# ---- block 1 ----
$ cat src/rtl/mux_out_skid_16.sv
// Registered output stage behind the 16-bit 2:1 data mux: 2-entry skid buffer with valid/ready.
// Optional transfer counter port xfer_count is built when XFER_COUNT_EN is defined.
module mux_out_skid_16 #(
    parameter int WIDTH = 16
) (
    input  logic             clk,
    input  logic             rst_n,
    input  logic [WIDTH-1:0] in_data,
    input  logic             in_key,
    input  logic             in_valid,
    output logic             in_ready,
    output logic [WIDTH-1:0] out_data,
    output logic             out_key,
    output logic             out_valid,
    input  logic             out_ready
`ifdef XFER_COUNT_EN
    ,
    output logic [15:0]      xfer_count
`endif
);

    // Handshake: a word moves on a side only in a cycle where its valid and ready are both 1;
    // in_ready/out_valid come from registers only, never from in_* or out_ready.
    typedef enum logic [1:0] {
        EMPTY = 2'd0,
        ONE   = 2'd1,
        TWO   = 2'd2
    } state_t;

    state_t           state;
    state_t           state_nxt;
    logic             live;
    logic [WIDTH-1:0] main_data;
    logic [WIDTH-1:0] main_data_nxt;
    logic             main_key;
    logic             main_key_nxt;
    logic [WIDTH-1:0] skid_data;
    logic [WIDTH-1:0] skid_data_nxt;
    logic             skid_key;
    logic             skid_key_nxt;
    logic             in_fire;
    logic             out_fire;

    // live holds in_ready low until the first edge after reset is released
    assign in_ready  = live & (state != TWO);
    assign out_valid = (state != EMPTY);
    assign out_data  = main_data;
    assign out_key   = main_key;
    assign in_fire   = in_valid & in_ready;
    assign out_fire  = out_valid & out_ready;

    always_comb begin
        state_nxt     = state;
        main_data_nxt = main_data;
        main_key_nxt  = main_key;
        skid_data_nxt = skid_data;
        skid_key_nxt  = skid_key;
        case (state)
            EMPTY: begin
                if (in_fire) begin
                    state_nxt     = ONE;
                    main_data_nxt = in_data;
                    main_key_nxt  = in_key;
                end
            end
            ONE: begin
                if (in_fire && out_fire) begin
                    main_data_nxt = in_data;
                    main_key_nxt  = in_key;
                end else if (in_fire) begin
                    state_nxt     = TWO;
                    skid_data_nxt = in_data;
                    skid_key_nxt  = in_key;
                end else if (out_fire) begin
                    state_nxt = EMPTY;
                end
            end
            TWO: begin
                if (out_fire) begin
                    state_nxt     = ONE;
                    main_data_nxt = skid_data;
                    main_key_nxt  = skid_key;
                end
            end
            default: state_nxt = EMPTY;
        endcase
    end

    always_ff @(posedge clk or negedge rst_n) begin
        if (!rst_n) begin
            state     <= EMPTY;
            live      <= 1'b0;
            main_data <= '0;
            main_key  <= 1'b0;
            skid_data <= '0;
            skid_key  <= 1'b0;
        end else begin
            state     <= state_nxt;
            live      <= 1'b1;
            main_data <= main_data_nxt;
            main_key  <= main_key_nxt;
            skid_data <= skid_data_nxt;
            skid_key  <= skid_key_nxt;
        end
    end

`ifdef XFER_COUNT_EN
    always_ff @(posedge clk or negedge rst_n) begin
        if (!rst_n) begin
            xfer_count <= 16'd0;
        end else if (out_fire) begin
            xfer_count <= xfer_count + 16'd1;
        end
    end
`endif

endmodule

$ cat config.mk
export PLATFORM = sky130hd
export DESIGN_NAME = mux_out_skid_16
export DESIGN_NICKNAME = d
export VERILOG_FILES = /design/src/rtl/mux_out_skid_16.sv
export SDC_FILE = /design/constraint.sdc
export NUM_CORES = 1
export LEC_CHECK = 0
export CAP_MARGIN = 20
export CORE_UTILIZATION = 30
export CTS_BUF_LIST = sky130_fd_sc_hd__clkbuf_8
export DETAILED_ROUTE_END_ITERATION = 8
export PLACE_DENSITY = 0.54
export SLEW_MARGIN = 20
export SYNTH_ARGS = -nofsm -noshare
export SYNTH_HDL_FRONTEND = slang
export SYNTH_SLANG_ARGS = --single-unit
$ cat constraint.sdc
create_clock -name clk -period 1.85 [get_ports clk]
set_input_delay 0.37 -clock clk [delete_from_list [all_inputs] [get_ports clk]]
set_output_delay 0.37 -clock clk [all_outputs]
set_load 0.03 [all_outputs]
block_1/met1.png
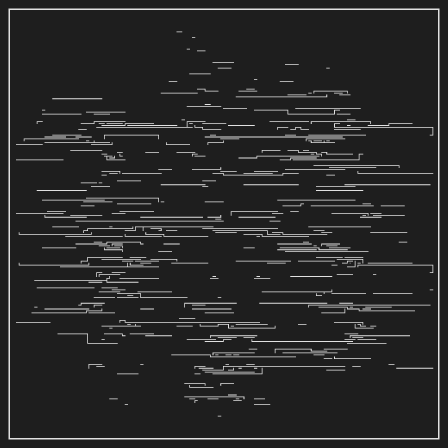
- main direction: horizontal
- longest straight run: 26.2 µm
- share of all routed wire: 49%
- nets with wire on the layer: 152
via count of the routed design: 1151
total detailed-routing wirelength: 3690 µm
global-route met1 utilization: 18.3%

==> Implementation_results.wiki <==
== Run summary ==
{| class="wikitable"
! Metric !! Value
|-
| Status || finished, final reports clean
|-
| HPWL after detailed placement || roughly 2600 µm
|-
| Met2 track demand over resource || roughly 23%
|-
| FFs & Latches || 37
|-
| Number of synthesized flops with an enable pin || 0
|-
| Total power || around 2.7 mW
|-
| GR Overflow Total || 0
|-
| Via/cell ratio || around 5
|-
| Start of the worst register-to-register path || state[1]$_DFFE_PN0P_
|-
| Flop+latch power || approximately 1.2 mW
|-
| Highest achievable clock rate || about 570 MHz
|-
| Vias in the first global route || 1265
|-
| Number of buffers on the longest clock path || 2
|-
| CP Data Arrival Time || ~1.4 ns
|-
| Logic share of the area || between 20 and 30%
|-
| Count of warning messages emitted by the tools || 26
|-
| Inverter count || 0
|-
| Highest routing layer actually used || met4
|-
| Layout buffering overhead excluding clock cells || a little over a fifth
|-
| Clock buffer count || 7
|-
| Adder Share, Synth || 0%
|-
| Number of clock buffers inserted by TritonCTS || 5
|-
| Critical path depth || 2
|-
| Mean cell area of the mapped netlist || between 15 and 20 µm²
|-
| Worst stage delay on the critical path || roughly 0.43 ns
|-
| Post-Place Worst Slack || -0.0262 ns
|-
| Most congested layer reported by global routing || met2
|-
| Combinational gate area || approximately 660 µm²
|-
| Max capacitance violation total || 0
|-
| Width of the die || roughly 76 µm
|-
| Worst-case headroom to the max-slew limit || about 66%
|-
| Post-route design area || around 0.0023 mm²
|-
| Number of tap cells inserted || roughly 70
|-
| Initial antenna violation count || 0
|-
| CP Max Fanout || 5
|-
| Hold crit path type || in2async
|-
| Number of fill cells in the layout || 500
|-
| Final Skew || about 0.0027 ns
|-
| Total power per unit cell area || 1220 mW/mm²
|-
| Ranking of synthesized cells by instance count || sky130_fd_sc_hd__dfrtp_1 (37), sky130_fd_sc_hd__o21a_1 (17), sky130_fd_sc_hd__o32a_1 (17)
|}

# ---- block 2 ----
block_2/final_clocks.png
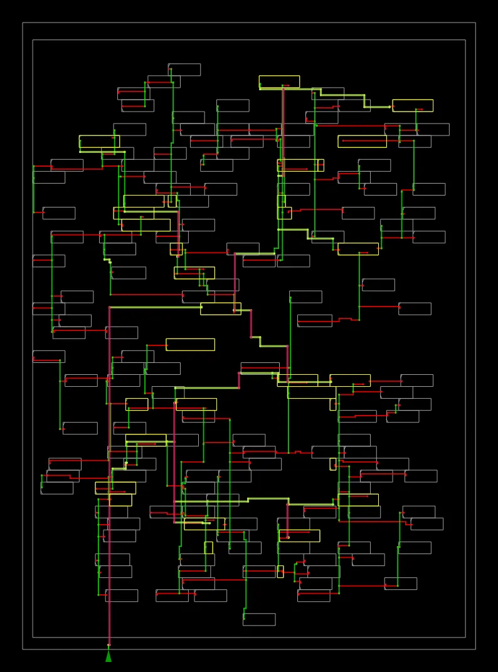
block_2/drive_strength.png
The bar under the picture is 20 µm long.
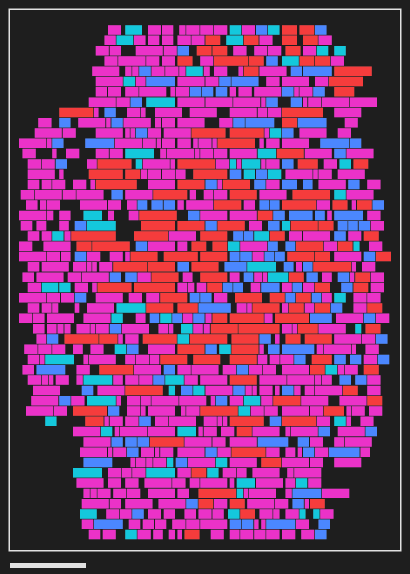
--- src/rtl/if_id_elastic_reg.sv ---
// IF/ID pipeline register with valid/ready handshake, flush and optional skid slot.
// With SKID_EN=1, in_ready comes from a flop and has no path from out_ready.
module if_id_elastic_reg #(
    parameter int unsigned           ADDR_WIDTH = 32,
    parameter int unsigned           INST_WIDTH = 32,
    parameter logic [INST_WIDTH-1:0] NOP_INST   = '0,
    parameter logic [ADDR_WIDTH-1:0] RESET_ADDR = '0,
    parameter bit                    SKID_EN    = 1'b1
) (
    input  logic                  clk,
    input  logic                  rst,
    input  logic                  flush,
    input  logic                  in_valid,
    output logic                  in_ready,
    input  logic [ADDR_WIDTH-1:0] addr_i,
    input  logic [INST_WIDTH-1:0] inst_i,
    output logic                  out_valid,
    input  logic                  out_ready,
    output logic [ADDR_WIDTH-1:0] addr_o,
    output logic [INST_WIDTH-1:0] inst_o
);

    typedef struct packed {
        logic [ADDR_WIDTH-1:0] addr;
        logic [INST_WIDTH-1:0] inst;
    } beat_t;

    typedef enum logic [1:0] {
        S_EMPTY = 2'd0,
        S_ONE   = 2'd1,
        S_TWO   = 2'd2
    } state_t;

    state_t r_state;
    beat_t  r_out;
    beat_t  r_skid;
    logic   r_valid;
    logic   r_ready;

    beat_t  w_in;
    logic   w_ready;
    logic   w_acc;
    logic   w_drn;

    assign w_in = {addr_i, inst_i};

    // Held low during reset; otherwise the flop (skid) or the bypass (no skid).
    assign w_ready = SKID_EN ? r_ready : (!r_valid || out_ready);
    assign in_ready = rst && w_ready;

    assign w_acc = in_valid && in_ready;
    assign w_drn = r_valid && out_ready;

    always_ff @(posedge clk) begin
        if (!rst) begin
            r_state <= S_EMPTY;
            r_valid <= 1'b0;
            r_ready <= 1'b1;
            r_out   <= {RESET_ADDR, NOP_INST};
            r_skid  <= '0;
        end else if (flush) begin
            r_state <= S_EMPTY;
            r_valid <= 1'b0;
            r_ready <= 1'b1;
            r_skid  <= '0;
        end else begin
            unique case (r_state)
                S_EMPTY: begin
                    if (w_acc) begin
                        r_out   <= w_in;
                        r_valid <= 1'b1;
                        r_state <= S_ONE;
                    end
                end
                S_ONE: begin
                    if (w_acc && w_drn) begin
                        r_out <= w_in;
                    end else if (w_acc && SKID_EN) begin
                        r_skid  <= w_in;
                        r_ready <= 1'b0;
                        r_state <= S_TWO;
                    end else if (w_drn) begin
                        r_valid <= 1'b0;
                        r_state <= S_EMPTY;
                    end
                end
                S_TWO: begin
                    if (w_drn) begin
                        r_out   <= r_skid;
                        r_skid  <= '0;
                        r_ready <= 1'b1;
                        r_state <= S_ONE;
                    end
                end
                default: begin
                    r_valid <= 1'b0;
                    r_ready <= 1'b1;
                    r_state <= S_EMPTY;
                end
            endcase
        end
    end

    assign out_valid = r_valid;
    assign addr_o    = r_out.addr;
    assign inst_o    = r_valid ? r_out.inst : NOP_INST;

endmodule

--- config.mk ---
export PLATFORM = sky130hd
export DESIGN_NAME = if_id_elastic_reg
export DESIGN_NICKNAME = d
export VERILOG_FILES = /design/src/rtl/if_id_elastic_reg.sv
export SDC_FILE = /design/constraint.sdc
export NUM_CORES = 1
export LEC_CHECK = 0
export CORE_ASPECT_RATIO = 1.4
export CORE_MARGIN = 2
export CORE_UTILIZATION = 46
export DETAILED_ROUTE_END_ITERATION = 6
export PLACE_DENSITY = 0.79
export REMOVE_ABC_BUFFERS = 1
export SLEW_MARGIN = 20
export SYNTH_ARGS = -nofsm -noshare
export SYNTH_HDL_FRONTEND = slang
export SYNTH_SLANG_ARGS = --single-unit
--- constraint.sdc ---
create_clock -name clk -period 1.51 [get_ports clk]
set_clock_uncertainty 0.1 [all_clocks]
set_input_delay 0.302 -clock clk [delete_from_list [all_inputs] [get_ports clk]]
set_output_delay 0.302 -clock clk [all_outputs]
set_load 0.005 [all_outputs]
==> Implementation_results.wiki <==
== Run summary ==
{| class="wikitable"
! Metric !! Value
|-
| Most used cells in the layout excluding fill and tap cells || sky130_fd_sc_hd__mux2i_1 (120), sky130_fd_sc_hd__dfxtp_1 (120), sky130_fd_sc_hd__and2_4 (97)
|-
| Clock Pin Slew Worst Setup and Hold Paths || about 0.060 ns
|-
| Critical path launch point || r_ready$_SDFFE_PP1P_
|-
| Cell-internal power || 7.03 mW
|-
| Hold crit path type || in2reg
|-
| Initial antenna violation count || 1
|-
| Placed cell count || 930
|-
| Sequential share of power || between 30% and 40%
|-
| Compound-cell area share of the yosys netlist || about 14%
|-
| Multi-In Gates || between 400 and 500
|-
| DRC viols || 0
|-
| Number of placed I/O pins || approximately 140
|-
| Post-synth top area share || 41.8%
|-
| Violated checks || negative setup slack
|-
| Inverter count || 0
|-
| M1 wire length || roughly 9400 µm
|-
| Resized cells post-CTS || around 340
|-
| Final number of max-transition violations || 0
|-
| Peak supply drop || slightly below 900 µV
|-
| Prevailing post-synth register cell || sky130_fd_sc_hd__dfxtp_1
|-
| Count of final setup violators || approximately 160
|-
| XOR-XNOR Cells, Area Fraction || 0%
|-
| Status || complete, but fails checks
|-
| First-pass iteration count of the detailed router || 5
|-
| Combinational-cell power consumption || between 1 and 1.5 mW
|-
| Cell with the most instances after synthesis || sky130_fd_sc_hd__dfxtp_1
|-
| Detail-routed net length per standard cell || about 27 µm
|-
| Largest area contributor in the netlist || sky130_fd_sc_hd__dfxtp_1
|-
| Register with the highest flop count || r_skid
|-
| Sequential element share of the synthesized area || around two fifths
|-
| Global-route track usage on met3 || under 10%
|-
| Fraction of synthesized area in multiplexers || 20.3%
|-
| Die Height || 143 µm
|-
| Via count of the routed design || between 6k and 7k
|-
| Post-route design area || slightly above 0.01 mm²
|-
| Nature of the critical path endpoint || flip-flop
|-
| Number of synthesized flops with an enable pin || 0
|-
| Final WS setup || -0.641 ns
|-
| Yosys warning count || 0
|-
| Reg-to-reg slack, setup || -0.64 ns
|}
Notes on block_2/final_clocks.png above:
Clk Latency, worst-skew pair: 0.43 ns
sinks on the clock net: 132
number of clock buffers inserted by TritonCTS: 17
clock buffer count: 23
clock group total power: 4.48 mW

Notes on block_2/drive_strength.png above:
- drive 3 to 4: blue (cells 146; most used and2_4)
- drive 2: cyan (cells 67; most used a21oi_2)
- drive 1 or less: magenta (cells 500)
- drive 6 and up: red (cells 134; most used buf_6)
Final WS setup: -0.641 ns
non-clock buffer instance count of the final layout: 240
Syn-to-layout area delta: 63.2%


# ---- block 3 ----
## src/rtl/conv_stream_driver.sv

```systemverilog
// Host-side front end for the convolution engine: holds a host-loaded x
// vector, streams it out over a valid/ready master port, and collects the
// engine's y results into a buffer the host reads back with 1-cycle latency.
module conv_stream_driver #(
    parameter int WIDTH = 16,
    parameter int LENX  = 8,
    parameter int LENF  = 4,
    parameter int ADDRX = 3,
    parameter int LENY  = LENX - LENF + 1,
    parameter int ADDRY = 3
) (
    input  logic             clk,
    input  logic             reset,
    input  logic             ld_en,
    input  logic [ADDRX-1:0] ld_addr,
    input  logic [WIDTH-1:0] ld_data,
    input  logic             start,
    output logic             busy,
    output logic             done,
    output logic [WIDTH-1:0] m_data_out_x,
    output logic             m_valid_x,
    input  logic             m_ready_x,
    input  logic [WIDTH-1:0] s_data_in_y,
    input  logic             s_valid_y,
    output logic             s_ready_y,
    input  logic [ADDRY-1:0] rd_addr,
    output logic [WIDTH-1:0] rd_data
);

    localparam int DEPTHX = 1 << ADDRX;
    localparam int DEPTHY = 1 << ADDRY;
    localparam logic [ADDRX:0] LENX_C = (ADDRX + 1)'(LENX);
    localparam logic [ADDRY:0] LENY_C = (ADDRY + 1)'(LENY);
    localparam logic [ADDRX:0] ONE_X  = (ADDRX + 1)'(1);
    localparam logic [ADDRY:0] ONE_Y  = (ADDRY + 1)'(1);

    typedef enum logic [1:0] {
        ST_IDLE = 2'd0,
        ST_RUN  = 2'd1,
        ST_DONE = 2'd2
    } state_t;

    state_t           state_q, state_d;
    logic [ADDRX:0]   tx_ptr_q, tx_ptr_d;
    logic [ADDRX:0]   txcnt_q, txcnt_d;
    logic [ADDRY:0]   rycnt_q, rycnt_d;
    logic             m_valid_x_q, m_valid_x_d;
    logic [WIDTH-1:0] m_data_q, m_data_d;
    logic [WIDTH-1:0] rd_data_q, rd_data_d;
    logic [WIDTH-1:0] buf_x_q [DEPTHX];
    logic [WIDTH-1:0] buf_x_d [DEPTHX];
    logic [WIDTH-1:0] buf_y_q [DEPTHY];
    logic [WIDTH-1:0] buf_y_d [DEPTHY];

    logic tx_fire;
    logic rx_fire;

    assign busy         = (state_q == ST_RUN);
    assign done         = (state_q == ST_DONE);
    assign s_ready_y    = (state_q == ST_RUN) && (rycnt_q < LENY_C);
    assign m_valid_x    = m_valid_x_q;
    assign m_data_out_x = m_data_q;
    assign rd_data      = rd_data_q;
    assign tx_fire      = m_valid_x_q && m_ready_x;
    assign rx_fire      = s_valid_y && s_ready_y;

    // Next-state, streaming and buffer-write logic; the output register is
    // refilled from the buffer whenever it is empty or being drained, so a
    // new word appears the cycle after every transfer.
    always_comb begin
        state_d     = state_q;
        tx_ptr_d    = tx_ptr_q;
        txcnt_d     = txcnt_q;
        rycnt_d     = rycnt_q;
        m_valid_x_d = m_valid_x_q;
        m_data_d    = m_data_q;
        buf_x_d     = buf_x_q;
        buf_y_d     = buf_y_q;
        case (state_q)
            ST_IDLE: begin
                m_valid_x_d = 1'b0;
                if (ld_en) begin
                    buf_x_d[ld_addr] = ld_data;
                end
                if (start) begin
                    state_d  = ST_RUN;
                    tx_ptr_d = '0;
                    txcnt_d  = '0;
                    rycnt_d  = '0;
                end
            end
            ST_RUN: begin
                if (tx_fire) begin
                    txcnt_d = txcnt_q + ONE_X;
                end
                if (rx_fire) begin
                    buf_y_d[rycnt_q[ADDRY-1:0]] = s_data_in_y;
                    rycnt_d = rycnt_q + ONE_Y;
                end
                if ((!m_valid_x_q || m_ready_x) && (tx_ptr_q < LENX_C)) begin
                    m_valid_x_d = 1'b1;
                    m_data_d    = buf_x_q[tx_ptr_q[ADDRX-1:0]];
                    tx_ptr_d    = tx_ptr_q + ONE_X;
                end else if (tx_fire) begin
                    m_valid_x_d = 1'b0;
                end
                if ((txcnt_d == LENX_C) && (rycnt_d == LENY_C)) begin
                    state_d = ST_DONE;
                end
            end
            ST_DONE: begin
                m_valid_x_d = 1'b0;
                state_d     = ST_IDLE;
            end
            default: begin
                m_valid_x_d = 1'b0;
                state_d     = ST_IDLE;
            end
        endcase
    end

    // Registered host read port of the result buffer (old data on collision).
    always_comb begin
        rd_data_d = buf_y_q[rd_addr];
    end

    // Control state, counters and registered outputs, cleared by reset.
    always_ff @(posedge clk or posedge reset) begin
        if (reset) begin
            state_q     <= ST_IDLE;
            tx_ptr_q    <= '0;
            txcnt_q     <= '0;
            rycnt_q     <= '0;
            m_valid_x_q <= 1'b0;
            m_data_q    <= '0;
            rd_data_q   <= '0;
        end else begin
            state_q     <= state_d;
            tx_ptr_q    <= tx_ptr_d;
            txcnt_q     <= txcnt_d;
            rycnt_q     <= rycnt_d;
            m_valid_x_q <= m_valid_x_d;
            m_data_q    <= m_data_d;
            rd_data_q   <= rd_data_d;
        end
    end

    // Data buffers keep their contents across reset.
    always_ff @(posedge clk) begin
        buf_x_q <= buf_x_d;
        buf_y_q <= buf_y_d;
    end

endmodule

```

## config.mk

```make
export PLATFORM = sky130hd
export DESIGN_NAME = conv_stream_driver
export DESIGN_NICKNAME = d
export VERILOG_FILES = /design/src/rtl/conv_stream_driver.sv
export SDC_FILE = /design/constraint.sdc
export NUM_CORES = 1
export LEC_CHECK = 0
export ABC_AREA = 1
export CAP_MARGIN = 20
export CORE_MARGIN = 2
export CORE_UTILIZATION = 35
export CTS_BUF_LIST = sky130_fd_sc_hd__clkbuf_4 sky130_fd_sc_hd__clkbuf_8
export DETAILED_ROUTE_END_ITERATION = 8
export MAX_ROUTING_LAYER = met4
export PLACE_DENSITY = 0.49
export SYNTH_ARGS = -nofsm -noshare
export SYNTH_HDL_FRONTEND = slang
export SYNTH_SLANG_ARGS = --single-unit
```

## constraint.sdc

```tcl
create_clock -name clk -period 3.06 [get_ports clk]
set_input_delay 0.612 -clock clk [delete_from_list [all_inputs] [get_ports clk]]
set_output_delay 0.612 -clock clk [all_outputs]
set_load 0.01 [all_outputs]
```

block_3/metal_stack.png
Only two layers are drawn.
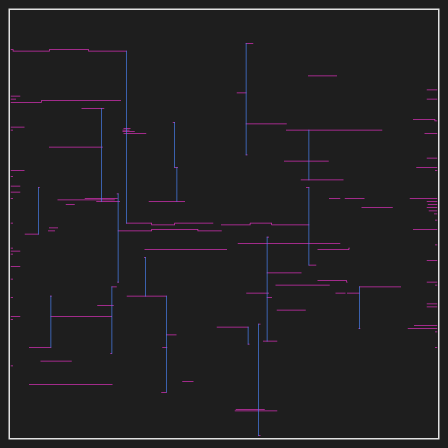
- met4: blue (wire length 546 µm)
- met3: magenta (wire length 1050 µm)
via count of the routed design: 7300
overall global routing resource usage: 15.8%
detail-routed net length per standard cell: 17.7 µm

block_3/final_clocks.png
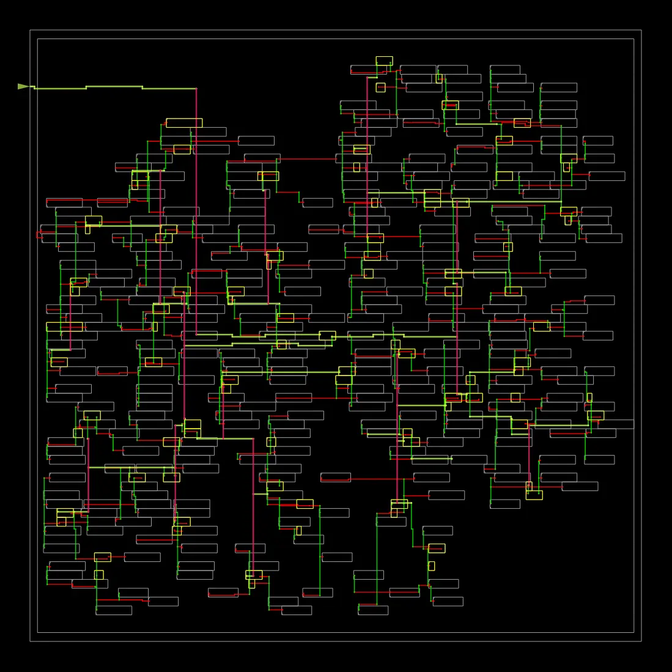
Clk Latency, worst-skew pair: 0.57 ns
FFs & Latches: 303

==> Implementation_results.wiki <==
== Run summary ==
{| class="wikitable"
! Metric !! Value
|-
| Count of warning messages emitted by the tools || 27
|-
| Reg2reg path depth || 9
|-
| Clock buffer count || 72
|-
| Least-Margin Pin Slew || 0.708 ns
|-
| Crit Path Class || reg2out
|-
| Shortest clock period the worst path allows after layout || between 2 and 3 ns
|-
| Ratio of cells with drive above 1 in the final layout || around 14%
|-
| Hold crit path type || in2async
|-
| Unrepaired setup endpoints after global routing || no
|-
| Buf/Inv on CP || 4
|-
| Syn-to-layout area delta || 20.5%
|-
| Worst stage delay on the critical path || between 0.5 and 0.6 ns
|-
| Peak supply drop || about 450 µV
|-
| Global-route wire length before repair || just over 40000 µm
|-
| Top logic cell by instance count in the layout || sky130_fd_sc_hd__edfxtp_1
|-
| Clock Pin Slew Worst Setup and Hold Paths || approximately 0.060 ns
|-
| Fraction of area in registers || between 60 and 70%
|-
| Switching Power || around 3.5 mW
|-
| Number of tap cells inserted || roughly 450
|-
| Wire length on met3 || between 1000 and 1500 µm
|-
| Ranking of synthesized cells by instance count || sky130_fd_sc_hd__edfxtp_1 (256), sky130_fd_sc_hd__nor2_1 (186), sky130_fd_sc_hd__o21ai_0 (106)
|-
| M1 wire length || 11900 µm
|-
| Status || finished, final reports clean
|-
| Async set-reset flop share out of synthesis || around 16%
|-
| Post-synth top area share || 65.1%
|-
| Number of placed I/O pins || around 80
|-
| Post-Place Worst Slack || ~0.66 ns
|}

# ---- block 4 ----
--- config.mk ---
export PLATFORM = sky130hd
export DESIGN_NAME = pbus_arbiter
export DESIGN_NICKNAME = d
export VERILOG_FILES = /design/src/rtl/pbus_arbiter.sv
export SDC_FILE = /design/constraint.sdc
export NUM_CORES = 1
export LEC_CHECK = 0
export CORE_ASPECT_RATIO = 1.25
export CORE_UTILIZATION = 42
export DETAILED_ROUTE_END_ITERATION = 10
export PLACE_DENSITY = 0.82
export RECOVER_POWER = 100
export SLEW_MARGIN = 20
export SYNTH_ARGS = -nofsm -noshare
export SYNTH_HDL_FRONTEND = slang
export SYNTH_SLANG_ARGS = --single-unit
export TNS_END_PERCENT = 30
--- constraint.sdc ---
create_clock -name clk -period 2.9 [get_ports clk]
set_input_delay 0.87 -clock clk [delete_from_list [all_inputs] [get_ports clk]]
set_output_delay 0.87 -clock clk [all_outputs]
set_load 0.03 [all_outputs]
--- src/rtl/pbus_arbiter.sv ---
// rtl/pbus_arbiter.sv - two-master arbiter, decoder and ACK/ERR generator for the 0xC00000 peripheral page
// Peripherals give no acknowledge; this block times every transfer with WAIT_CYCLES and answers for them.
module pbus_arbiter #(
  parameter int WAIT_CYCLES = 1,
  parameter int NSLV        = 5
) (
  input  logic                clk,
  input  logic                rst,
  input  logic [10:0]         m0_adr,
  input  logic [7:0]          m0_dat_i,
  input  logic                m0_we,
  input  logic                m0_cyc,
  input  logic                m0_stb,
  output logic [7:0]          m0_dat_o,
  output logic                m0_ack,
  output logic                m0_err,
  input  logic [10:0]         m1_adr,
  input  logic [7:0]          m1_dat_i,
  input  logic                m1_we,
  input  logic                m1_cyc,
  input  logic                m1_stb,
  output logic [7:0]          m1_dat_o,
  output logic                m1_ack,
  output logic                m1_err,
  output logic [10:0]         s_adr,
  output logic [7:0]          s_dat_o,
  output logic                s_we,
  output logic                s_cyc,
  output logic [NSLV-1:0]     s_stb,
  input  logic [8*NSLV-1:0]   s_dat_i,
  output logic [1:0]          owner
);

  typedef enum logic [1:0] {IDLE, ACCESS, DONE, OWNED} state_t;

  localparam logic [3:0] CNT_LOAD = 4'(WAIT_CYCLES - 1);

  state_t     state;
  logic       rr;
  logic [3:0] cnt;
  logic [2:0] slot_q;
  logic       hit_q;
  logic       we_q;
  logic       abort_q;

  logic        m0_req, m1_req, gnt_m1;
  logic [10:0] g_adr;
  logic        g_we;
  logic        own_cyc, own_stb, own_we;
  logic [10:0] own_adr;
  logic [7:0]  own_dat;
  logic        abort_now;
  logic [7:0]  cap_dat;
  logic [7:0]  rd_slot [8];

  function automatic logic dec_hit(input logic [10:0] a);
    return (a[10:8] == 3'd0) && (a[7:5] < 3'(NSLV));
  endfunction

  assign m0_req = m0_cyc & m0_stb;
  assign m1_req = m1_cyc & m1_stb;
  assign gnt_m1 = m1_req & (~m0_req | rr);
  assign g_adr  = gnt_m1 ? m1_adr : m0_adr;
  assign g_we   = gnt_m1 ? m1_we  : m0_we;

  always_comb begin
    own_cyc = 1'b0;
    own_stb = 1'b0;
    own_we  = 1'b0;
    own_adr = 11'd0;
    own_dat = 8'd0;
    case (owner)
      2'b01: begin
        own_cyc = m0_cyc;
        own_stb = m0_stb;
        own_we  = m0_we;
        own_adr = m0_adr;
        own_dat = m0_dat_i;
      end
      2'b10: begin
        own_cyc = m1_cyc;
        own_stb = m1_stb;
        own_we  = m1_we;
        own_adr = m1_adr;
        own_dat = m1_dat_i;
      end
      default: ;
    endcase
  end

  assign s_adr   = own_adr;
  assign s_dat_o = own_dat;
  assign s_we    = own_we;
  assign s_cyc   = (owner != 2'b00);

  // Unused slot positions read as zero so the data mux never selects outside s_dat_i.
  for (genvar i = 0; i < 8; i++) begin : g_rd
    if (i < NSLV) begin : g_on
      assign rd_slot[i] = s_dat_i[8*i +: 8];
    end else begin : g_off
      assign rd_slot[i] = 8'h00;
    end
  end

  assign cap_dat   = (hit_q && !we_q) ? rd_slot[slot_q] : 8'h00;
  assign abort_now = abort_q | ~own_cyc;

  always_ff @(posedge clk or posedge rst) begin
    if (rst) begin
      state    <= IDLE;
      owner    <= 2'b00;
      rr       <= 1'b0;
      cnt      <= 4'd0;
      slot_q   <= 3'd0;
      hit_q    <= 1'b0;
      we_q     <= 1'b0;
      abort_q  <= 1'b0;
      s_stb    <= '0;
      m0_ack   <= 1'b0;
      m0_err   <= 1'b0;
      m1_ack   <= 1'b0;
      m1_err   <= 1'b0;
      m0_dat_o <= 8'h00;
      m1_dat_o <= 8'h00;
    end else begin
      s_stb  <= '0;
      m0_ack <= 1'b0;
      m0_err <= 1'b0;
      m1_ack <= 1'b0;
      m1_err <= 1'b0;
      case (state)
        IDLE: begin
          if (m0_req || m1_req) begin
            owner   <= gnt_m1 ? 2'b10 : 2'b01;
            slot_q  <= g_adr[7:5];
            hit_q   <= dec_hit(g_adr);
            we_q    <= g_we;
            abort_q <= 1'b0;
            cnt     <= CNT_LOAD;
            if (dec_hit(g_adr)) s_stb <= NSLV'(1) << g_adr[7:5];
            state   <= ACCESS;
          end
        end
        ACCESS: begin
          // A cyc drop anywhere in ACCESS is remembered so the completion pulse is withheld.
          abort_q <= abort_now;
          if (cnt == 4'd0) begin
            if (owner == 2'b01) begin
              m0_dat_o <= cap_dat;
              m0_ack   <= ~abort_now & hit_q;
              m0_err   <= ~abort_now & ~hit_q;
            end else begin
              m1_dat_o <= cap_dat;
              m1_ack   <= ~abort_now & hit_q;
              m1_err   <= ~abort_now & ~hit_q;
            end
            state <= DONE;
          end else begin
            cnt <= cnt - 4'd1;
          end
        end
        DONE: begin
          if (abort_q) begin
            owner <= 2'b00;
            rr    <= (owner == 2'b01);
            state <= IDLE;
          end else begin
            state <= OWNED;
          end
        end
        OWNED: begin
          if (!own_cyc) begin
            owner <= 2'b00;
            rr    <= (owner == 2'b01);
            state <= IDLE;
          end else if (own_stb) begin
            slot_q  <= own_adr[7:5];
            hit_q   <= dec_hit(own_adr);
            we_q    <= own_we;
            abort_q <= 1'b0;
            cnt     <= CNT_LOAD;
            if (dec_hit(own_adr)) s_stb <= NSLV'(1) << own_adr[7:5];
            state   <= ACCESS;
          end
        end
        default: state <= IDLE;
      endcase
    end
  end

endmodule
block_4/met2.png
Cells faint in the background.
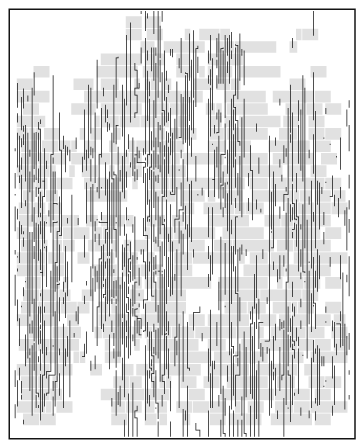
- wire length on this layer: 4690 µm
- longest straight run: 51.3 µm
- share of all routed wire: 53%

==> Implementation_results.wiki <==
== Run summary ==
{| class="wikitable"
! Metric !! Value
|-
| Largest area contributor in the netlist || sky130_fd_sc_hd__dfrtp_1
|-
| Antenna Diode Count || 0
|-
| Status || finished, final reports clean
|-
| Yosys warning count || 0
|-
| Crit start category || flip-flop
|-
| Switching part of the total || about 47%
|-
| Sequential element share of the synthesized area || between 30% and 40%
|-
| Cell-internal power || roughly 2 mW
|-
| XOR-XNOR Cells, Area Fraction || 0%
|-
| Flops after synth || 40
|-
| HPWL after detailed placement || 6960 µm
|-
| Start of the worst register-to-register path || owner[1]$_DFFE_PP0P_
|-
| First DRT Iteration DRCs || ~160
|-
| Placed cell count || between 500 and 600
|-
| Count of warning messages emitted by the tools || 34
|-
| Wire length on met3 || between 700 and 800 µm
|-
| Highest routing layer actually used || met4
|-
| Compound-cell area share of the yosys netlist || 21.4%
|-
| Resized cells post-CTS || 2
|-
| Multi-In Gates || 221
|-
| Ratio of cells with drive above 1 in the final layout || 18.6%
|}
block_4/metal_stack.png
Only two layers are drawn.
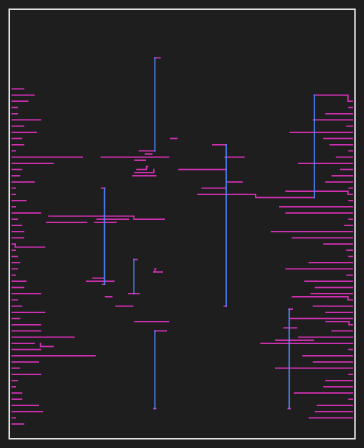
- met3: magenta (wire length 785 µm)
- met4: blue (wire length 146 µm)
detail-routed net length per standard cell: 17.1 µm
overall global routing resource usage: 25.9%
total detailed-routing wirelength: 8830 µm


# ---- block 5 ----
block_5/metal_stack.png
Only two layers are drawn.
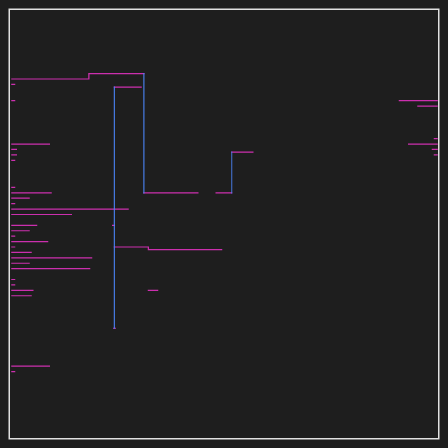
--- src/rtl/ast_frame_arbiter_pkg.sv ---
// Shared packet-type constants and arbiter FSM encoding.
// The bt656 video blocks reuse the packet-type constants.
package ast_frame_arbiter_pkg;

    localparam logic [3:0] PKT_CTRL  = 4'hF;
    localparam logic [3:0] PKT_VIDEO = 4'h0;

    typedef enum logic [1:0] {
        ST_IDLE = 2'd0,
        ST_FWD  = 2'd1,
        ST_DROP = 2'd2
    } fsm_state_e;

    function automatic logic is_ctrl(input logic [3:0] pkt_type);
        return pkt_type == PKT_CTRL;
    endfunction

endpackage

--- src/rtl/ast_skid_buffer.sv ---
// Two-entry Avalon-ST skid buffer with registered outputs.
// Handshake: a beat moves on any edge where valid and ready are both high; in_ready is "not full".
module ast_skid_buffer #(
    parameter int WIDTH = 10
) (
    input  logic             clk,
    input  logic             rst_n,
    input  logic             in_valid,
    output logic             in_ready,
    input  logic [WIDTH-1:0] in_data,
    output logic             out_valid,
    input  logic             out_ready,
    output logic [WIDTH-1:0] out_data
);

    logic             out_valid_q, out_valid_d;
    logic [WIDTH-1:0] out_data_q, out_data_d;
    logic             skid_valid_q, skid_valid_d;
    logic [WIDTH-1:0] skid_data_q, skid_data_d;
    logic             push;

    always_comb begin
        out_valid_d  = out_valid_q;
        out_data_d   = out_data_q;
        skid_valid_d = skid_valid_q;
        skid_data_d  = skid_data_q;
        push         = in_valid && !skid_valid_q;

        // The output register refills whenever it is empty or being drained;
        // the skid entry always has priority so beat order is preserved.
        if (!out_valid_q || out_ready) begin
            if (skid_valid_q) begin
                out_valid_d  = 1'b1;
                out_data_d   = skid_data_q;
                skid_valid_d = 1'b0;
            end else begin
                out_valid_d = push;
                if (push) begin
                    out_data_d = in_data;
                end
            end
        end else if (push) begin
            skid_valid_d = 1'b1;
            skid_data_d  = in_data;
        end
    end

    always_ff @(posedge clk or negedge rst_n) begin
        if (!rst_n) begin
            out_valid_q  <= 1'b0;
            out_data_q   <= '0;
            skid_valid_q <= 1'b0;
            skid_data_q  <= '0;
        end else begin
            out_valid_q  <= out_valid_d;
            out_data_q   <= out_data_d;
            skid_valid_q <= skid_valid_d;
            skid_data_q  <= skid_data_d;
        end
    end

    assign in_ready  = !skid_valid_q;
    assign out_valid = out_valid_q;
    assign out_data  = out_data_q;

endmodule

--- src/rtl/ast_frame_arbiter.sv ---
// Two-input Avalon-ST frame arbiter: grants whole control+video frame sequences per input,
// drops packets that do not start with a control header, and never interleaves inputs.
module ast_frame_arbiter
    import ast_frame_arbiter_pkg::*;
#(
    parameter int DATA_WIDTH       = 8,
    parameter int FRAMES_PER_GRANT = 1
) (
    input  logic                  clk,
    input  logic                  rst_n,
    input  logic [DATA_WIDTH-1:0] din0_data,
    input  logic                  din0_valid,
    input  logic                  din0_startofpacket,
    input  logic                  din0_endofpacket,
    output logic                  din0_ready,
    input  logic [DATA_WIDTH-1:0] din1_data,
    input  logic                  din1_valid,
    input  logic                  din1_startofpacket,
    input  logic                  din1_endofpacket,
    output logic                  din1_ready,
    output logic [DATA_WIDTH-1:0] dout_data,
    output logic                  dout_valid,
    output logic                  dout_startofpacket,
    output logic                  dout_endofpacket,
    input  logic                  dout_ready,
    output logic                  grant,
    output logic                  busy,
    output logic [15:0]           frame_count,
    output logic [15:0]           drop_count,
    output fsm_state_e            dbg_state
);

    localparam int         BW  = DATA_WIDTH + 2;
    localparam logic [7:0] FPG = 8'(FRAMES_PER_GRANT);

    fsm_state_e  state_q, state_d;
    logic        grant_q, grant_d;
    logic        last_grant_q, last_grant_d;
    logic [7:0]  fig_q, fig_d;
    logic [15:0] frame_count_q, frame_count_d;
    logic [15:0] drop_count_q, drop_count_d;
    logic [3:0]  type_q, type_d;

    logic [DATA_WIDTH-1:0] sel_data;
    logic                  sel_valid, sel_sop, sel_eop, sel_ready, accept;
    logic                  cand0, cand1, win;
    logic [3:0]            head_type, cur_type;
    logic                  buf_in_valid, buf_in_ready;
    logic [BW-1:0]         buf_in_data, buf_out_data;

    always_comb begin
        sel_data  = grant_q ? din1_data          : din0_data;
        sel_valid = grant_q ? din1_valid         : din0_valid;
        sel_sop   = grant_q ? din1_startofpacket : din0_startofpacket;
        sel_eop   = grant_q ? din1_endofpacket   : din0_endofpacket;
    end

    always_comb begin
        state_d       = state_q;
        grant_d       = grant_q;
        last_grant_d  = last_grant_q;
        fig_d         = fig_q;
        frame_count_d = frame_count_q;
        drop_count_d  = drop_count_q;
        type_d        = type_q;
        sel_ready     = 1'b0;
        buf_in_valid  = 1'b0;

        cand0     = din0_valid && din0_startofpacket;
        cand1     = din1_valid && din1_startofpacket;
        win       = (cand0 && cand1) ? !last_grant_q : cand1;
        head_type = win ? din1_data[3:0] : din0_data[3:0];
        // A one-beat packet carries its type on the same beat as its EOP.
        cur_type  = sel_sop ? sel_data[3:0] : type_q;
        accept    = 1'b0;

        case (state_q)
            ST_IDLE: begin
                if (cand0 || cand1) begin
                    grant_d = win;
                    if (is_ctrl(head_type)) begin
                        fig_d   = 8'd0;
                        state_d = ST_FWD;
                    end else begin
                        state_d = ST_DROP;
                    end
                end
            end
            ST_FWD: begin
                sel_ready    = buf_in_ready;
                buf_in_valid = sel_valid;
                accept       = sel_valid && sel_ready;
                if (accept && sel_sop) begin
                    type_d = sel_data[3:0];
                end
                if (accept && sel_eop && cur_type == PKT_VIDEO) begin
                    frame_count_d = frame_count_q + 16'd1;
                    fig_d         = fig_q + 8'd1;
                    if (fig_q + 8'd1 == FPG) begin
                        last_grant_d = grant_q;
                        state_d      = ST_IDLE;
                    end
                end
            end
            ST_DROP: begin
                sel_ready = 1'b1;
                accept    = sel_valid;
                if (accept && sel_eop) begin
                    drop_count_d = drop_count_q + 16'd1;
                    last_grant_d = grant_q;
                    state_d      = ST_IDLE;
                end
            end
            default: state_d = ST_IDLE;
        endcase
    end

    always_ff @(posedge clk or negedge rst_n) begin
        if (!rst_n) begin
            state_q       <= ST_IDLE;
            grant_q       <= 1'b0;
            last_grant_q  <= 1'b1;
            fig_q         <= 8'd0;
            frame_count_q <= 16'd0;
            drop_count_q  <= 16'd0;
            type_q        <= 4'd0;
        end else begin
            state_q       <= state_d;
            grant_q       <= grant_d;
            last_grant_q  <= last_grant_d;
            fig_q         <= fig_d;
            frame_count_q <= frame_count_d;
            drop_count_q  <= drop_count_d;
            type_q        <= type_d;
        end
    end

    assign buf_in_data = {sel_sop, sel_eop, sel_data};

    ast_skid_buffer #(.WIDTH(BW)) u_skid (
        .clk      (clk),
        .rst_n    (rst_n),
        .in_valid (buf_in_valid),
        .in_ready (buf_in_ready),
        .in_data  (buf_in_data),
        .out_valid(dout_valid),
        .out_ready(dout_ready),
        .out_data (buf_out_data)
    );

    assign {dout_startofpacket, dout_endofpacket, dout_data} = buf_out_data;

    assign din0_ready  = sel_ready && !grant_q;
    assign din1_ready  = sel_ready && grant_q;
    assign grant       = grant_q;
    assign busy        = state_q != ST_IDLE;
    assign frame_count = frame_count_q;
    assign drop_count  = drop_count_q;
    assign dbg_state   = state_q;

endmodule

--- config.mk ---
export PLATFORM = sky130hd
export DESIGN_NAME = ast_frame_arbiter
export DESIGN_NICKNAME = d
export VERILOG_FILES = /design/src/rtl/ast_frame_arbiter_pkg.sv /design/src/rtl/ast_skid_buffer.sv /design/src/rtl/ast_frame_arbiter.sv
export SDC_FILE = /design/constraint.sdc
export NUM_CORES = 1
export LEC_CHECK = 0
export CAP_MARGIN = 20
export CELL_PAD_IN_SITES_DETAIL_PLACEMENT = 1
export CELL_PAD_IN_SITES_GLOBAL_PLACEMENT = 1
export CORE_MARGIN = 4
export CORE_UTILIZATION = 35
export DETAILED_ROUTE_END_ITERATION = 6
export HOLD_SLACK_MARGIN = 0.05
export PLACE_DENSITY = 0.77
export SLEW_MARGIN = 20
export SYNTH_ARGS = -nofsm -noshare
export SYNTH_HDL_FRONTEND = slang
export SYNTH_SLANG_ARGS = --single-unit
--- constraint.sdc ---
create_clock -name clk -period 2.5 [get_ports clk]
set_input_delay 0.5 -clock clk [delete_from_list [all_inputs] [get_ports clk]]
set_output_delay 0.5 -clock clk [all_outputs]
set_load 0.02 [all_outputs]
==> Implementation_results.wiki <==
== Run summary ==
{| class="wikitable"
! Metric !! Value
|-
| Status || finished, final reports clean
|-
| Count of warning messages emitted by the tools || 32
|-
| Switching Power || ~1.3 mW
|-
| Power group with the largest share || sequential cells
|-
| Final Core Density || 50.3%
|-
| Worst-case headroom to the max-slew limit || between 50% and 60%
|-
| Top logic cell by instance count in the layout || sky130_fd_sc_hd__dfrtp_1
|-
| Prevailing post-synth register cell || sky130_fd_sc_hd__dfrtp_1
|-
| Die Height || about 110 µm
|-
| Clock Pin Slew Worst Setup and Hold Paths || about 0.08 ns
|-
| Number of unique standard cell types used by synthesis || 48
|-
| Max capacitance violation total || 0
|-
| Adder Share, Synth || 2.53%
|-
| Reg2reg path depth || 7
|-
| Number of fill cells in the layout || roughly 1.1k
|-
| Clk Latency, worst-skew pair || about 0.34 ns
|-
| Fin crit share || 98.9%
|-
| Vias in the first global route || between 3k and 4k
|-
| Maximum number of pins on one net before global-route repair || roughly 46
|-
| GR Overflow Total || 0
|-
| Part of the total power dissipated in the clock network || 27.1%
|-
| Clock network share of area || under 10%
|-
| # H-tree levels || 3
|-
| Global-route wire length before repair || 16000 µm
|-
| CP max-delay cell || sky130_fd_sc_hd__or4b_4
|-
| Crit Path Class || in2reg
|-
| Largest cells by area || sky130_fd_sc_hd__dfrtp_1 (50%), sky130_fd_sc_hd__xnor2_1 (5.1%), sky130_fd_sc_hd__mux2_2 (4.6%)
|-
| Number of synthesized flops with an enable pin || 0
|-
| Number of placed I/O pins || ~74
|-
| Total power || roughly 3.8 mW
|-
| Global-route met1 utilization || between 20% and 30%
|-
| Sinks on the clock net || about 70
|-
| Aggregate negative setup slack || 0 ns
|-
| Instance area at placement || roughly 0.0046 mm²
|-
| Highest achievable clock rate || ~400 MHz
|-
| Post-Synthesis Net Count || between 300 and 400
|}
About block_5/metal_stack.png:
- met3: magenta (wire length 283 µm)
- met4: blue (wire length 101 µm)
detail-routed net length per standard cell: 16.0 µm
total detailed-routing wirelength: 9340 µm
overall global routing resource usage: 17.3%
via count of the routed design: 2923


# ---- block 6 ----
File: src/rtl/spi_fsm_if.sv
// Control bundle between the SPI front end and the transaction sequencer.
// The host side (master) drives the conditioned SPI inputs; the sequencer drives strobes.
interface spi_fsm_if;
  logic       sclk_pos;
  logic       cs_cond;
  logic       rw_bit;
  logic       sr_we;
  logic       addr_we;
  logic       dm_we;
  logic       miso_en;
  logic       abort;
  logic [3:0] state_out;

  modport master (
    output sclk_pos, cs_cond, rw_bit,
    input  sr_we, addr_we, dm_we, miso_en, abort, state_out
  );

  modport slave (
    input  sclk_pos, cs_cond, rw_bit,
    output sr_we, addr_we, dm_we, miso_en, abort, state_out
  );
endinterface

File: src/rtl/spi_fsm_controller.sv
// SPI memory transaction sequencer: counts SCLK pulses under CS and
// drives the datapath load/latch/write/tri-state strobes.
module spi_fsm_controller #(
  parameter int FRAME_BITS = 8,
  parameter int CNT_W      = 4
) (
  input  logic     clk,
  input  logic     reset,
  spi_fsm_if.slave bus
);

  typedef enum logic [3:0] {
    IDLE         = 4'd0,
    GET_ADDR     = 4'd1,
    GOT_ADDR     = 4'd2,
    READ_WAIT    = 4'd3,
    READ_LOAD    = 4'd4,
    READ_SHIFT   = 4'd5,
    WRITE_SHIFT  = 4'd6,
    WRITE_COMMIT = 4'd7,
    DONE         = 4'd8
  } state_t;

  localparam logic [CNT_W-1:0] LAST = CNT_W'(FRAME_BITS - 1);

  state_t           state_q, state_d;
  logic [CNT_W-1:0] cnt_q, cnt_d;
  logic             abort_q, abort_d;

  always_ff @(posedge clk or posedge reset) begin
    if (reset) begin
      state_q <= IDLE;
      cnt_q   <= '0;
      abort_q <= 1'b0;
    end else begin
      state_q <= state_d;
      cnt_q   <= cnt_d;
      abort_q <= abort_d;
    end
  end

  always_comb begin
    state_d = state_q;
    cnt_d   = cnt_q;
    abort_d = 1'b0;
    unique case (state_q)
      IDLE: begin
        if (!bus.cs_cond) begin
          state_d = GET_ADDR;
          cnt_d   = '0;
        end
      end
      GET_ADDR: begin
        if (bus.cs_cond) begin
          state_d = IDLE;
          cnt_d   = '0;
          abort_d = 1'b1;
        end else if (bus.sclk_pos) begin
          cnt_d = cnt_q + 1'b1;
          if (cnt_q == LAST) state_d = GOT_ADDR;
        end
      end
      GOT_ADDR: begin
        if (bus.cs_cond) begin
          state_d = IDLE;
          cnt_d   = '0;
          abort_d = 1'b1;
        end else if (bus.rw_bit) begin
          state_d = READ_WAIT;
        end else begin
          state_d = WRITE_SHIFT;
          cnt_d   = '0;
        end
      end
      READ_WAIT: begin
        if (bus.cs_cond) begin
          state_d = IDLE;
          cnt_d   = '0;
          abort_d = 1'b1;
        end else begin
          state_d = READ_LOAD;
        end
      end
      READ_LOAD: begin
        cnt_d = '0;
        if (bus.cs_cond) begin
          state_d = IDLE;
          abort_d = 1'b1;
        end else begin
          state_d = READ_SHIFT;
        end
      end
      READ_SHIFT, WRITE_SHIFT: begin
        if (bus.cs_cond) begin
          state_d = IDLE;
          cnt_d   = '0;
          abort_d = 1'b1;
        end else if (bus.sclk_pos) begin
          cnt_d = cnt_q + 1'b1;
          if (cnt_q == LAST)
            state_d = (state_q == READ_SHIFT) ? DONE : WRITE_COMMIT;
        end
      end
      // the write is already committed this cycle, so CS rising is not an abort
      WRITE_COMMIT: state_d = bus.cs_cond ? IDLE : DONE;
      DONE:         if (bus.cs_cond) state_d = IDLE;
      default: begin
        state_d = IDLE;
        cnt_d   = '0;
      end
    endcase
  end

  assign bus.addr_we   = (state_q == GOT_ADDR);
  assign bus.sr_we     = (state_q == READ_LOAD);
  assign bus.miso_en   = (state_q == READ_SHIFT);
  assign bus.dm_we     = (state_q == WRITE_COMMIT);
  assign bus.abort     = abort_q;
  assign bus.state_out = state_q;

endmodule

File: src/flat_wrapper.sv
// flat-port wrapper written by rule: the top's interface ports become plain ports
module spi_fsm_controller_flat 
#(
  parameter int FRAME_BITS = 8,
  parameter int CNT_W      = 4
)
  (clk, reset, bus_sclk_pos, bus_cs_cond, bus_rw_bit, bus_sr_we, bus_addr_we, bus_dm_we, bus_miso_en, bus_abort, bus_state_out);
  spi_fsm_if bus_i ();
  input  logic clk;
  input  logic reset;
  input wire logic [$bits(bus_i.sclk_pos)-1:0] bus_sclk_pos;
  input wire logic [$bits(bus_i.cs_cond)-1:0] bus_cs_cond;
  input wire logic [$bits(bus_i.rw_bit)-1:0] bus_rw_bit;
  output wire logic [$bits(bus_i.sr_we)-1:0] bus_sr_we;
  output wire logic [$bits(bus_i.addr_we)-1:0] bus_addr_we;
  output wire logic [$bits(bus_i.dm_we)-1:0] bus_dm_we;
  output wire logic [$bits(bus_i.miso_en)-1:0] bus_miso_en;
  output wire logic [$bits(bus_i.abort)-1:0] bus_abort;
  output wire logic [$bits(bus_i.state_out)-1:0] bus_state_out;
  assign bus_i.sclk_pos = bus_sclk_pos;
  assign bus_i.cs_cond = bus_cs_cond;
  assign bus_i.rw_bit = bus_rw_bit;
  assign bus_sr_we = bus_i.sr_we;
  assign bus_addr_we = bus_i.addr_we;
  assign bus_dm_we = bus_i.dm_we;
  assign bus_miso_en = bus_i.miso_en;
  assign bus_abort = bus_i.abort;
  assign bus_state_out = bus_i.state_out;
  spi_fsm_controller #(.FRAME_BITS(FRAME_BITS), .CNT_W(CNT_W)) u_core (.clk(clk), .reset(reset), .bus(bus_i));
endmodule
File: config.mk
export PLATFORM = sky130hd
export DESIGN_NAME = spi_fsm_controller_flat
export DESIGN_NICKNAME = d
export VERILOG_FILES = /design/src/rtl/spi_fsm_if.sv /design/src/rtl/spi_fsm_controller.sv /design/src/flat_wrapper.sv
export SDC_FILE = /design/constraint.sdc
export NUM_CORES = 1
export LEC_CHECK = 0
export ABC_AREA = 1
export CAP_MARGIN = 15
export CORE_ASPECT_RATIO = 0.9
export CORE_UTILIZATION = 45
export DETAILED_ROUTE_END_ITERATION = 8
export PLACE_DENSITY = 0.78
export SKIP_LAST_GASP = 1
export SLEW_MARGIN = 10
export SYNTH_ARGS = -nofsm -noshare
export SYNTH_HDL_FRONTEND = slang
export SYNTH_SLANG_ARGS = --single-unit
File: constraint.sdc
create_clock -name clk -period 1.92 [get_ports clk]
set_input_delay 0.192 -clock clk [delete_from_list [all_inputs] [get_ports clk]]
set_output_delay 0.192 -clock clk [all_outputs]
set_load 0.02 [all_outputs]
==> Implementation_results.wiki <==
== Run summary ==
{| class="wikitable"
! Metric !! Value
|-
| GR Overflow Total || 0
|-
| Async set-reset flop share out of synthesis || 100%
|-
| Die Height || 41.0 µm
|-
| Cell with the most instances after synthesis || sky130_fd_sc_hd__nand2_1
|-
| XOR-XNOR Cells, Area Fraction || 0%
|-
| Count of final setup violators || 0
|-
| Status || finished, final reports clean
|-
| Shortest clock period the worst path allows after layout || roughly 1.8 ns
|-
| Inverter count || 17
|-
| Post-Route Hold Slack || between 0.15 and 0.2 ns
|-
| Fraction of synthesized area in multiplexers || 0%
|-
| Aggregate negative setup slack || 0 ns
|-
| Switching Power || slightly below 0.6 mW
|-
| Number of buffers on the longest clock path || 2
|-
| Input/output buffers || 13
|}
block_6/met2.png
Cells faint in the background.
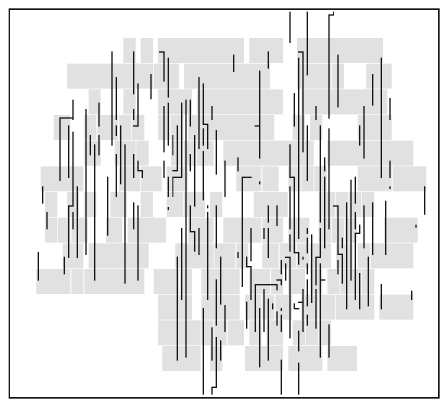
- longest straight run: 27.2 µm
- main direction: vertical

block_6/drive_strength.png
The bar under the picture is 10 µm long.
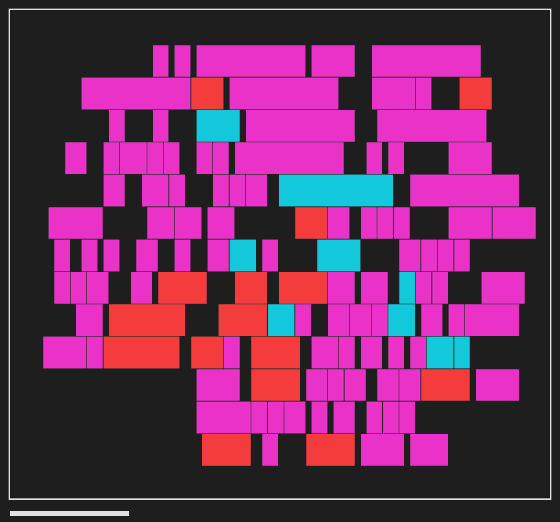
- drive 3 to 4: red (cells 15; most used nor2_4)
- drive 2: cyan (cells 9; most used nor2_2)
- drive 1 or less: magenta (cells 96; most used nand2_1)


# ---- block 7 ----
File: config.mk
export PLATFORM = sky130hd
export DESIGN_NAME = prbs_burst_ctrl
export DESIGN_NICKNAME = d
export VERILOG_FILES = /design/src/rtl/prbs_pkg.sv /design/src/rtl/prbs15_byte_gen.sv /design/src/rtl/prbs_burst_ctrl.sv
export SDC_FILE = /design/constraint.sdc
export NUM_CORES = 1
export LEC_CHECK = 0
export CAP_MARGIN = 10
export CORE_UTILIZATION = 35
export CTS_CLUSTER_SIZE = 28
export DETAILED_ROUTE_END_ITERATION = 8
export PLACE_DENSITY = 0.63
export RECOVER_POWER = 50
export SYNTH_ARGS = -nofsm -noshare
export SYNTH_HDL_FRONTEND = slang
export SYNTH_SLANG_ARGS = --single-unit
File: constraint.sdc
create_clock -name CLK -period 5.5 [get_ports CLK]
set_input_delay 1.375 -clock CLK [delete_from_list [all_inputs] [get_ports CLK]]
set_output_delay 1.375 -clock CLK [all_outputs]
set_load 0.02 [all_outputs]
File: src/rtl/prbs_pkg.sv
// Shared definitions for the PRBS15 burst sequencer.
//   prbs_state_e : controller FSM states
//   PRBS_ORDER   : LFSR length (x^15 + x^14 + 1)
//   TAP_A/TAP_B  : feedback taps, new bit = lfsr[TAP_A] ^ lfsr[TAP_B]
//   prbs15_step8 : LFSR state after eight single-bit shifts
package prbs_pkg;

  typedef enum logic [1:0] {
    IDLE,
    PATTERN,
    PRBS,
    DONE
  } prbs_state_e;

  localparam int PRBS_ORDER = 15;
  localparam int TAP_A      = 14;
  localparam int TAP_B      = 13;

  // Eight left shifts; the first generated bit ends up in bit 7, so the
  // low byte of the result is the output byte MSB-first.
  function automatic logic [PRBS_ORDER-1:0] prbs15_step8(input logic [PRBS_ORDER-1:0] state);
    logic [PRBS_ORDER-1:0] s;
    s = state;
    for (int i = 0; i < 8; i++) begin
      s = {s[PRBS_ORDER-2:0], s[TAP_A] ^ s[TAP_B]};
    end
    return s;
  endfunction

endpackage

File: src/rtl/prbs15_byte_gen.sv
// Byte-wide PRBS15 generator.
//   CLK, RST : clock, synchronous active-high reset (LFSR returns to SEED)
//   load     : load the LFSR with seed (has priority over advance)
//   seed     : value loaded on load
//   advance  : step the LFSR by eight bits (one byte consumed)
//   byte_o   : byte produced by the next eight shifts of the current state
module prbs15_byte_gen
  import prbs_pkg::*;
#(
  parameter logic [14:0] SEED = 15'h0011
) (
  input  logic        CLK,
  input  logic        RST,
  input  logic        load,
  input  logic [14:0] seed,
  input  logic        advance,
  output logic [7:0]  byte_o
);

  logic [PRBS_ORDER-1:0] lfsr_q;
  logic [PRBS_ORDER-1:0] lfsr_d;
  logic [PRBS_ORDER-1:0] step_s;

  // The byte is computed ahead from the current state, so it is on the
  // bus immediately and the register only moves when that byte is taken.
  assign step_s = prbs15_step8(lfsr_q);
  assign byte_o = step_s[7:0];

  always_comb begin
    lfsr_d = lfsr_q;
    if (load) begin
      lfsr_d = seed;
    end else if (advance) begin
      lfsr_d = step_s;
    end
  end

  always_ff @(posedge CLK) begin
    if (RST) begin
      lfsr_q <= SEED;
    end else begin
      lfsr_q <= lfsr_d;
    end
  end

endmodule

File: src/rtl/prbs_burst_ctrl.sv
// Burst sequencer: preamble words followed by PRBS15 bytes on a
// valid/ready byte stream, controlled by a start/busy/done handshake.
//   CLK, RST         : clock, synchronous active-high reset
//   start, abort     : begin a burst (IDLE only) / end it without done
//   cfg_pattern      : preamble word, MSB byte first
//   cfg_repeat       : number of preamble words (0 = none)
//   cfg_prbs_len     : number of PRBS bytes (0 = none)
//   cfg_seed         : LFSR seed, 0 selects SEED
//   busy, done       : burst active / one-cycle completion pulse
//   out_data, out_valid, out_ready : byte stream
module prbs_burst_ctrl
  import prbs_pkg::*;
#(
  parameter logic [14:0] SEED  = 15'h0011,
  parameter int          LEN_W = 16
) (
  input  logic             CLK,
  input  logic             RST,
  input  logic             start,
  input  logic             abort,
  input  logic [31:0]      cfg_pattern,
  input  logic [7:0]       cfg_repeat,
  input  logic [LEN_W-1:0] cfg_prbs_len,
  input  logic [14:0]      cfg_seed,
  output logic             busy,
  output logic             done,
  output logic [7:0]       out_data,
  output logic             out_valid,
  input  logic             out_ready
);

  prbs_state_e      state_q, state_d;
  logic [31:0]      pattern_q, pattern_d;
  logic [7:0]       repeat_q, repeat_d;
  logic [LEN_W-1:0] prbs_len_q, prbs_len_d;
  logic [1:0]       byte_idx_q, byte_idx_d;
  logic [7:0]       rep_cnt_q, rep_cnt_d;
  logic [LEN_W-1:0] prbs_cnt_q, prbs_cnt_d;
  logic             out_valid_q, out_valid_d;
  logic             done_q, done_d;

  logic             xfer;
  logic             gen_load;
  logic             gen_advance;
  logic [14:0]      gen_seed;
  logic [7:0]       prbs_byte;
  logic [7:0]       pattern_byte;

  prbs15_byte_gen #(.SEED(SEED)) u_gen (
    .CLK     (CLK),
    .RST     (RST),
    .load    (gen_load),
    .seed    (gen_seed),
    .advance (gen_advance),
    .byte_o  (prbs_byte)
  );

  assign xfer = out_valid_q & out_ready;

  always_comb begin
    unique case (byte_idx_q)
      2'd0: pattern_byte = pattern_q[31:24];
      2'd1: pattern_byte = pattern_q[23:16];
      2'd2: pattern_byte = pattern_q[15:8];
      2'd3: pattern_byte = pattern_q[7:0];
    endcase
  end

  // NOTE: every signal gets a default before the case so no path leaves it
  // unassigned; a missing default here infers a latch.
  always_comb begin
    state_d     = state_q;
    pattern_d   = pattern_q;
    repeat_d    = repeat_q;
    prbs_len_d  = prbs_len_q;
    byte_idx_d  = byte_idx_q;
    rep_cnt_d   = rep_cnt_q;
    prbs_cnt_d  = prbs_cnt_q;
    out_valid_d = out_valid_q;
    done_d      = 1'b0;
    gen_load    = 1'b0;
    gen_advance = 1'b0;
    gen_seed    = (cfg_seed != '0) ? cfg_seed : SEED;

    if (state_q != IDLE && abort) begin
      // Abort beats a simultaneous transfer and suppresses done.
      state_d     = IDLE;
      out_valid_d = 1'b0;
    end else begin
      unique case (state_q)
        IDLE: begin
          if (start) begin
            pattern_d  = cfg_pattern;
            repeat_d   = cfg_repeat;
            prbs_len_d = cfg_prbs_len;
            byte_idx_d = '0;
            rep_cnt_d  = '0;
            prbs_cnt_d = '0;
            gen_load   = 1'b1;
            if (cfg_repeat != '0) begin
              state_d     = PATTERN;
              out_valid_d = 1'b1;
            end else if (cfg_prbs_len != '0) begin
              state_d     = PRBS;
              out_valid_d = 1'b1;
            end else begin
              state_d = DONE;
              done_d  = 1'b1;
            end
          end
        end
        PATTERN: begin
          if (xfer) begin
            byte_idx_d = byte_idx_q + 2'd1;
            if (byte_idx_q == 2'd3) begin
              rep_cnt_d = rep_cnt_q + 8'd1;
              // Compare against repeat-1 so 255 words never needs a 9th bit.
              if (rep_cnt_q == repeat_q - 8'd1) begin
                if (prbs_len_q != '0) begin
                  state_d = PRBS;
                end else begin
                  state_d     = DONE;
                  out_valid_d = 1'b0;
                  done_d      = 1'b1;
                end
              end
            end
          end
        end
        PRBS: begin
          if (xfer) begin
            gen_advance = 1'b1;
            prbs_cnt_d  = prbs_cnt_q + LEN_W'(1);
            if (prbs_cnt_q == prbs_len_q - LEN_W'(1)) begin
              state_d     = DONE;
              out_valid_d = 1'b0;
              done_d      = 1'b1;
            end
          end
        end
        DONE: begin
          state_d = IDLE;
        end
      endcase
    end
  end

  // NOTE: sequential state is updated with non-blocking assignments so all
  // flops see the pre-edge values regardless of statement order.
  always_ff @(posedge CLK) begin
    if (RST) begin
      state_q     <= IDLE;
      pattern_q   <= '0;
      repeat_q    <= '0;
      prbs_len_q  <= '0;
      byte_idx_q  <= '0;
      rep_cnt_q   <= '0;
      prbs_cnt_q  <= '0;
      out_valid_q <= 1'b0;
      done_q      <= 1'b0;
    end else begin
      state_q     <= state_d;
      pattern_q   <= pattern_d;
      repeat_q    <= repeat_d;
      prbs_len_q  <= prbs_len_d;
      byte_idx_q  <= byte_idx_d;
      rep_cnt_q   <= rep_cnt_d;
      prbs_cnt_q  <= prbs_cnt_d;
      out_valid_q <= out_valid_d;
      done_q      <= done_d;
    end
  end

  assign busy      = (state_q != IDLE);
  assign done      = done_q;
  assign out_valid = out_valid_q;
  // Only registered values feed this mux; it is zero whenever no byte is valid.
  assign out_data  = (state_q == PATTERN) ? pattern_byte :
                     (state_q == PRBS)    ? prbs_byte    : 8'h00;

endmodule
block_7/final_clocks.png
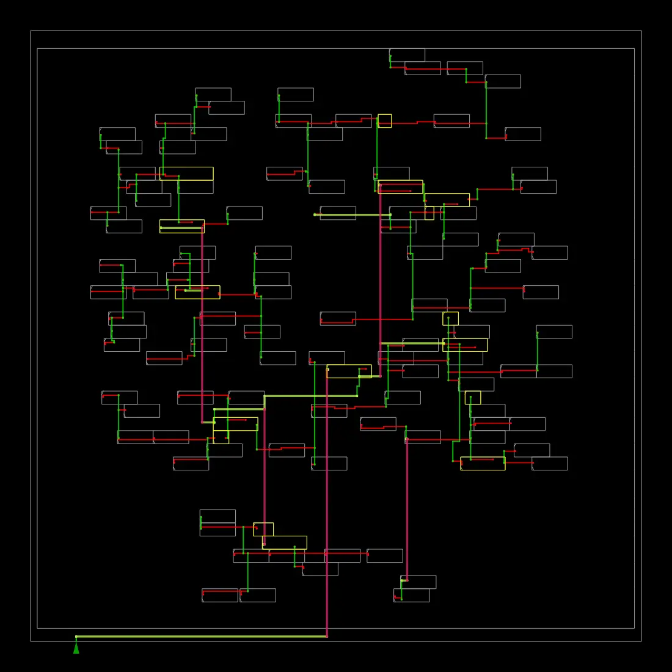
clock buffer count: 9
FFs & Latches: 101
Final Skew: 0.00860 ns
Clk Latency, worst-skew pair: 0.35 ns
clock group total power: 0.657 mW

==> Implementation_results.wiki <==
== Run summary ==
{| class="wikitable"
! Metric !! Value
|-
| Via/cell ratio || 5.39
|-
| Max capacitance violation total || 1
|-
| Status || complete, but fails checks
|-
| Final number of max-transition violations || around 47
|-
| Violated checks || max-capacitance violations, max-slew violations
|-
| Total power per unit cell area || between 300 and 400 mW/mm²
|-
| Clock Pin Slew Worst Setup and Hold Paths || ~0.07 ns
|-
| Vias in the first global route || about 4.7k
|-
| Dominant kind of combinational cell || simple AND/OR/NAND/NOR gates
|-
| Power group with the largest share || combinational logic
|-
| Adder Share, Synth || 2.79%
|-
| Register area || 0.00202 mm²
|-
| Combinational gate area || roughly 0.0031 mm²
|-
| Largest cells by area || sky130_fd_sc_hd__dfxtp_1 (38%), sky130_fd_sc_hd__nand2_1 (10%), sky130_fd_sc_hd__a21oi_1 (7.2%)
|-
| Width of the die || about 130 µm
|-
| Post-Route Hold Slack || roughly 0.46 ns
|-
| CTS tree || built
|-
| Clock network share of area || under 10%
|-
| Post-synthesis simple-gate area fraction || a little over a quarter
|-
| Std cell rows || approximately 44
|-
| Flip-flop count of the largest register after layout || 32
|-
| DRC viols || 0
|-
| Reg-to-reg slack, setup || 2.04 ns
|-
| Hold crit path type || reg2reg
|-
| Nature of the critical path endpoint || flip-flop
|-
| Register with the highest flop count || pattern_q
|-
| Critical path depth || 5
|-
| Syn-to-layout area delta || 22.6%
|}
block_7/met4.png
The bar under the picture is 50 µm long. Cells faint in the background.
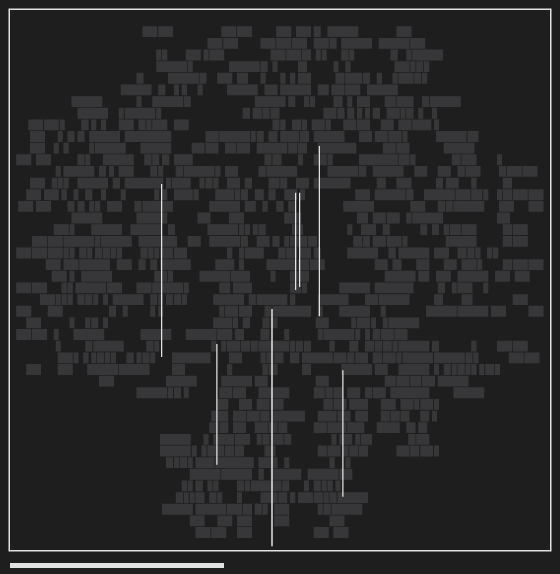
- longest straight run: 55.1 µm
- wire length on this layer: 236 µm
- nets with wire on the layer: 5
total detailed-routing wirelength: 14100 µm
via count of the routed design: 4989


# ---- block 8 ----
--- src/rtl/fp_normalize_round.sv ---
// Post-add normalizer/rounder for the single-precision adder: renormalizes the raw sum,
// rounds to nearest-even and packs an IEEE-754 word behind a stall-as-a-whole pipeline.
module fp_normalize_round (
  input  logic        clk,
  input  logic        rst_n,
  input  logic        in_valid,
  output logic        in_ready,
  input  logic        in_sign,
  input  logic [7:0]  in_exp,
  input  logic [27:0] in_mant,
  output logic        out_valid,
  input  logic        out_ready,
  output logic [31:0] out_result,
  output logic        out_ovf,
  output logic        out_unf,
  output logic        out_inexact
);

  logic advance;
  assign advance  = ~out_valid | out_ready;
  assign in_ready = advance;

  // Input capture rank, then classify/LZC, shift and round/pack ranks.
  logic        v0_q, sign0_q;
  logic [7:0]  exp0_q;
  logic [27:0] mant0_q;

  logic        v1_q, sign1_q, pass1_q, zero1_q, carry1_q;
  logic [4:0]  lzc1_q;
  logic [26:0] mant1_q;
  logic signed [9:0] exp1_q;

  logic        v2_q, sign2_q, force2_q, ovf2_q, unf2_q;
  logic [30:0] fres2_q;
  logic [25:0] mant2_q;
  logic signed [9:0] exp2_q;

  // Stage 1: classify and count leading zeros below the carry bit
  logic        pass1_d, zero1_d, carry1_d;
  logic [4:0]  lzc1_d;
  logic [26:0] mant1_d;
  logic signed [9:0] exp1_d;

  always_comb begin
    pass1_d  = (exp0_q == 8'hFF);
    zero1_d  = (mant0_q == '0);
    carry1_d = mant0_q[27];
    lzc1_d   = '0;
    for (int i = 0; i < 27; i++) begin
      if (mant0_q[i]) lzc1_d = 5'(26 - i);
    end
    mant1_d = mant0_q[26:0];
    exp1_d  = signed'({2'b00, exp0_q});
    if (carry1_d && !pass1_d) begin
      mant1_d = {mant0_q[27:2], mant0_q[1] | mant0_q[0]};
      exp1_d  = exp1_d + 10'sd1;
    end
  end

  // Stage 2: special cases resolve here to a fixed result; normal values get left-shifted
  logic        force2_d, ovf2_d, unf2_d;
  logic [30:0] fres2_d;
  logic [25:0] mant2_d;
  logic signed [9:0] exp2_d, lzc_ext;

  assign lzc_ext = signed'({5'b00000, lzc1_q});

  always_comb begin
    force2_d = 1'b0;
    ovf2_d   = 1'b0;
    unf2_d   = 1'b0;
    fres2_d  = '0;
    mant2_d  = mant1_q[25:0];
    exp2_d   = exp1_q;
    if (pass1_q) begin
      force2_d = 1'b1;
      fres2_d  = {8'hFF, mant1_q[25:3]};
    end else if (zero1_q) begin
      force2_d = 1'b1;
    end else if (carry1_q) begin
      if (exp1_q >= 10'sd255) begin
        force2_d = 1'b1;
        ovf2_d   = 1'b1;
        fres2_d  = {8'hFF, 23'd0};
      end
    end else if (exp1_q <= lzc_ext) begin
      force2_d = 1'b1;
      unf2_d   = 1'b1;
    end else begin
      mant2_d = 26'(mant1_q << lzc1_q);
      exp2_d  = exp1_q - lzc_ext;
    end
  end

  // Stage 3: round to nearest even; a carry out of the fraction means significand 1.0
  logic        g3, rs3, inc3, ovf3_d, unf3_d, inex3_d;
  logic [23:0] frac_sum;
  logic [31:0] res3_d;
  logic signed [9:0] exp3;

  always_comb begin
    g3       = mant2_q[2];
    rs3      = mant2_q[1] | mant2_q[0];
    inc3     = g3 & (rs3 | mant2_q[3]);
    frac_sum = {1'b0, mant2_q[25:3]} + {23'd0, inc3};
    exp3     = exp2_q + (frac_sum[23] ? 10'sd1 : 10'sd0);
    ovf3_d   = 1'b0;
    unf3_d   = 1'b0;
    inex3_d  = g3 | rs3;
    res3_d   = {sign2_q, exp3[7:0], frac_sum[22:0]};
    if (force2_q) begin
      res3_d  = {sign2_q, fres2_q};
      ovf3_d  = ovf2_q;
      unf3_d  = unf2_q;
      inex3_d = ovf2_q | unf2_q;
    end else if (exp3 >= 10'sd255) begin
      res3_d  = {sign2_q, 8'hFF, 23'd0};
      ovf3_d  = 1'b1;
      inex3_d = 1'b1;
    end
  end

  always_ff @(posedge clk or negedge rst_n) begin
    if (!rst_n) begin
      v0_q <= 1'b0;  sign0_q <= 1'b0;  exp0_q <= '0;  mant0_q <= '0;
      v1_q <= 1'b0;  sign1_q <= 1'b0;  pass1_q <= 1'b0;  zero1_q <= 1'b0;  carry1_q <= 1'b0;
      lzc1_q <= '0;  mant1_q <= '0;  exp1_q <= '0;
      v2_q <= 1'b0;  sign2_q <= 1'b0;  force2_q <= 1'b0;  ovf2_q <= 1'b0;  unf2_q <= 1'b0;
      fres2_q <= '0;  mant2_q <= '0;  exp2_q <= '0;
      out_valid <= 1'b0;  out_result <= '0;
      out_ovf <= 1'b0;  out_unf <= 1'b0;  out_inexact <= 1'b0;
    end else if (advance) begin
      v0_q     <= in_valid;
      sign0_q  <= in_sign;
      exp0_q   <= in_exp;
      mant0_q  <= in_mant;
      v1_q     <= v0_q;
      sign1_q  <= sign0_q;
      pass1_q  <= pass1_d;
      zero1_q  <= zero1_d;
      carry1_q <= carry1_d;
      lzc1_q   <= lzc1_d;
      mant1_q  <= mant1_d;
      exp1_q   <= exp1_d;
      v2_q     <= v1_q;
      sign2_q  <= sign1_q;
      force2_q <= force2_d;
      ovf2_q   <= ovf2_d;
      unf2_q   <= unf2_d;
      fres2_q  <= fres2_d;
      mant2_q  <= mant2_d;
      exp2_q   <= exp2_d;
      out_valid   <= v2_q;
      out_result  <= res3_d;
      out_ovf     <= ovf3_d;
      out_unf     <= unf3_d;
      out_inexact <= inex3_d;
    end
  end

endmodule

--- config.mk ---
export PLATFORM = sky130hd
export DESIGN_NAME = fp_normalize_round
export DESIGN_NICKNAME = d
export VERILOG_FILES = /design/src/rtl/fp_normalize_round.sv
export SDC_FILE = /design/constraint.sdc
export NUM_CORES = 1
export LEC_CHECK = 0
export CAP_MARGIN = 20
export CORE_UTILIZATION = 45
export DETAILED_ROUTE_END_ITERATION = 10
export MAX_ROUTING_LAYER = met4
export PLACE_DENSITY = 0.75
export REMOVE_ABC_BUFFERS = 1
export SYNTH_ARGS = -nofsm -noshare
export SYNTH_HDL_FRONTEND = slang
export SYNTH_SLANG_ARGS = --single-unit
export TNS_END_PERCENT = 30
--- constraint.sdc ---
create_clock -name clk -period 3.7 [get_ports clk]
set_input_delay 0.74 -clock clk [delete_from_list [all_inputs] [get_ports clk]]
set_output_delay 0.74 -clock clk [all_outputs]
set_load 0.02 [all_outputs]
block_8/met2.png
Cells faint in the background.
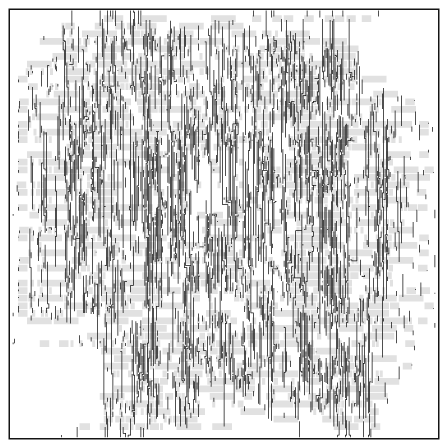
- longest straight run: 59.2 µm
- main direction: vertical
via count of the routed design: 8882
met2 track demand over resource: 36.5%

==> Implementation_results.wiki <==
== Run summary ==
{| class="wikitable"
! Metric !! Value
|-
| Register area || about 0.0046 mm²
|-
| HPWL after detailed placement || 18700 µm
|-
| Final number of max-transition violations || 0
|-
| Register with the highest flop count || out_result
|-
| Top logic cell by instance count in the layout || sky130_fd_sc_hd__nand2_1
|-
| Reg-to-reg slack, setup || roughly 0.40 ns
|-
| GR Overflow Total || 0
|-
| Least-Margin Pin Slew || a little over 1 ns
|-
| Final tally of hold violations || 0
|-
| Post-route design area || ~0.012 mm²
|-
| Shortest clock period the worst path allows after layout || around 3.3 ns
|-
| Clock buffer count || 18
|-
| Combinational gate area || 0.00536 mm²
|-
| CP max-delay cell || sky130_fd_sc_hd__or3b_2
|-
| Power group with the largest share || combinational logic
|-
| XOR-XNOR Cells, Area Fraction || 3.20%
|-
| Largest area contributor in the netlist || sky130_fd_sc_hd__dfrtp_1
|-
| Dominant cell type by count on the critical path || sky130_fd_sc_hd__and3_1
|-
| Overall global routing resource usage || 24.6%
|-
| Buf/Inv on CP || 1
|-
| Count of final setup violators || 0
|-
| Number of buffers inserted for hold repair after clock tree synthesis || 0
|-
| Status || finished, final reports clean
|-
| # H-tree levels || 4
|-
| Yosys warning count || 0
|-
| Fraction of area in registers || between 30% and 40%
|-
| Nature of the critical path endpoint || flip-flop
|-
| Worst stage delay on the critical path || 0.45 ns
|-
| Sequential share of power || around a third
|-
| Non-clock buffer instance count of the final layout || 98
|-
| Initial antenna violation count || 0
|-
| Worst-case headroom to the max-slew limit || 32.8%
|-
| Compound-cell area share of the yosys netlist || ~16%
|-
| Ratio of cells with drive above 1 in the final layout || around 7%
|-
| Vias in the first global route || about 8.5k
|-
| Number of clock buffers inserted by TritonCTS || 17
|-
| Placed cell count || 1541
|}
block_8/met4.png
The bar under the picture is 50 µm long. Cells faint in the background.
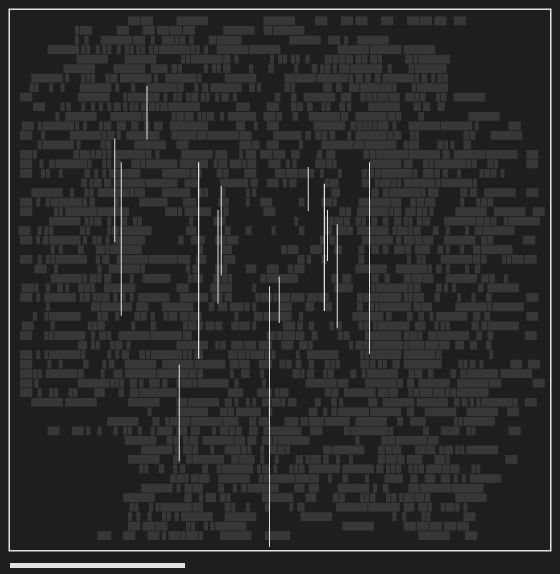
- longest straight run: 74.1 µm
- share of all routed wire: 1.7%
- nets with wire on the layer: 11


# ---- block 9 ----
===== config.mk =====
export PLATFORM = sky130hd
export DESIGN_NAME = register_file_sb
export DESIGN_NICKNAME = d
export VERILOG_FILES = /design/src/rtl/register_file_sb.sv
export SDC_FILE = /design/constraint.sdc
export NUM_CORES = 2
export LEC_CHECK = 0
export CORE_MARGIN = 1
export CORE_UTILIZATION = 45
export CTS_CLUSTER_DIAMETER = 80
export CTS_CLUSTER_SIZE = 20
export DETAILED_ROUTE_END_ITERATION = 7
export SLEW_MARGIN = 10
export SYNTH_ARGS = -nofsm -noshare
export SYNTH_HDL_FRONTEND = slang
export SYNTH_SLANG_ARGS = --single-unit

===== constraint.sdc =====
create_clock -name clk -period 5.8 [get_ports clk]
set_input_delay 0.58 -clock clk [delete_from_list [all_inputs] [get_ports clk]]
set_output_delay 0.58 -clock clk [all_outputs]
set_load 0.02 [all_outputs]

===== src/rtl/register_file_sb.sv =====
// Two-read / one-write register file with write-to-read bypass, optional hardwired
// zero register and a per-register pending-write scoreboard for hazard detection.
module register_file_sb #(
  parameter int N        = 32,
  parameter int ADDR_W   = 5,
  parameter int ZERO_REG = 1
) (
  input  logic              clk,
  input  logic              rst_n,
  input  logic              wr_ena,
  input  logic [ADDR_W-1:0] wr_addr,
  input  logic [N-1:0]      wr_data,
  input  logic              rsv_ena,
  input  logic [ADDR_W-1:0] rsv_addr,
  input  logic [ADDR_W-1:0] rd_addr0,
  input  logic [ADDR_W-1:0] rd_addr1,
  output logic [N-1:0]      rd_data0,
  output logic [N-1:0]      rd_data1,
  output logic              busy0,
  output logic              busy1,
  output logic [ADDR_W:0]   busy_count
);

  localparam int   DEPTH    = 1 << ADDR_W;
  localparam logic HAS_ZERO = 1'(ZERO_REG != 0);

  logic [N-1:0]      regs [DEPTH];
  logic [DEPTH-1:0]  busy_q;
  logic [ADDR_W:0]   busy_count_q;

  logic wr_valid;
  logic rsv_valid;
  logic set_new;
  logic release_old;

  always_comb begin
    wr_valid    = wr_ena  && !(HAS_ZERO && (wr_addr  == '0));
    rsv_valid   = rsv_ena && !(HAS_ZERO && (rsv_addr == '0));
    set_new     = rsv_valid && !busy_q[rsv_addr];
    // A write to a busy register that is re-reserved in the same cycle keeps it busy.
    release_old = wr_valid && busy_q[wr_addr] && !(rsv_valid && (rsv_addr == wr_addr));
  end

  always_ff @(posedge clk or negedge rst_n) begin
    if (!rst_n) begin
      for (int i = 0; i < DEPTH; i++) begin
        regs[i] <= '0;
      end
    end else if (wr_valid) begin
      regs[wr_addr] <= wr_data;
    end
  end

  // Reserve is applied after the release so that it wins on an address collision.
  always_ff @(posedge clk or negedge rst_n) begin
    if (!rst_n) begin
      busy_q <= '0;
    end else begin
      if (wr_valid) begin
        busy_q[wr_addr] <= 1'b0;
      end
      if (rsv_valid) begin
        busy_q[rsv_addr] <= 1'b1;
      end
    end
  end

  always_ff @(posedge clk or negedge rst_n) begin
    if (!rst_n) begin
      busy_count_q <= '0;
    end else if (set_new && !release_old) begin
      busy_count_q <= busy_count_q + (ADDR_W+1)'(1);
    end else if (release_old && !set_new) begin
      busy_count_q <= busy_count_q - (ADDR_W+1)'(1);
    end
  end

  assign busy_count = busy_count_q;

  logic [ADDR_W-1:0] rd_addr_k [2];
  logic [N-1:0]      rd_data_k [2];
  logic              rd_busy_k [2];

  assign rd_addr_k[0] = rd_addr0;
  assign rd_addr_k[1] = rd_addr1;

  // Bypass is suppressed while reset is asserted so the outputs read as zero.
  always_comb begin
    for (int k = 0; k < 2; k++) begin
      rd_data_k[k] = regs[rd_addr_k[k]];
      rd_busy_k[k] = busy_q[rd_addr_k[k]];
      if (HAS_ZERO && (rd_addr_k[k] == '0)) begin
        rd_data_k[k] = '0;
        rd_busy_k[k] = 1'b0;
      end else if (rst_n && wr_ena && (wr_addr == rd_addr_k[k])) begin
        rd_data_k[k] = wr_data;
        rd_busy_k[k] = 1'b0;
      end
    end
  end

  assign rd_data0 = rd_data_k[0];
  assign rd_data1 = rd_data_k[1];
  assign busy0    = rd_busy_k[0];
  assign busy1    = rd_busy_k[1];

endmodule


block_9/final_clocks.png
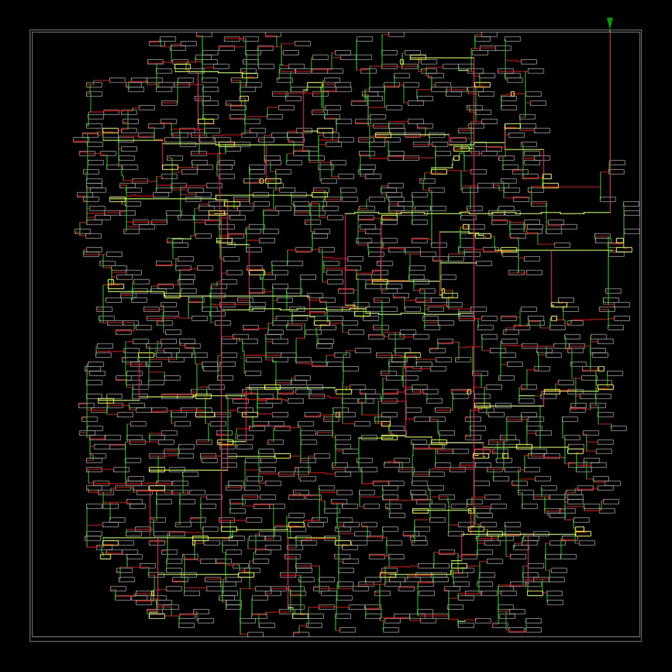
Final Skew: 0.0190 ns
Clk Latency, worst-skew pair: 0.67 ns
clock buffer count: 74
sinks on the clock net: 1062
clock group total power: 4.92 mW

block_9/metal_stack.png
Only two layers are drawn.
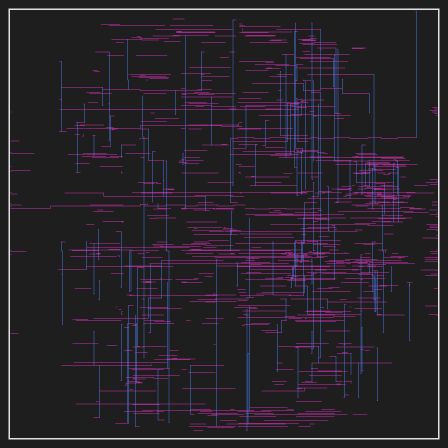
- met4: blue (wire length 6460 µm)
- met3: magenta (wire length 14300 µm)

block_9/met4.png
The bar under the picture is 100 µm long. Cells faint in the background.
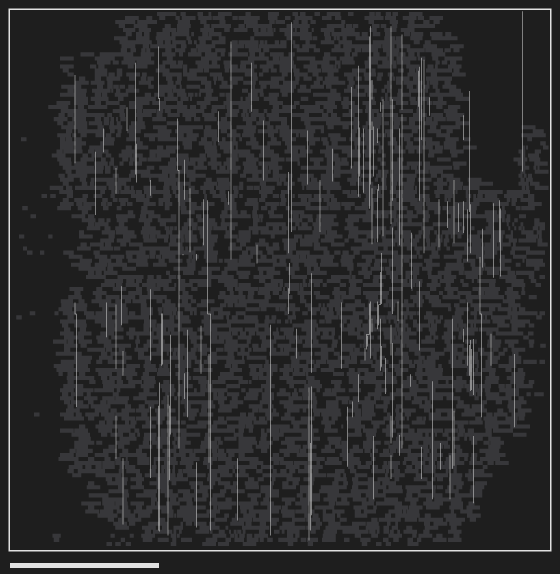
- longest straight run: 224 µm
- share of all routed wire: 3.4%
- main direction: vertical
- wire length on this layer: 6460 µm
total detailed-routing wirelength: 191000 µm
via count of the routed design: 38.7k

==> Implementation_results.wiki <==
== Run summary ==
{| class="wikitable"
! Metric !! Value
|-
| Status || finished, final reports clean
|-
| Fin crit share || between 70 and 80%
|-
| GR Overflow Total || 0
|-
| Reg2reg path depth || 12
|-
| Cell-internal power || 13.9 mW
|-
| HPWL after detailed placement || 119000 µm
|-
| Post-synth top area share || between 40% and 50%
|-
| Final Core Density || around half
|-
| Final tally of hold violations || 0
|-
| Flop+latch power || 9.90 mW
|-
| Width of the die || about 360 µm
|-
| Worst stage delay on the critical path || between 0.6 and 0.7 ns
|-
| Highest achievable clock rate || roughly 220 MHz
|-
| Inverter count || 12
|-
| Largest area contributor in the netlist || sky130_fd_sc_hd__dfrtp_1
|-
| Fraction of area in registers || around 42%
|-
| Number of buffers inserted for hold repair after clock tree synthesis || 1
|-
| Non-clock buffer instance count of the final layout || 291
|-
| Highest routing layer actually used || met5
|-
| DRC viols || 0
|-
| Number of clock buffers inserted by TritonCTS || approximately 66
|-
| CTS tree || built
|-
| Maximum number of pins on one net before global-route repair || 157
|-
| Most congested layer reported by global routing || met2
|-
| Via/cell ratio || 6.68
|-
| Std cell rows || 132
|-
| Critical path depth || 8
|-
| Ratio of cells with drive above 1 in the final layout || between 40 and 50%
|-
| Global-route met1 utilization || 42.1%
|-
| Die Height || 363 µm
|}

# ---- block 10 ----
block_10/met2.png
Cells faint in the background.
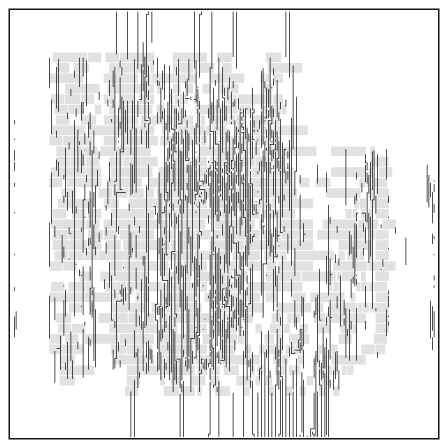
block_10/final_clocks.png
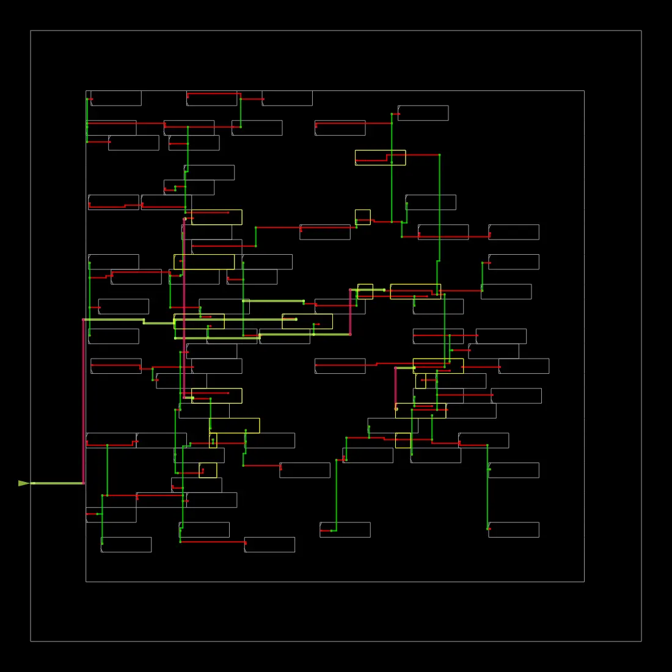
--- src/rtl/vga_mem_arb_if.sv ---
// Host write port and single-port frame-memory bus of vga_mem_arb.
// slave is the arbiter side; master is the host plus memory side.
interface vga_mem_arb_if #(
  parameter int unsigned AW = 19,
  parameter int unsigned DW = 12
) ();
  logic          wr_req;
  logic [AW-1:0] wr_addr;
  logic [DW-1:0] wr_data;
  logic          wr_ack;
  logic          wr_err;
  logic [AW-1:0] mem_addr;
  logic          mem_we;
  logic [DW-1:0] mem_wdata;
  logic [DW-1:0] mem_rdata;

  modport slave (
    input  wr_req, wr_addr, wr_data, mem_rdata,
    output wr_ack, wr_err, mem_addr, mem_we, mem_wdata
  );

  modport master (
    output wr_req, wr_addr, wr_data, mem_rdata,
    input  wr_ack, wr_err, mem_addr, mem_we, mem_wdata
  );
endinterface

--- src/rtl/vga_mem_arb.sv ---
// Arbitrates one single-port frame memory between VGA scan-out reads (absolute
// priority) and four-phase host writes, which fill the free half of each pixel slot.
module vga_mem_arb #(
  parameter int unsigned AW       = 19,
  parameter int unsigned DW       = 12,
  parameter int unsigned H_ACTIVE = 640,
  parameter int unsigned V_ACTIVE = 480
) (
  input  logic          clk,
  input  logic          rst,
  input  logic          pix_en,
  input  logic [9:0]    hcnt,
  input  logic [9:0]    vcnt,
  vga_mem_arb_if.slave  bus,
  output logic [DW-1:0] pix_o
);

  localparam logic [1:0] W_IDLE = 2'd0;
  localparam logic [1:0] W_PEND = 2'd1;
  localparam logic [1:0] W_DONE = 2'd2;

  localparam logic [9:0] HLim      = 10'(H_ACTIVE);
  localparam logic [9:0] VLim      = 10'(V_ACTIVE);
  localparam logic [AW:0] FrameSize = (AW+1)'(H_ACTIVE * V_ACTIVE);

  logic [1:0]    state_q, state_d;
  logic [AW-1:0] cnt_q, cnt_d;
  logic [AW-1:0] haddr_q, haddr_d;
  logic [DW-1:0] hdata_q, hdata_d;
  logic          err_q, err_d;
  logic          disp_q, disp_d;
  logic          blank_q, blank_d;
  logic [DW-1:0] pix_q, pix_d;

  logic          disp;
  logic          in_range;
  logic [AW-1:0] slot_addr;
  logic [AW-1:0] mem_addr;
  logic          mem_we;

  assign disp      = pix_en && (hcnt < HLim) && (vcnt < VLim);
  assign in_range  = {1'b0, haddr_q} < FrameSize;
  // The origin slot reloads the counter, so no frame-size wrap logic is needed.
  assign slot_addr = ((hcnt == 10'd0) && (vcnt == 10'd0)) ? '0 : cnt_q;

  always_comb begin
    state_d  = state_q;
    cnt_d    = cnt_q;
    haddr_d  = haddr_q;
    hdata_d  = hdata_q;
    err_d    = 1'b0;
    mem_addr = cnt_q;
    mem_we   = 1'b0;

    if (disp) begin
      mem_addr = slot_addr;
      cnt_d    = slot_addr + AW'(1);
    end

    case (state_q)
      W_IDLE: begin
        if (bus.wr_req) begin
          haddr_d = bus.wr_addr;
          hdata_d = bus.wr_data;
          state_d = W_PEND;
        end
      end
      W_PEND: begin
        if (!disp) begin
          mem_addr = haddr_q;
          mem_we   = in_range;
          err_d    = !in_range;
          state_d  = W_DONE;
        end
      end
      W_DONE: begin
        if (!bus.wr_req) begin
          state_d = W_IDLE;
        end
      end
      default: state_d = W_IDLE;
    endcase
  end

  // Read data returns one clk after the slot; pix_o captures it the clk after that.
  always_comb begin
    disp_d  = disp;
    blank_d = pix_en && !disp;
    pix_d   = pix_q;
    if (disp_q) begin
      pix_d = bus.mem_rdata;
    end else if (blank_q) begin
      pix_d = '0;
    end
  end

  always_ff @(posedge clk or posedge rst) begin
    if (rst) begin
      state_q <= W_IDLE;
      cnt_q   <= '0;
      haddr_q <= '0;
      hdata_q <= '0;
      err_q   <= 1'b0;
      disp_q  <= 1'b0;
      blank_q <= 1'b0;
      pix_q   <= '0;
    end else begin
      state_q <= state_d;
      cnt_q   <= cnt_d;
      haddr_q <= haddr_d;
      hdata_q <= hdata_d;
      err_q   <= err_d;
      disp_q  <= disp_d;
      blank_q <= blank_d;
      pix_q   <= pix_d;
    end
  end

  assign bus.mem_addr  = mem_addr;
  assign bus.mem_we    = mem_we;
  assign bus.mem_wdata = hdata_q;
  assign bus.wr_ack    = (state_q == W_DONE);
  assign bus.wr_err    = err_q;
  assign pix_o         = pix_q;

endmodule

--- src/flat_wrapper.sv ---
// flat-port wrapper written by rule: the top's interface ports become plain ports
module vga_mem_arb_flat 
#(
  parameter int unsigned AW       = 19,
  parameter int unsigned DW       = 12,
  parameter int unsigned H_ACTIVE = 640,
  parameter int unsigned V_ACTIVE = 480
)
  (clk, rst, pix_en, hcnt, vcnt, pix_o, bus_wr_req, bus_wr_addr, bus_wr_data, bus_mem_rdata, bus_wr_ack, bus_wr_err, bus_mem_addr, bus_mem_we, bus_mem_wdata);
  vga_mem_arb_if #(.AW(AW), .DW(DW)) bus_i ();
  input  logic clk;
  input  logic rst;
  input  logic pix_en;
  input  logic [9:0] hcnt;
  input  logic [9:0] vcnt;
  output logic [DW-1:0] pix_o;
  input wire logic [$bits(bus_i.wr_req)-1:0] bus_wr_req;
  input wire logic [$bits(bus_i.wr_addr)-1:0] bus_wr_addr;
  input wire logic [$bits(bus_i.wr_data)-1:0] bus_wr_data;
  input wire logic [$bits(bus_i.mem_rdata)-1:0] bus_mem_rdata;
  output wire logic [$bits(bus_i.wr_ack)-1:0] bus_wr_ack;
  output wire logic [$bits(bus_i.wr_err)-1:0] bus_wr_err;
  output wire logic [$bits(bus_i.mem_addr)-1:0] bus_mem_addr;
  output wire logic [$bits(bus_i.mem_we)-1:0] bus_mem_we;
  output wire logic [$bits(bus_i.mem_wdata)-1:0] bus_mem_wdata;
  assign bus_i.wr_req = bus_wr_req;
  assign bus_i.wr_addr = bus_wr_addr;
  assign bus_i.wr_data = bus_wr_data;
  assign bus_i.mem_rdata = bus_mem_rdata;
  assign bus_wr_ack = bus_i.wr_ack;
  assign bus_wr_err = bus_i.wr_err;
  assign bus_mem_addr = bus_i.mem_addr;
  assign bus_mem_we = bus_i.mem_we;
  assign bus_mem_wdata = bus_i.mem_wdata;
  vga_mem_arb #(.AW(AW), .DW(DW), .H_ACTIVE(H_ACTIVE), .V_ACTIVE(V_ACTIVE)) u_core (.clk(clk), .rst(rst), .pix_en(pix_en), .hcnt(hcnt), .vcnt(vcnt), .bus(bus_i), .pix_o(pix_o));
endmodule
--- config.mk ---
export PLATFORM = sky130hd
export DESIGN_NAME = vga_mem_arb_flat
export DESIGN_NICKNAME = d
export VERILOG_FILES = /design/src/rtl/vga_mem_arb_if.sv /design/src/rtl/vga_mem_arb.sv /design/src/flat_wrapper.sv
export SDC_FILE = /design/constraint.sdc
export NUM_CORES = 1
export LEC_CHECK = 0
export ABC_AREA = 1
export CORE_MARGIN = 10
export CORE_UTILIZATION = 42
export CTS_BUF_LIST = sky130_fd_sc_hd__clkbuf_16
export DETAILED_ROUTE_END_ITERATION = 6
export GPL_TIMING_DRIVEN = 0
export PLACE_DENSITY = 0.75
export SLEW_MARGIN = 20
export SYNTH_ARGS = -nofsm -noshare
export SYNTH_HDL_FRONTEND = slang
export SYNTH_SLANG_ARGS = --single-unit
export TNS_END_PERCENT = 1
--- constraint.sdc ---
create_clock -name clk -period 1.9 [get_ports clk]
set_input_delay 0.285 -clock clk [delete_from_list [all_inputs] [get_ports clk]]
set_output_delay 0.285 -clock clk [all_outputs]
set_load 0.03 [all_outputs]
==> Implementation_results.wiki <==
== Run summary ==
{| class="wikitable"
! Metric !! Value
|-
| Status || finished, final reports clean
|-
| First DRT Iteration DRCs || between 150 and 200
|-
| Critical R2R Capture || u_core.cnt_q[18]$_DFFE_PP0N_
|-
| Input/output buffers || about 110
|-
| Fraction of synthesized area in multiplexers || roughly 8.9%
|-
| Nature of the critical path endpoint || primary output
|-
| Highest achievable clock rate || ~530 MHz
|-
| Vias in the first global route || between 3k and 4k
|-
| Clk Latency, worst-skew pair || roughly 0.33 ns
|-
| Ratio of cells with drive above 1 in the final layout || approximately a third
|-
| Flop+latch power || 2.16 mW
|-
| Sequential share of power || between 30% and 40%
|-
| Prevailing post-synth register cell || sky130_fd_sc_hd__dfrtp_1
|-
| Final WS setup || roughly 0.023 ns
|-
| Combinational gate area || 0.00186 mm²
|-
| Global placer's final weighted congestion || around 0.84
|-
| Switching Power || between 2 and 3 mW
|-
| Async set-reset flop share out of synthesis || 100%
|-
| Net count of the finished layout || 620
|-
| Inverter count || 45
|-
| Number of synthesized flops with an enable pin || 0
|-
| Count of warning messages emitted by the tools || 29
|-
| CP Max Fanout || 6
|-
| Critical path depth || 8
|-
| Root Buffer || sky130_fd_sc_hd__clkbuf_16
|-
| Number of unique standard cell types used by synthesis || 31
|-
| Met2 track demand over resource || approximately 28%
|-
| Width of the die || ~110 µm
|-
| Aggregate negative setup slack || 0 ns
|-
| Multi-In Gates || 287
|-
| XOR-XNOR Cells, Area Fraction || less than 1%
|-
| Most used cells in the layout excluding fill and tap cells || sky130_fd_sc_hd__nand2_1 (91), sky130_fd_sc_hd__clkdlybuf4s50_1 (70), sky130_fd_sc_hd__dfrtp_1 (67)
|-
| Total power per unit cell area || around 1300 mW/mm²
|-
| HPWL after detailed placement || about 7900 µm
|-
| Adder Share, Synth || 0.355%
|-
| Wire length on met3 || 1160 µm
|-
| Combinational-cell power consumption || 3.14 mW
|-
| Shortest clock period the worst path allows after layout || approximately 1.9 ns
|-
| Sequential element share of the synthesized area || 47.5%
|}
Notes on block_10/met2.png above:
- nets with wire on the layer: 528
- share of all routed wire: 48%
- longest straight run: 51.0 µm

Notes on block_10/final_clocks.png above:
clock buffer count: 9
clock group total power: 1.65 mW


# ---- block 11 ----
==> config.mk <==
export PLATFORM = sky130hd
export DESIGN_NAME = led_sequencer
export DESIGN_NICKNAME = d
export VERILOG_FILES = /design/src/rtl/led_sequencer.sv
export SDC_FILE = /design/constraint.sdc
export NUM_CORES = 1
export LEC_CHECK = 0
export CAP_MARGIN = 20
export CORE_MARGIN = 5
export CORE_UTILIZATION = 25
export CTS_CLUSTER_DIAMETER = 60
export DETAILED_ROUTE_END_ITERATION = 16
export HOLD_SLACK_MARGIN = 0.15
export PLACE_DENSITY = 0.43
export SLEW_MARGIN = 30
export SYNTH_ARGS = -nofsm -noshare
export SYNTH_HDL_FRONTEND = slang
export SYNTH_SLANG_ARGS = --single-unit
==> constraint.sdc <==
create_clock -name led_clk -period 2.26 [get_ports led_clk]
set_input_delay 0.339 -clock led_clk [delete_from_list [all_inputs] [get_ports led_clk]]
set_output_delay 0.339 -clock led_clk [all_outputs]
set_load 0.02 [all_outputs]
==> src/rtl/led_sequencer.sv <==
// LED bank controller: CPU-written data/mode registers plus a tick-driven
// pattern engine (blink, scroll, count). CPU stores always beat engine ticks.
module led_sequencer #(
    parameter int TICK_DIV = 12_500_000,
    parameter int CNT_W    = 24
) (
    input  logic        led_clk,
    input  logic        ledrst,
    input  logic        ledcs,
    input  logic [1:0]  ledaddr,
    input  logic [15:0] ledwdata,
    input  logic        hold,
    output logic [15:0] ledout,
    output logic        busy,
    output logic        tick
);

    typedef enum logic [2:0] {
        S_DIRECT,
        S_BLINK_ON,
        S_BLINK_OFF,
        S_SCROLL,
        S_COUNT
    } state_t;

    localparam logic [1:0]       M_DIRECT = 2'b00;
    localparam logic [1:0]       M_BLINK  = 2'b01;
    localparam logic [1:0]       M_SCROLL = 2'b10;
    localparam logic [CNT_W-1:0] DIV_LAST = CNT_W'(TICK_DIV - 1);

    state_t           state;
    logic [15:0]      data_r;
    logic [15:0]      pat_r;
    logic [1:0]       mode_r;
    logic [CNT_W-1:0] div_r;
    logic             tick_r;

    logic data_wr;
    logic mode_wr;
    logic div_hit;

    // Addresses 00 and 10 both alias the data register; 11 is dead space.
    assign data_wr = ledcs && !ledaddr[0];
    assign mode_wr = ledcs && (ledaddr == 2'b01);
    assign div_hit = (div_r == DIV_LAST);

    always_ff @(posedge led_clk or negedge ledrst) begin
        if (!ledrst) begin
            state  <= S_DIRECT;
            data_r <= 16'h0000;
            pat_r  <= 16'h0000;
            mode_r <= M_DIRECT;
            div_r  <= '0;
            tick_r <= 1'b0;
        end else begin
            tick_r <= 1'b0;
            if (mode_wr) begin
                mode_r <= ledwdata[1:0];
                pat_r  <= data_r;
                div_r  <= '0;
                case (ledwdata[1:0])
                    M_DIRECT: state <= S_DIRECT;
                    M_BLINK:  state <= S_BLINK_ON;
                    M_SCROLL: state <= S_SCROLL;
                    default:  state <= S_COUNT;
                endcase
            end else if (data_wr) begin
                data_r <= ledwdata;
                pat_r  <= ledwdata;
                div_r  <= '0;
                if (state == S_BLINK_OFF) begin
                    state <= S_BLINK_ON;
                end
            end else if (!hold) begin
                if (div_hit) begin
                    div_r  <= '0;
                    tick_r <= 1'b1;
                    case (state)
                        S_DIRECT: begin
                        end
                        S_BLINK_ON: begin
                            pat_r <= 16'h0000;
                            state <= S_BLINK_OFF;
                        end
                        S_BLINK_OFF: begin
                            pat_r <= data_r;
                            state <= S_BLINK_ON;
                        end
                        S_SCROLL: pat_r <= {pat_r[14:0], pat_r[15]};
                        S_COUNT:  pat_r <= pat_r + 16'd1;
                        default:  state <= S_DIRECT;
                    endcase
                end else begin
                    div_r <= div_r + 1'b1;
                end
            end
        end
    end

    assign ledout = pat_r;
    assign busy   = (mode_r != M_DIRECT);
    assign tick   = tick_r;

endmodule
==> Implementation_results.wiki <==
== Run summary ==
{| class="wikitable"
! Metric !! Value
|-
| Status || finished, final reports clean
|-
| Flip-flop count of the largest register after layout || 24
|-
| Chip area from the yosys synthesis statistics || approximately 0.0038 mm²
|-
| Input/output buffers || 39
|-
| Sequential element share of the synthesized area || around 40%
|-
| Fraction of area in registers || slightly above 30%
|-
| Worst stage delay on the critical path || approximately 0.45 ns
|-
| Number of placed I/O pins || approximately 40
|-
| Via/cell ratio || about 5
|-
| Combinational-cell power consumption || about 1.3 mW
|-
| Die Height || 133 µm
|-
| Total power || approximately 4.3 mW
|-
| Max capacitance violation total || 0
|-
| Shortest clock period the worst path allows after layout || 2.11 ns
|-
| Switching part of the total || roughly 34%
|}
block_11/final_clocks.png
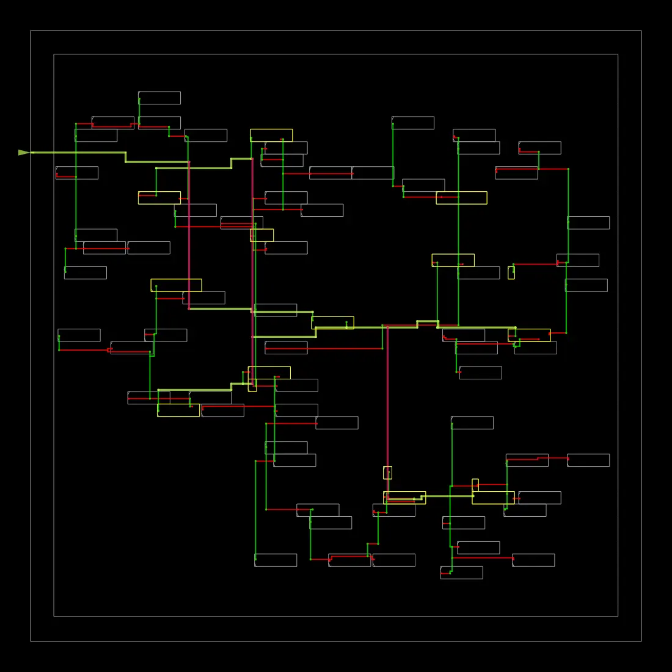
FFs & Latches: 62
Clk Latency, worst-skew pair: 0.34 ns
Final Skew: 0.00670 ns


# ---- block 12 ----
<file path="src/rtl/multicycle_sequencer_if.sv">
// Control/handshake bundle between the multi-cycle sequencer and the CPU datapath.
// master = sequencer side, slave = datapath / memory side.
interface multicycle_sequencer_if;
  logic [15:0] instr;
  logic [3:0]  alu_flags;
  logic        mem_ready;
  logic        run;
  logic        step;

  logic        pc_we;
  logic        pc_src;
  logic        ir_we;
  logic        reg_we;
  logic [1:0]  reg_src;
  logic        alu_src;
  logic [1:0]  alu_ctrl;
  logic        mem_we;
  logic        mem_re;
  logic        mem_to_reg;
  logic [2:0]  state;
  logic        halted;
  logic        mem_err;
  logic        retired;

  // Memory handshake: mem_re/mem_we stay high through MEM until the cycle in which
  // mem_ready is seen; that cycle completes the transfer. No ready within the
  // timeout window drops the strobe and parks the sequencer in HALT with mem_err.
  modport master (
    input  instr, alu_flags, mem_ready, run, step,
    output pc_we, pc_src, ir_we, reg_we, reg_src, alu_src, alu_ctrl,
           mem_we, mem_re, mem_to_reg, state, halted, mem_err, retired
  );

  modport slave (
    output instr, alu_flags, mem_ready, run, step,
    input  pc_we, pc_src, ir_we, reg_we, reg_src, alu_src, alu_ctrl,
           mem_we, mem_re, mem_to_reg, state, halted, mem_err, retired
  );
endinterface

</file>
<file path="src/rtl/multicycle_sequencer.sv">
// Multi-cycle control FSM for the 8-bit / 16-bit-instruction CPU: FETCH, DECODE,
// EXEC, MEM, WB with per-state write enables, memory timeout and run/step control.
module multicycle_sequencer #(
  parameter int MEM_TIMEOUT = 8
) (
  input  logic                   clk,
  input  logic                   rst_n,
  multicycle_sequencer_if.master bus
);

  localparam logic [2:0] S_IDLE   = 3'd0;
  localparam logic [2:0] S_FETCH  = 3'd1;
  localparam logic [2:0] S_DECODE = 3'd2;
  localparam logic [2:0] S_EXEC   = 3'd3;
  localparam logic [2:0] S_MEM    = 3'd4;
  localparam logic [2:0] S_WB     = 3'd5;
  localparam logic [2:0] S_HALT   = 3'd6;

  localparam logic [7:0] WAIT_LAST = 8'(MEM_TIMEOUT - 1);

  logic [2:0]  state_q, state_d;
  logic [15:0] ir_q;
  logic [3:0]  flags_q;
  logic [7:0]  wait_q;
  logic        step_pend_q;
  logic        mem_err_q;

  logic [2:0] op;
  logic [2:0] cond;
  logic       is_addi, is_ldr, is_str, is_b, is_hlt, is_mem, sets_flags;
  logic       flag_n, flag_z, flag_v;
  logic       br_taken;
  logic       wait_last;
  logic [2:0] done_next;

  assign op         = ir_q[15:13];
  assign cond       = ir_q[12:10];
  assign is_addi    = (op == 3'b100);
  assign is_ldr     = (op == 3'b101);
  assign is_str     = (op == 3'b110);
  assign is_b       = (op == 3'b111);
  assign is_hlt     = is_b && (cond == 3'b111);
  assign is_mem     = is_ldr || is_str;
  assign sets_flags = !op[2] || is_addi;

  assign flag_n = flags_q[3];
  assign flag_z = flags_q[2];
  assign flag_v = flags_q[0];

  // Register fields (dest/src/imm) and the carry flag feed the datapath, not control.
  logic unused_ok;
  assign unused_ok = ^{ir_q[9:0], flags_q[1]};

  // Conditions 101/110 never branch; 111 is HLT and never reaches EXEC.
  always_comb begin
    br_taken = 1'b0;
    case (cond)
      3'b000:  br_taken = 1'b1;
      3'b001:  br_taken = flag_z;
      3'b010:  br_taken = !flag_z;
      3'b011:  br_taken = (flag_n != flag_v);
      3'b100:  br_taken = (flag_n == flag_v);
      default: br_taken = 1'b0;
    endcase
  end

  assign wait_last = (wait_q == WAIT_LAST);
  assign done_next = bus.run ? S_FETCH : S_IDLE;

  always_comb begin
    state_d = state_q;
    case (state_q)
      S_IDLE: begin
        if (bus.run || bus.step || step_pend_q) state_d = S_FETCH;
      end
      S_FETCH:  state_d = S_DECODE;
      S_DECODE: state_d = is_hlt ? S_HALT : S_EXEC;
      S_EXEC: begin
        if (is_b)        state_d = done_next;
        else if (is_mem) state_d = S_MEM;
        else             state_d = S_WB;
      end
      S_MEM: begin
        if (bus.mem_ready) state_d = is_ldr ? S_WB : done_next;
        else if (wait_last) state_d = S_HALT;
      end
      S_WB:     state_d = done_next;
      S_HALT:   state_d = S_HALT;
      default:  state_d = S_IDLE;
    endcase
  end

  always_ff @(posedge clk or negedge rst_n) begin
    if (!rst_n) begin
      state_q     <= S_IDLE;
      ir_q        <= '0;
      flags_q     <= '0;
      wait_q      <= '0;
      step_pend_q <= 1'b0;
      mem_err_q   <= 1'b0;
    end else begin
      state_q <= state_d;

      if (state_q == S_FETCH) ir_q <= bus.instr;

      if (state_q == S_EXEC && sets_flags) flags_q <= bus.alu_flags;

      if (state_q == S_MEM && !bus.mem_ready) wait_q <= wait_q + 8'd1;
      else                                    wait_q <= '0;

      if (state_q == S_MEM && !bus.mem_ready && wait_last) mem_err_q <= 1'b1;

      // A step pulse seen while stopped is remembered until the next FETCH.
      if (state_d == S_FETCH)
        step_pend_q <= 1'b0;
      else if (bus.step && !bus.run && state_q != S_HALT)
        step_pend_q <= 1'b1;
    end
  end

  always_comb begin
    bus.pc_we      = 1'b0;
    bus.pc_src     = 1'b0;
    bus.ir_we      = 1'b0;
    bus.reg_we     = 1'b0;
    bus.reg_src    = 2'b00;
    bus.alu_src    = 1'b0;
    bus.alu_ctrl   = 2'b00;
    bus.mem_we     = 1'b0;
    bus.mem_re     = 1'b0;
    bus.mem_to_reg = 1'b0;
    bus.retired    = 1'b0;
    case (state_q)
      S_FETCH: begin
        bus.ir_we = 1'b1;
        bus.pc_we = 1'b1;
      end
      S_EXEC: begin
        bus.alu_src  = op[2];
        bus.alu_ctrl = op[2] ? 2'b00 : op[1:0];
        bus.reg_src  = {is_str, is_b};
        if (is_b) begin
          bus.pc_we   = br_taken;
          bus.pc_src  = br_taken;
          bus.retired = 1'b1;
        end
      end
      // Address selects stay stable while the memory access is outstanding.
      S_MEM: begin
        bus.alu_src  = 1'b1;
        bus.alu_ctrl = 2'b00;
        bus.reg_src  = {is_str, 1'b0};
        bus.mem_re   = is_ldr;
        bus.mem_we   = is_str;
        bus.retired  = is_str && bus.mem_ready;
      end
      S_WB: begin
        bus.reg_we     = 1'b1;
        bus.mem_to_reg = is_ldr;
        bus.retired    = 1'b1;
      end
      default: ;
    endcase
  end

  assign bus.state   = state_q;
  assign bus.halted  = (state_q == S_HALT);
  assign bus.mem_err = mem_err_q;

endmodule

</file>
<file path="src/flat_wrapper.sv">
// flat-port wrapper written by rule: the top's interface ports become plain ports
module multicycle_sequencer_flat 
#(
  parameter int MEM_TIMEOUT = 8
)
  (clk, rst_n, bus_instr, bus_alu_flags, bus_mem_ready, bus_run, bus_step, bus_pc_we, bus_pc_src, bus_ir_we, bus_reg_we, bus_reg_src, bus_alu_src, bus_alu_ctrl, bus_mem_we, bus_mem_re, bus_mem_to_reg, bus_state, bus_halted, bus_mem_err, bus_retired);
  multicycle_sequencer_if bus_i ();
  input  logic clk;
  input  logic rst_n;
  input wire logic [$bits(bus_i.instr)-1:0] bus_instr;
  input wire logic [$bits(bus_i.alu_flags)-1:0] bus_alu_flags;
  input wire logic [$bits(bus_i.mem_ready)-1:0] bus_mem_ready;
  input wire logic [$bits(bus_i.run)-1:0] bus_run;
  input wire logic [$bits(bus_i.step)-1:0] bus_step;
  output wire logic [$bits(bus_i.pc_we)-1:0] bus_pc_we;
  output wire logic [$bits(bus_i.pc_src)-1:0] bus_pc_src;
  output wire logic [$bits(bus_i.ir_we)-1:0] bus_ir_we;
  output wire logic [$bits(bus_i.reg_we)-1:0] bus_reg_we;
  output wire logic [$bits(bus_i.reg_src)-1:0] bus_reg_src;
  output wire logic [$bits(bus_i.alu_src)-1:0] bus_alu_src;
  output wire logic [$bits(bus_i.alu_ctrl)-1:0] bus_alu_ctrl;
  output wire logic [$bits(bus_i.mem_we)-1:0] bus_mem_we;
  output wire logic [$bits(bus_i.mem_re)-1:0] bus_mem_re;
  output wire logic [$bits(bus_i.mem_to_reg)-1:0] bus_mem_to_reg;
  output wire logic [$bits(bus_i.state)-1:0] bus_state;
  output wire logic [$bits(bus_i.halted)-1:0] bus_halted;
  output wire logic [$bits(bus_i.mem_err)-1:0] bus_mem_err;
  output wire logic [$bits(bus_i.retired)-1:0] bus_retired;
  assign bus_i.instr = bus_instr;
  assign bus_i.alu_flags = bus_alu_flags;
  assign bus_i.mem_ready = bus_mem_ready;
  assign bus_i.run = bus_run;
  assign bus_i.step = bus_step;
  assign bus_pc_we = bus_i.pc_we;
  assign bus_pc_src = bus_i.pc_src;
  assign bus_ir_we = bus_i.ir_we;
  assign bus_reg_we = bus_i.reg_we;
  assign bus_reg_src = bus_i.reg_src;
  assign bus_alu_src = bus_i.alu_src;
  assign bus_alu_ctrl = bus_i.alu_ctrl;
  assign bus_mem_we = bus_i.mem_we;
  assign bus_mem_re = bus_i.mem_re;
  assign bus_mem_to_reg = bus_i.mem_to_reg;
  assign bus_state = bus_i.state;
  assign bus_halted = bus_i.halted;
  assign bus_mem_err = bus_i.mem_err;
  assign bus_retired = bus_i.retired;
  multicycle_sequencer #(.MEM_TIMEOUT(MEM_TIMEOUT)) u_core (.clk(clk), .rst_n(rst_n), .bus(bus_i));
endmodule
</file>
<file path="config.mk">
export PLATFORM = sky130hd
export DESIGN_NAME = multicycle_sequencer_flat
export DESIGN_NICKNAME = d
export VERILOG_FILES = /design/src/rtl/multicycle_sequencer_if.sv /design/src/rtl/multicycle_sequencer.sv /design/src/flat_wrapper.sv
export SDC_FILE = /design/constraint.sdc
export NUM_CORES = 1
export LEC_CHECK = 0
export ABC_AREA = 0
export CAP_MARGIN = 0
export CORE_UTILIZATION = 30
export DETAILED_ROUTE_END_ITERATION = 12
export SYNTH_ARGS = -nofsm -noshare
export SYNTH_HDL_FRONTEND = slang
export SYNTH_SLANG_ARGS = --single-unit
</file>
<file path="constraint.sdc">
create_clock -name clk -period 2.3 [get_ports clk]
set_input_delay 0.46 -clock clk [delete_from_list [all_inputs] [get_ports clk]]
set_output_delay 0.46 -clock clk [all_outputs]
set_load 0.05 [all_outputs]
</file>
block_12/drive_strength.png
The bar under the picture is 20 µm long.
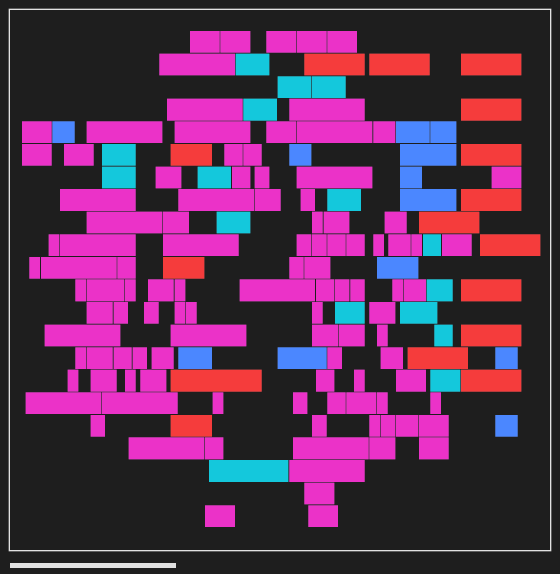
- drive 3 to 4: blue (cells 12; most used buf_4)
- drive 2: cyan (cells 16; most used mux2_2)
- drive 1 or less: magenta (cells 108; most used dfrtp_1)
- drive 6 and up: red (cells 16; most used buf_12)
Final WS setup: 0.116 ns
non-clock buffer instance count of the final layout: 34
post-route design area: 0.00181 mm²
Syn-to-layout area delta: 51.4%

block_12/metal_stack.png
Only two layers are drawn.
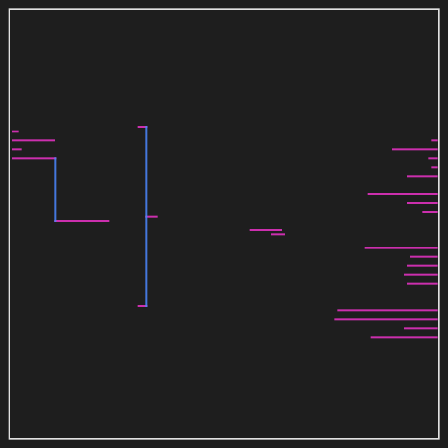
- met3: magenta (wire length 137 µm)
- met4: blue (wire length 36.7 µm)

==> Implementation_results.wiki <==
== Run summary ==
{| class="wikitable"
! Metric !! Value
|-
| Least-Margin Pin Slew || 0.503 ns
|-
| Ordered list of cells on the worst path || clkinv_1 > nor3_4 > buf_4 > buf_12
|-
| Compound-cell area share of the yosys netlist || between 10% and 20%
|-
| Yosys warning count || 0
|-
| Switching part of the total || a little over two fifths
|-
| Crit start category || flip-flop
|-
| Post-synth top area share || around 46%
|-
| Post-Synthesis Net Count || 145
|-
| Post-CTS setup-driven buffer insertion count || 0
|-
| Total power per unit cell area || roughly 1200 mW/mm²
|-
| XOR-XNOR Cells, Area Fraction || 5.14%
|-
| Overall global routing resource usage || ~13%
|-
| Maximum number of pins on one net before global-route repair || 23
|-
| Final Core Density || about half
|-
| Clock Pin Slew Worst Setup and Hold Paths || 0.08 ns
|-
| Highest routing layer actually used || met4
|-
| Number of buffers on the longest clock path || 2
|-
| Wire length on met3 || between 100 and 150 µm
|-
| Reg-to-reg slack, setup || 0.36 ns
|-
| Fraction of area in registers || between 30 and 40%
|-
| GR Overflow Total || 0
|-
| Vias in the first global route || 903
|-
| Non-filler cells in the finished layout || 200
|-
| Clock group total power || 0.353 mW
|-
| Async set-reset flop share out of synthesis || 100%
|-
| Final number of max-transition violations || 0
|-
| Highest achievable clock rate || ~460 MHz
|-
| Peak supply drop || just under 500 µV
|-
| Antenna Diode Count || 0
|-
| DRC viols || 0
|-
| Power group with the largest share || combinational logic
|-
| Input/output buffers || 31
|-
| Cell-internal power || between 1 and 1.5 mW
|-
| Sinks on the clock net || 22
|-
| Adder Share, Synth || about 1.0%
|-
| Number of synthesized flops with an enable pin || 0
|-
| Register area || around 550 µm²
|-
| Status || finished, final reports clean
|-
| # H-tree levels || 1
|-
| Post-synthesis instance total || 119
|-
| Number of tap cells inserted || around 48
|-
| Detail-routed net length per standard cell || between 10 and 15 µm
|-
| Post-route antenna net violation count || 0
|-
| CP max-delay cell || sky130_fd_sc_hd__dfrtp_1
|-
| Critical path launch point || u_core.bus.state[0]$_DFF_PN0_
|}

# ---- block 13 ----
block_13/final_clocks.png
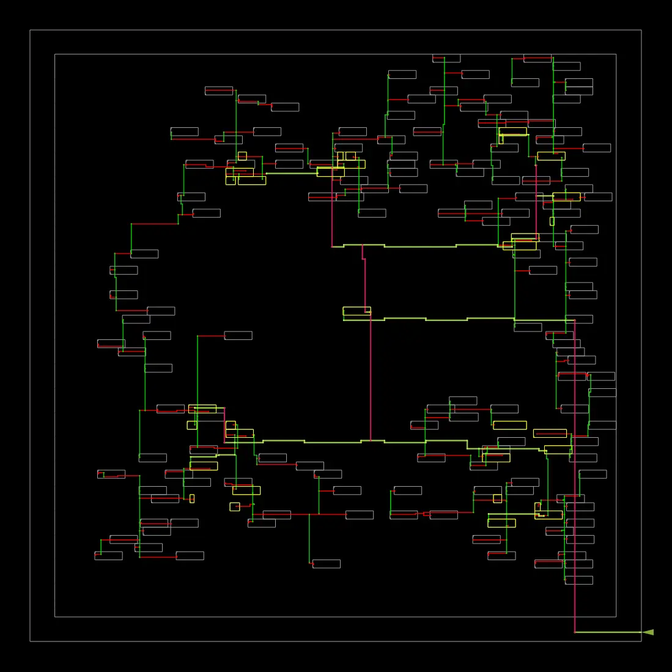
block_13/drive_strength.png
The bar under the picture is 50 µm long.
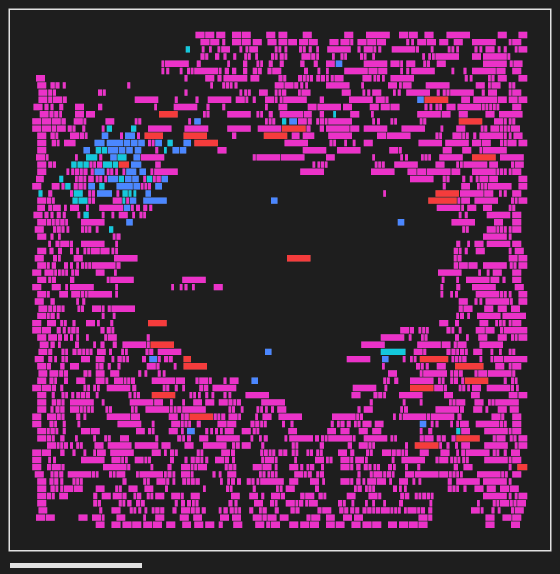
block_13/met2.png
Cells faint in the background.
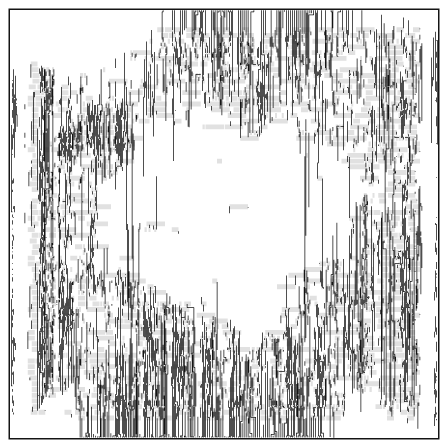
==> src/rtl/mult_arbiter.sv <==
// mult_arbiter: shares one pipelined multiplier between NUM_REQ requesters.
//
// A round-robin arbiter grants at most one requester per cycle. Granted
// operands are registered onto mult_a/mult_b. A tag pipeline of {vld, id}
// tracks each operation, and the product is returned to the requester that
// issued it.
//
// Ports
//   clk, rst_n  clock (rising edge) and asynchronous active-low reset
//   en          issue enable; low blocks new grants while in-flight work drains
//   req_valid   per-requester request
//   req_a/b     flattened operands, requester i at [i*WIDTH +: WIDTH]
//   req_ready   one-hot combinational grant
//   mult_a/b    registered operands to the multiplier
//   mult_y      product from the multiplier, MULT_LAT edges after mult_a/b
//   rsp_valid   one-hot single-cycle response strobe
//   rsp_y       registered product, meaningful while rsp_valid != 0
//   inflight    accepted operations not yet responded
//
// Handshake: requester i is accepted on a rising edge where
// req_valid[i] && req_ready[i]. Its operands are sampled only on that edge.
// req_ready never depends on anything but req_valid, en and the
// round-robin pointer, so the path is combinational but loop-free.
module mult_arbiter #(
  parameter int WIDTH    = 32,
  parameter int NUM_REQ  = 4,
  parameter int MULT_LAT = 2,
  parameter int IDW      = $clog2(NUM_REQ),
  localparam int CW      = $clog2(MULT_LAT + 2)
) (
  input  logic                       clk,
  input  logic                       rst_n,
  input  logic                       en,
  input  logic [NUM_REQ-1:0]         req_valid,
  input  logic [NUM_REQ*WIDTH-1:0]   req_a,
  input  logic [NUM_REQ*WIDTH-1:0]   req_b,
  output logic [NUM_REQ-1:0]         req_ready,
  output logic [WIDTH-1:0]           mult_a,
  output logic [WIDTH-1:0]           mult_b,
  input  logic [2*WIDTH-1:0]         mult_y,
  output logic [NUM_REQ-1:0]         rsp_valid,
  output logic [2*WIDTH-1:0]         rsp_y,
  output logic [CW-1:0]              inflight
);

  logic [IDW-1:0]              rr_ptr;
  logic [IDW-1:0]              grant_id;
  logic                        accept;
  logic [IDW-1:0]              next_ptr;
  logic                        done;

  // Tag stage 0 is loaded on the accept edge. The product lands on mult_y
  // after MULT_LAT further edges, so the final stage (index MULT_LAT)
  // lines up with a valid mult_y and is consumed on the edge after that.
  logic [MULT_LAT:0]           tag_vld;
  logic [MULT_LAT:0][IDW-1:0]  tag_id;

  // Round-robin scan starting at rr_ptr; the first valid requester wins.
  always_comb begin
    int idx;
    idx      = 0;
    accept   = 1'b0;
    grant_id = '0;
    for (int k = 0; k < NUM_REQ; k++) begin
      idx = (int'(rr_ptr) + k) % NUM_REQ;
      if (en && !accept && req_valid[idx[IDW-1:0]]) begin
        accept   = 1'b1;
        grant_id = idx[IDW-1:0];
      end
    end
  end

  assign req_ready = accept ? (NUM_REQ'(1) << grant_id) : '0;
  assign next_ptr  = (grant_id == IDW'(NUM_REQ - 1)) ? '0 : grant_id + IDW'(1);
  assign done      = tag_vld[MULT_LAT];

  always_ff @(posedge clk or negedge rst_n) begin
    if (!rst_n) begin
      mult_a    <= '0;
      mult_b    <= '0;
      rr_ptr    <= '0;
      tag_vld   <= '0;
      tag_id    <= '0;
      rsp_valid <= '0;
      rsp_y     <= '0;
      inflight  <= '0;
    end else begin
      // Tags shift every edge; the multiplier has no backpressure.
      tag_vld <= {tag_vld[MULT_LAT-1:0], accept};
      tag_id  <= {tag_id[MULT_LAT-1:0], grant_id};

      if (accept) begin
        mult_a <= req_a[int'(grant_id)*WIDTH +: WIDTH];
        mult_b <= req_b[int'(grant_id)*WIDTH +: WIDTH];
        rr_ptr <= next_ptr;
      end

      rsp_valid <= done ? (NUM_REQ'(1) << tag_id[MULT_LAT]) : '0;
      if (done) begin
        rsp_y <= mult_y;
      end

      case ({accept, done})
        2'b10:   inflight <= inflight + CW'(1);
        2'b01:   inflight <= inflight - CW'(1);
        default: inflight <= inflight;
      endcase
    end
  end

endmodule

==> config.mk <==
export PLATFORM = sky130hd
export DESIGN_NAME = mult_arbiter
export DESIGN_NICKNAME = d
export VERILOG_FILES = /design/src/rtl/mult_arbiter.sv
export SDC_FILE = /design/constraint.sdc
export NUM_CORES = 1
export LEC_CHECK = 0
export ABC_AREA = 1
export CAP_MARGIN = 20
export CORE_MARGIN = 8
export CORE_UTILIZATION = 25
export DETAILED_ROUTE_END_ITERATION = 16
export GPL_ROUTABILITY_DRIVEN = 0
export SYNTH_ARGS = -nofsm -noshare
export SYNTH_HDL_FRONTEND = slang
export SYNTH_SLANG_ARGS = --single-unit
==> constraint.sdc <==
create_clock -name clk -period 4.2 [get_ports clk]
set_input_delay 1.26 -clock clk [delete_from_list [all_inputs] [get_ports clk]]
set_output_delay 1.26 -clock clk [all_outputs]
set_load 0.01 [all_outputs]
==> Implementation_results.wiki <==
== Run summary ==
{| class="wikitable"
! Metric !! Value
|-
| Inverter count || roughly 150
|-
| Layout buffering overhead excluding clock cells || between 30% and 40%
|-
| Worst Hold End || tag_id[2]$_DFF_PN0_
|-
| Flop+latch power || approximately 2.6 mW
|-
| Number of buffers inserted for hold repair after clock tree synthesis || 0
|-
| Crit start category || input pin
|-
| Aggregate negative setup slack || 0 ns
|-
| Overall global routing resource usage || roughly a fifth
|-
| Sequential element share of the synthesized area || 41.1%
|-
| Data required time of the worst path || 2.94 ns
|-
| Post-route antenna net violation count || 0
|-
| Vias in the first global route || 10.4k
|-
| Chip area || ~0.042 mm²
|-
| Status || finished, final reports clean
|-
| Initial antenna violation count || 1
|-
| Nature of the critical path endpoint || primary output
|-
| Clock network share of area || 4.11%
|-
| Fin crit share || between 90% and 100%
|-
| Total detailed-routing wirelength || about 40000 µm
|}
About block_13/final_clocks.png:
Clk Latency, worst-skew pair: 0.44 ns
FFs & Latches: 145
number of clock buffers inserted by TritonCTS: 17
clock group total power: 1.57 mW
Final Skew: 0.0102 ns

About block_13/drive_strength.png:
- drive 3 to 4: blue (cells 48; most used buf_4)
- drive 2: cyan (cells 33; most used nand2_2)
- drive 1 or less: magenta (cells 1686; most used nand2_1)
- drive 6 and up: red (cells 26; most used clkbuf_16)

About block_13/met2.png:
- nets with wire on the layer: 1611
- longest straight run: 91.1 µm



==> gallery <==
Clock nets.
(a)
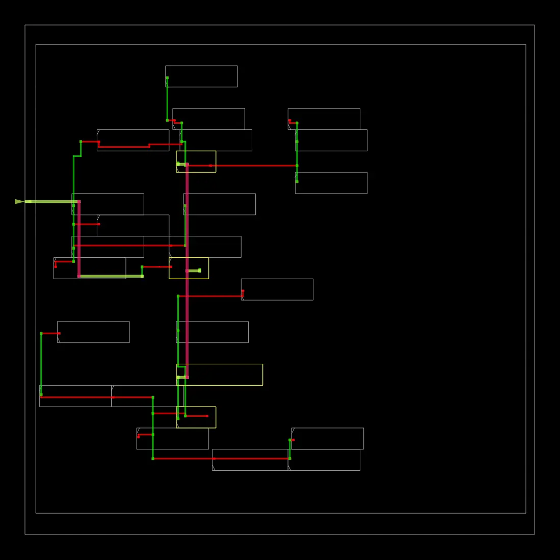
(b)
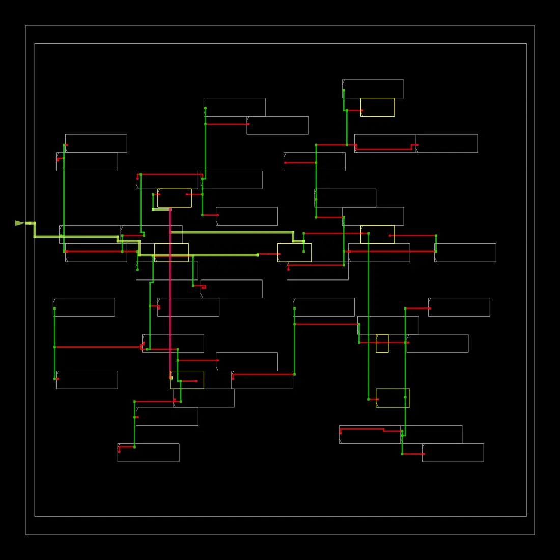
(c)
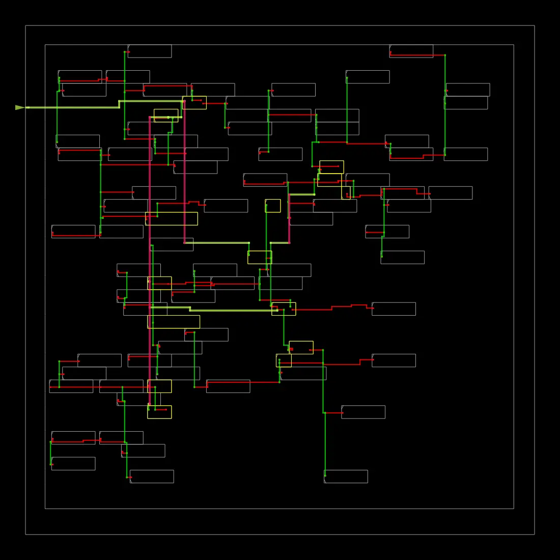
(d)
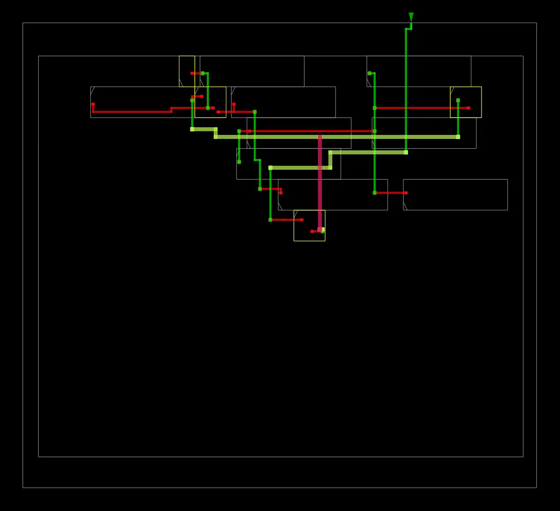
(e)
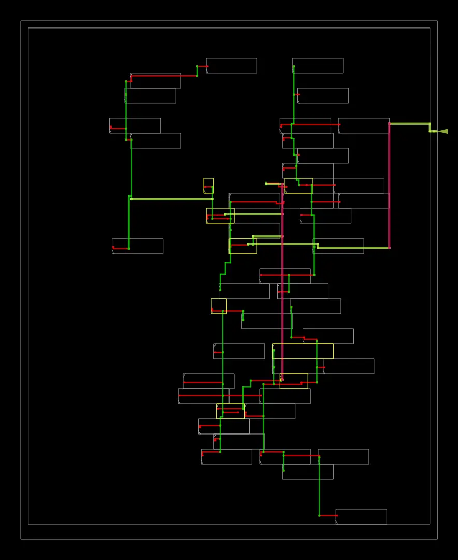
(f)
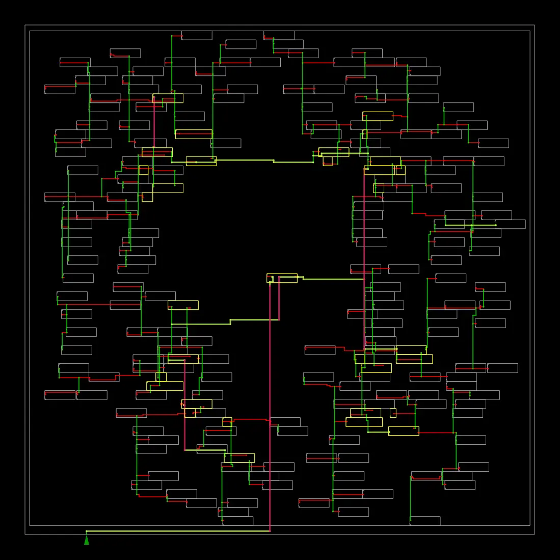
- most sequential cells: (f)
- fewest sequential cells: (d)
(a): block 12
(c): block 5
(d): block 6
(e): block 4
(f): block 8
(b): block 1


==> screenshots <==
Signal wires on met1.
image #1
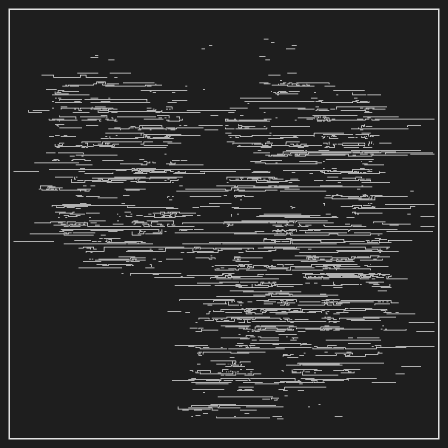
image #2
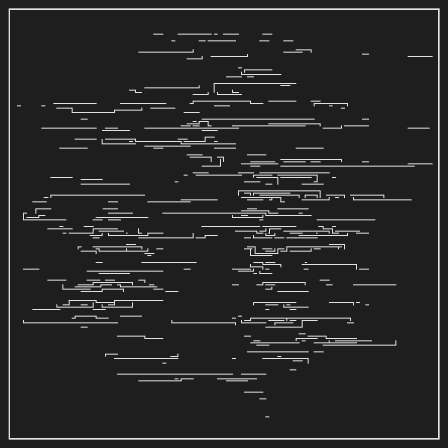
image #3
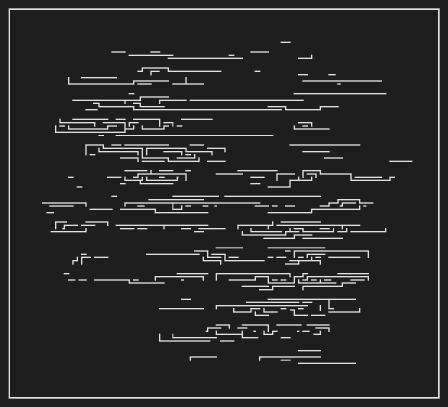
image #4
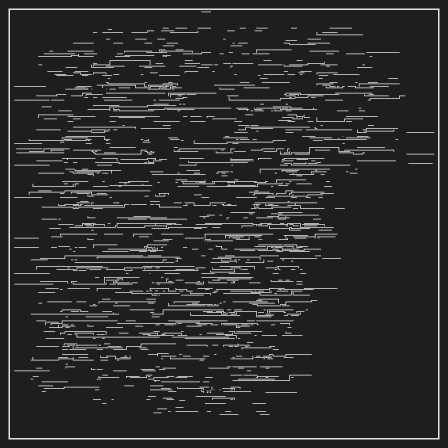
block 6: image #3
block 11: image #1
block 12: image #2
block 5: image #4

Power and IR drop assume default switching activity.
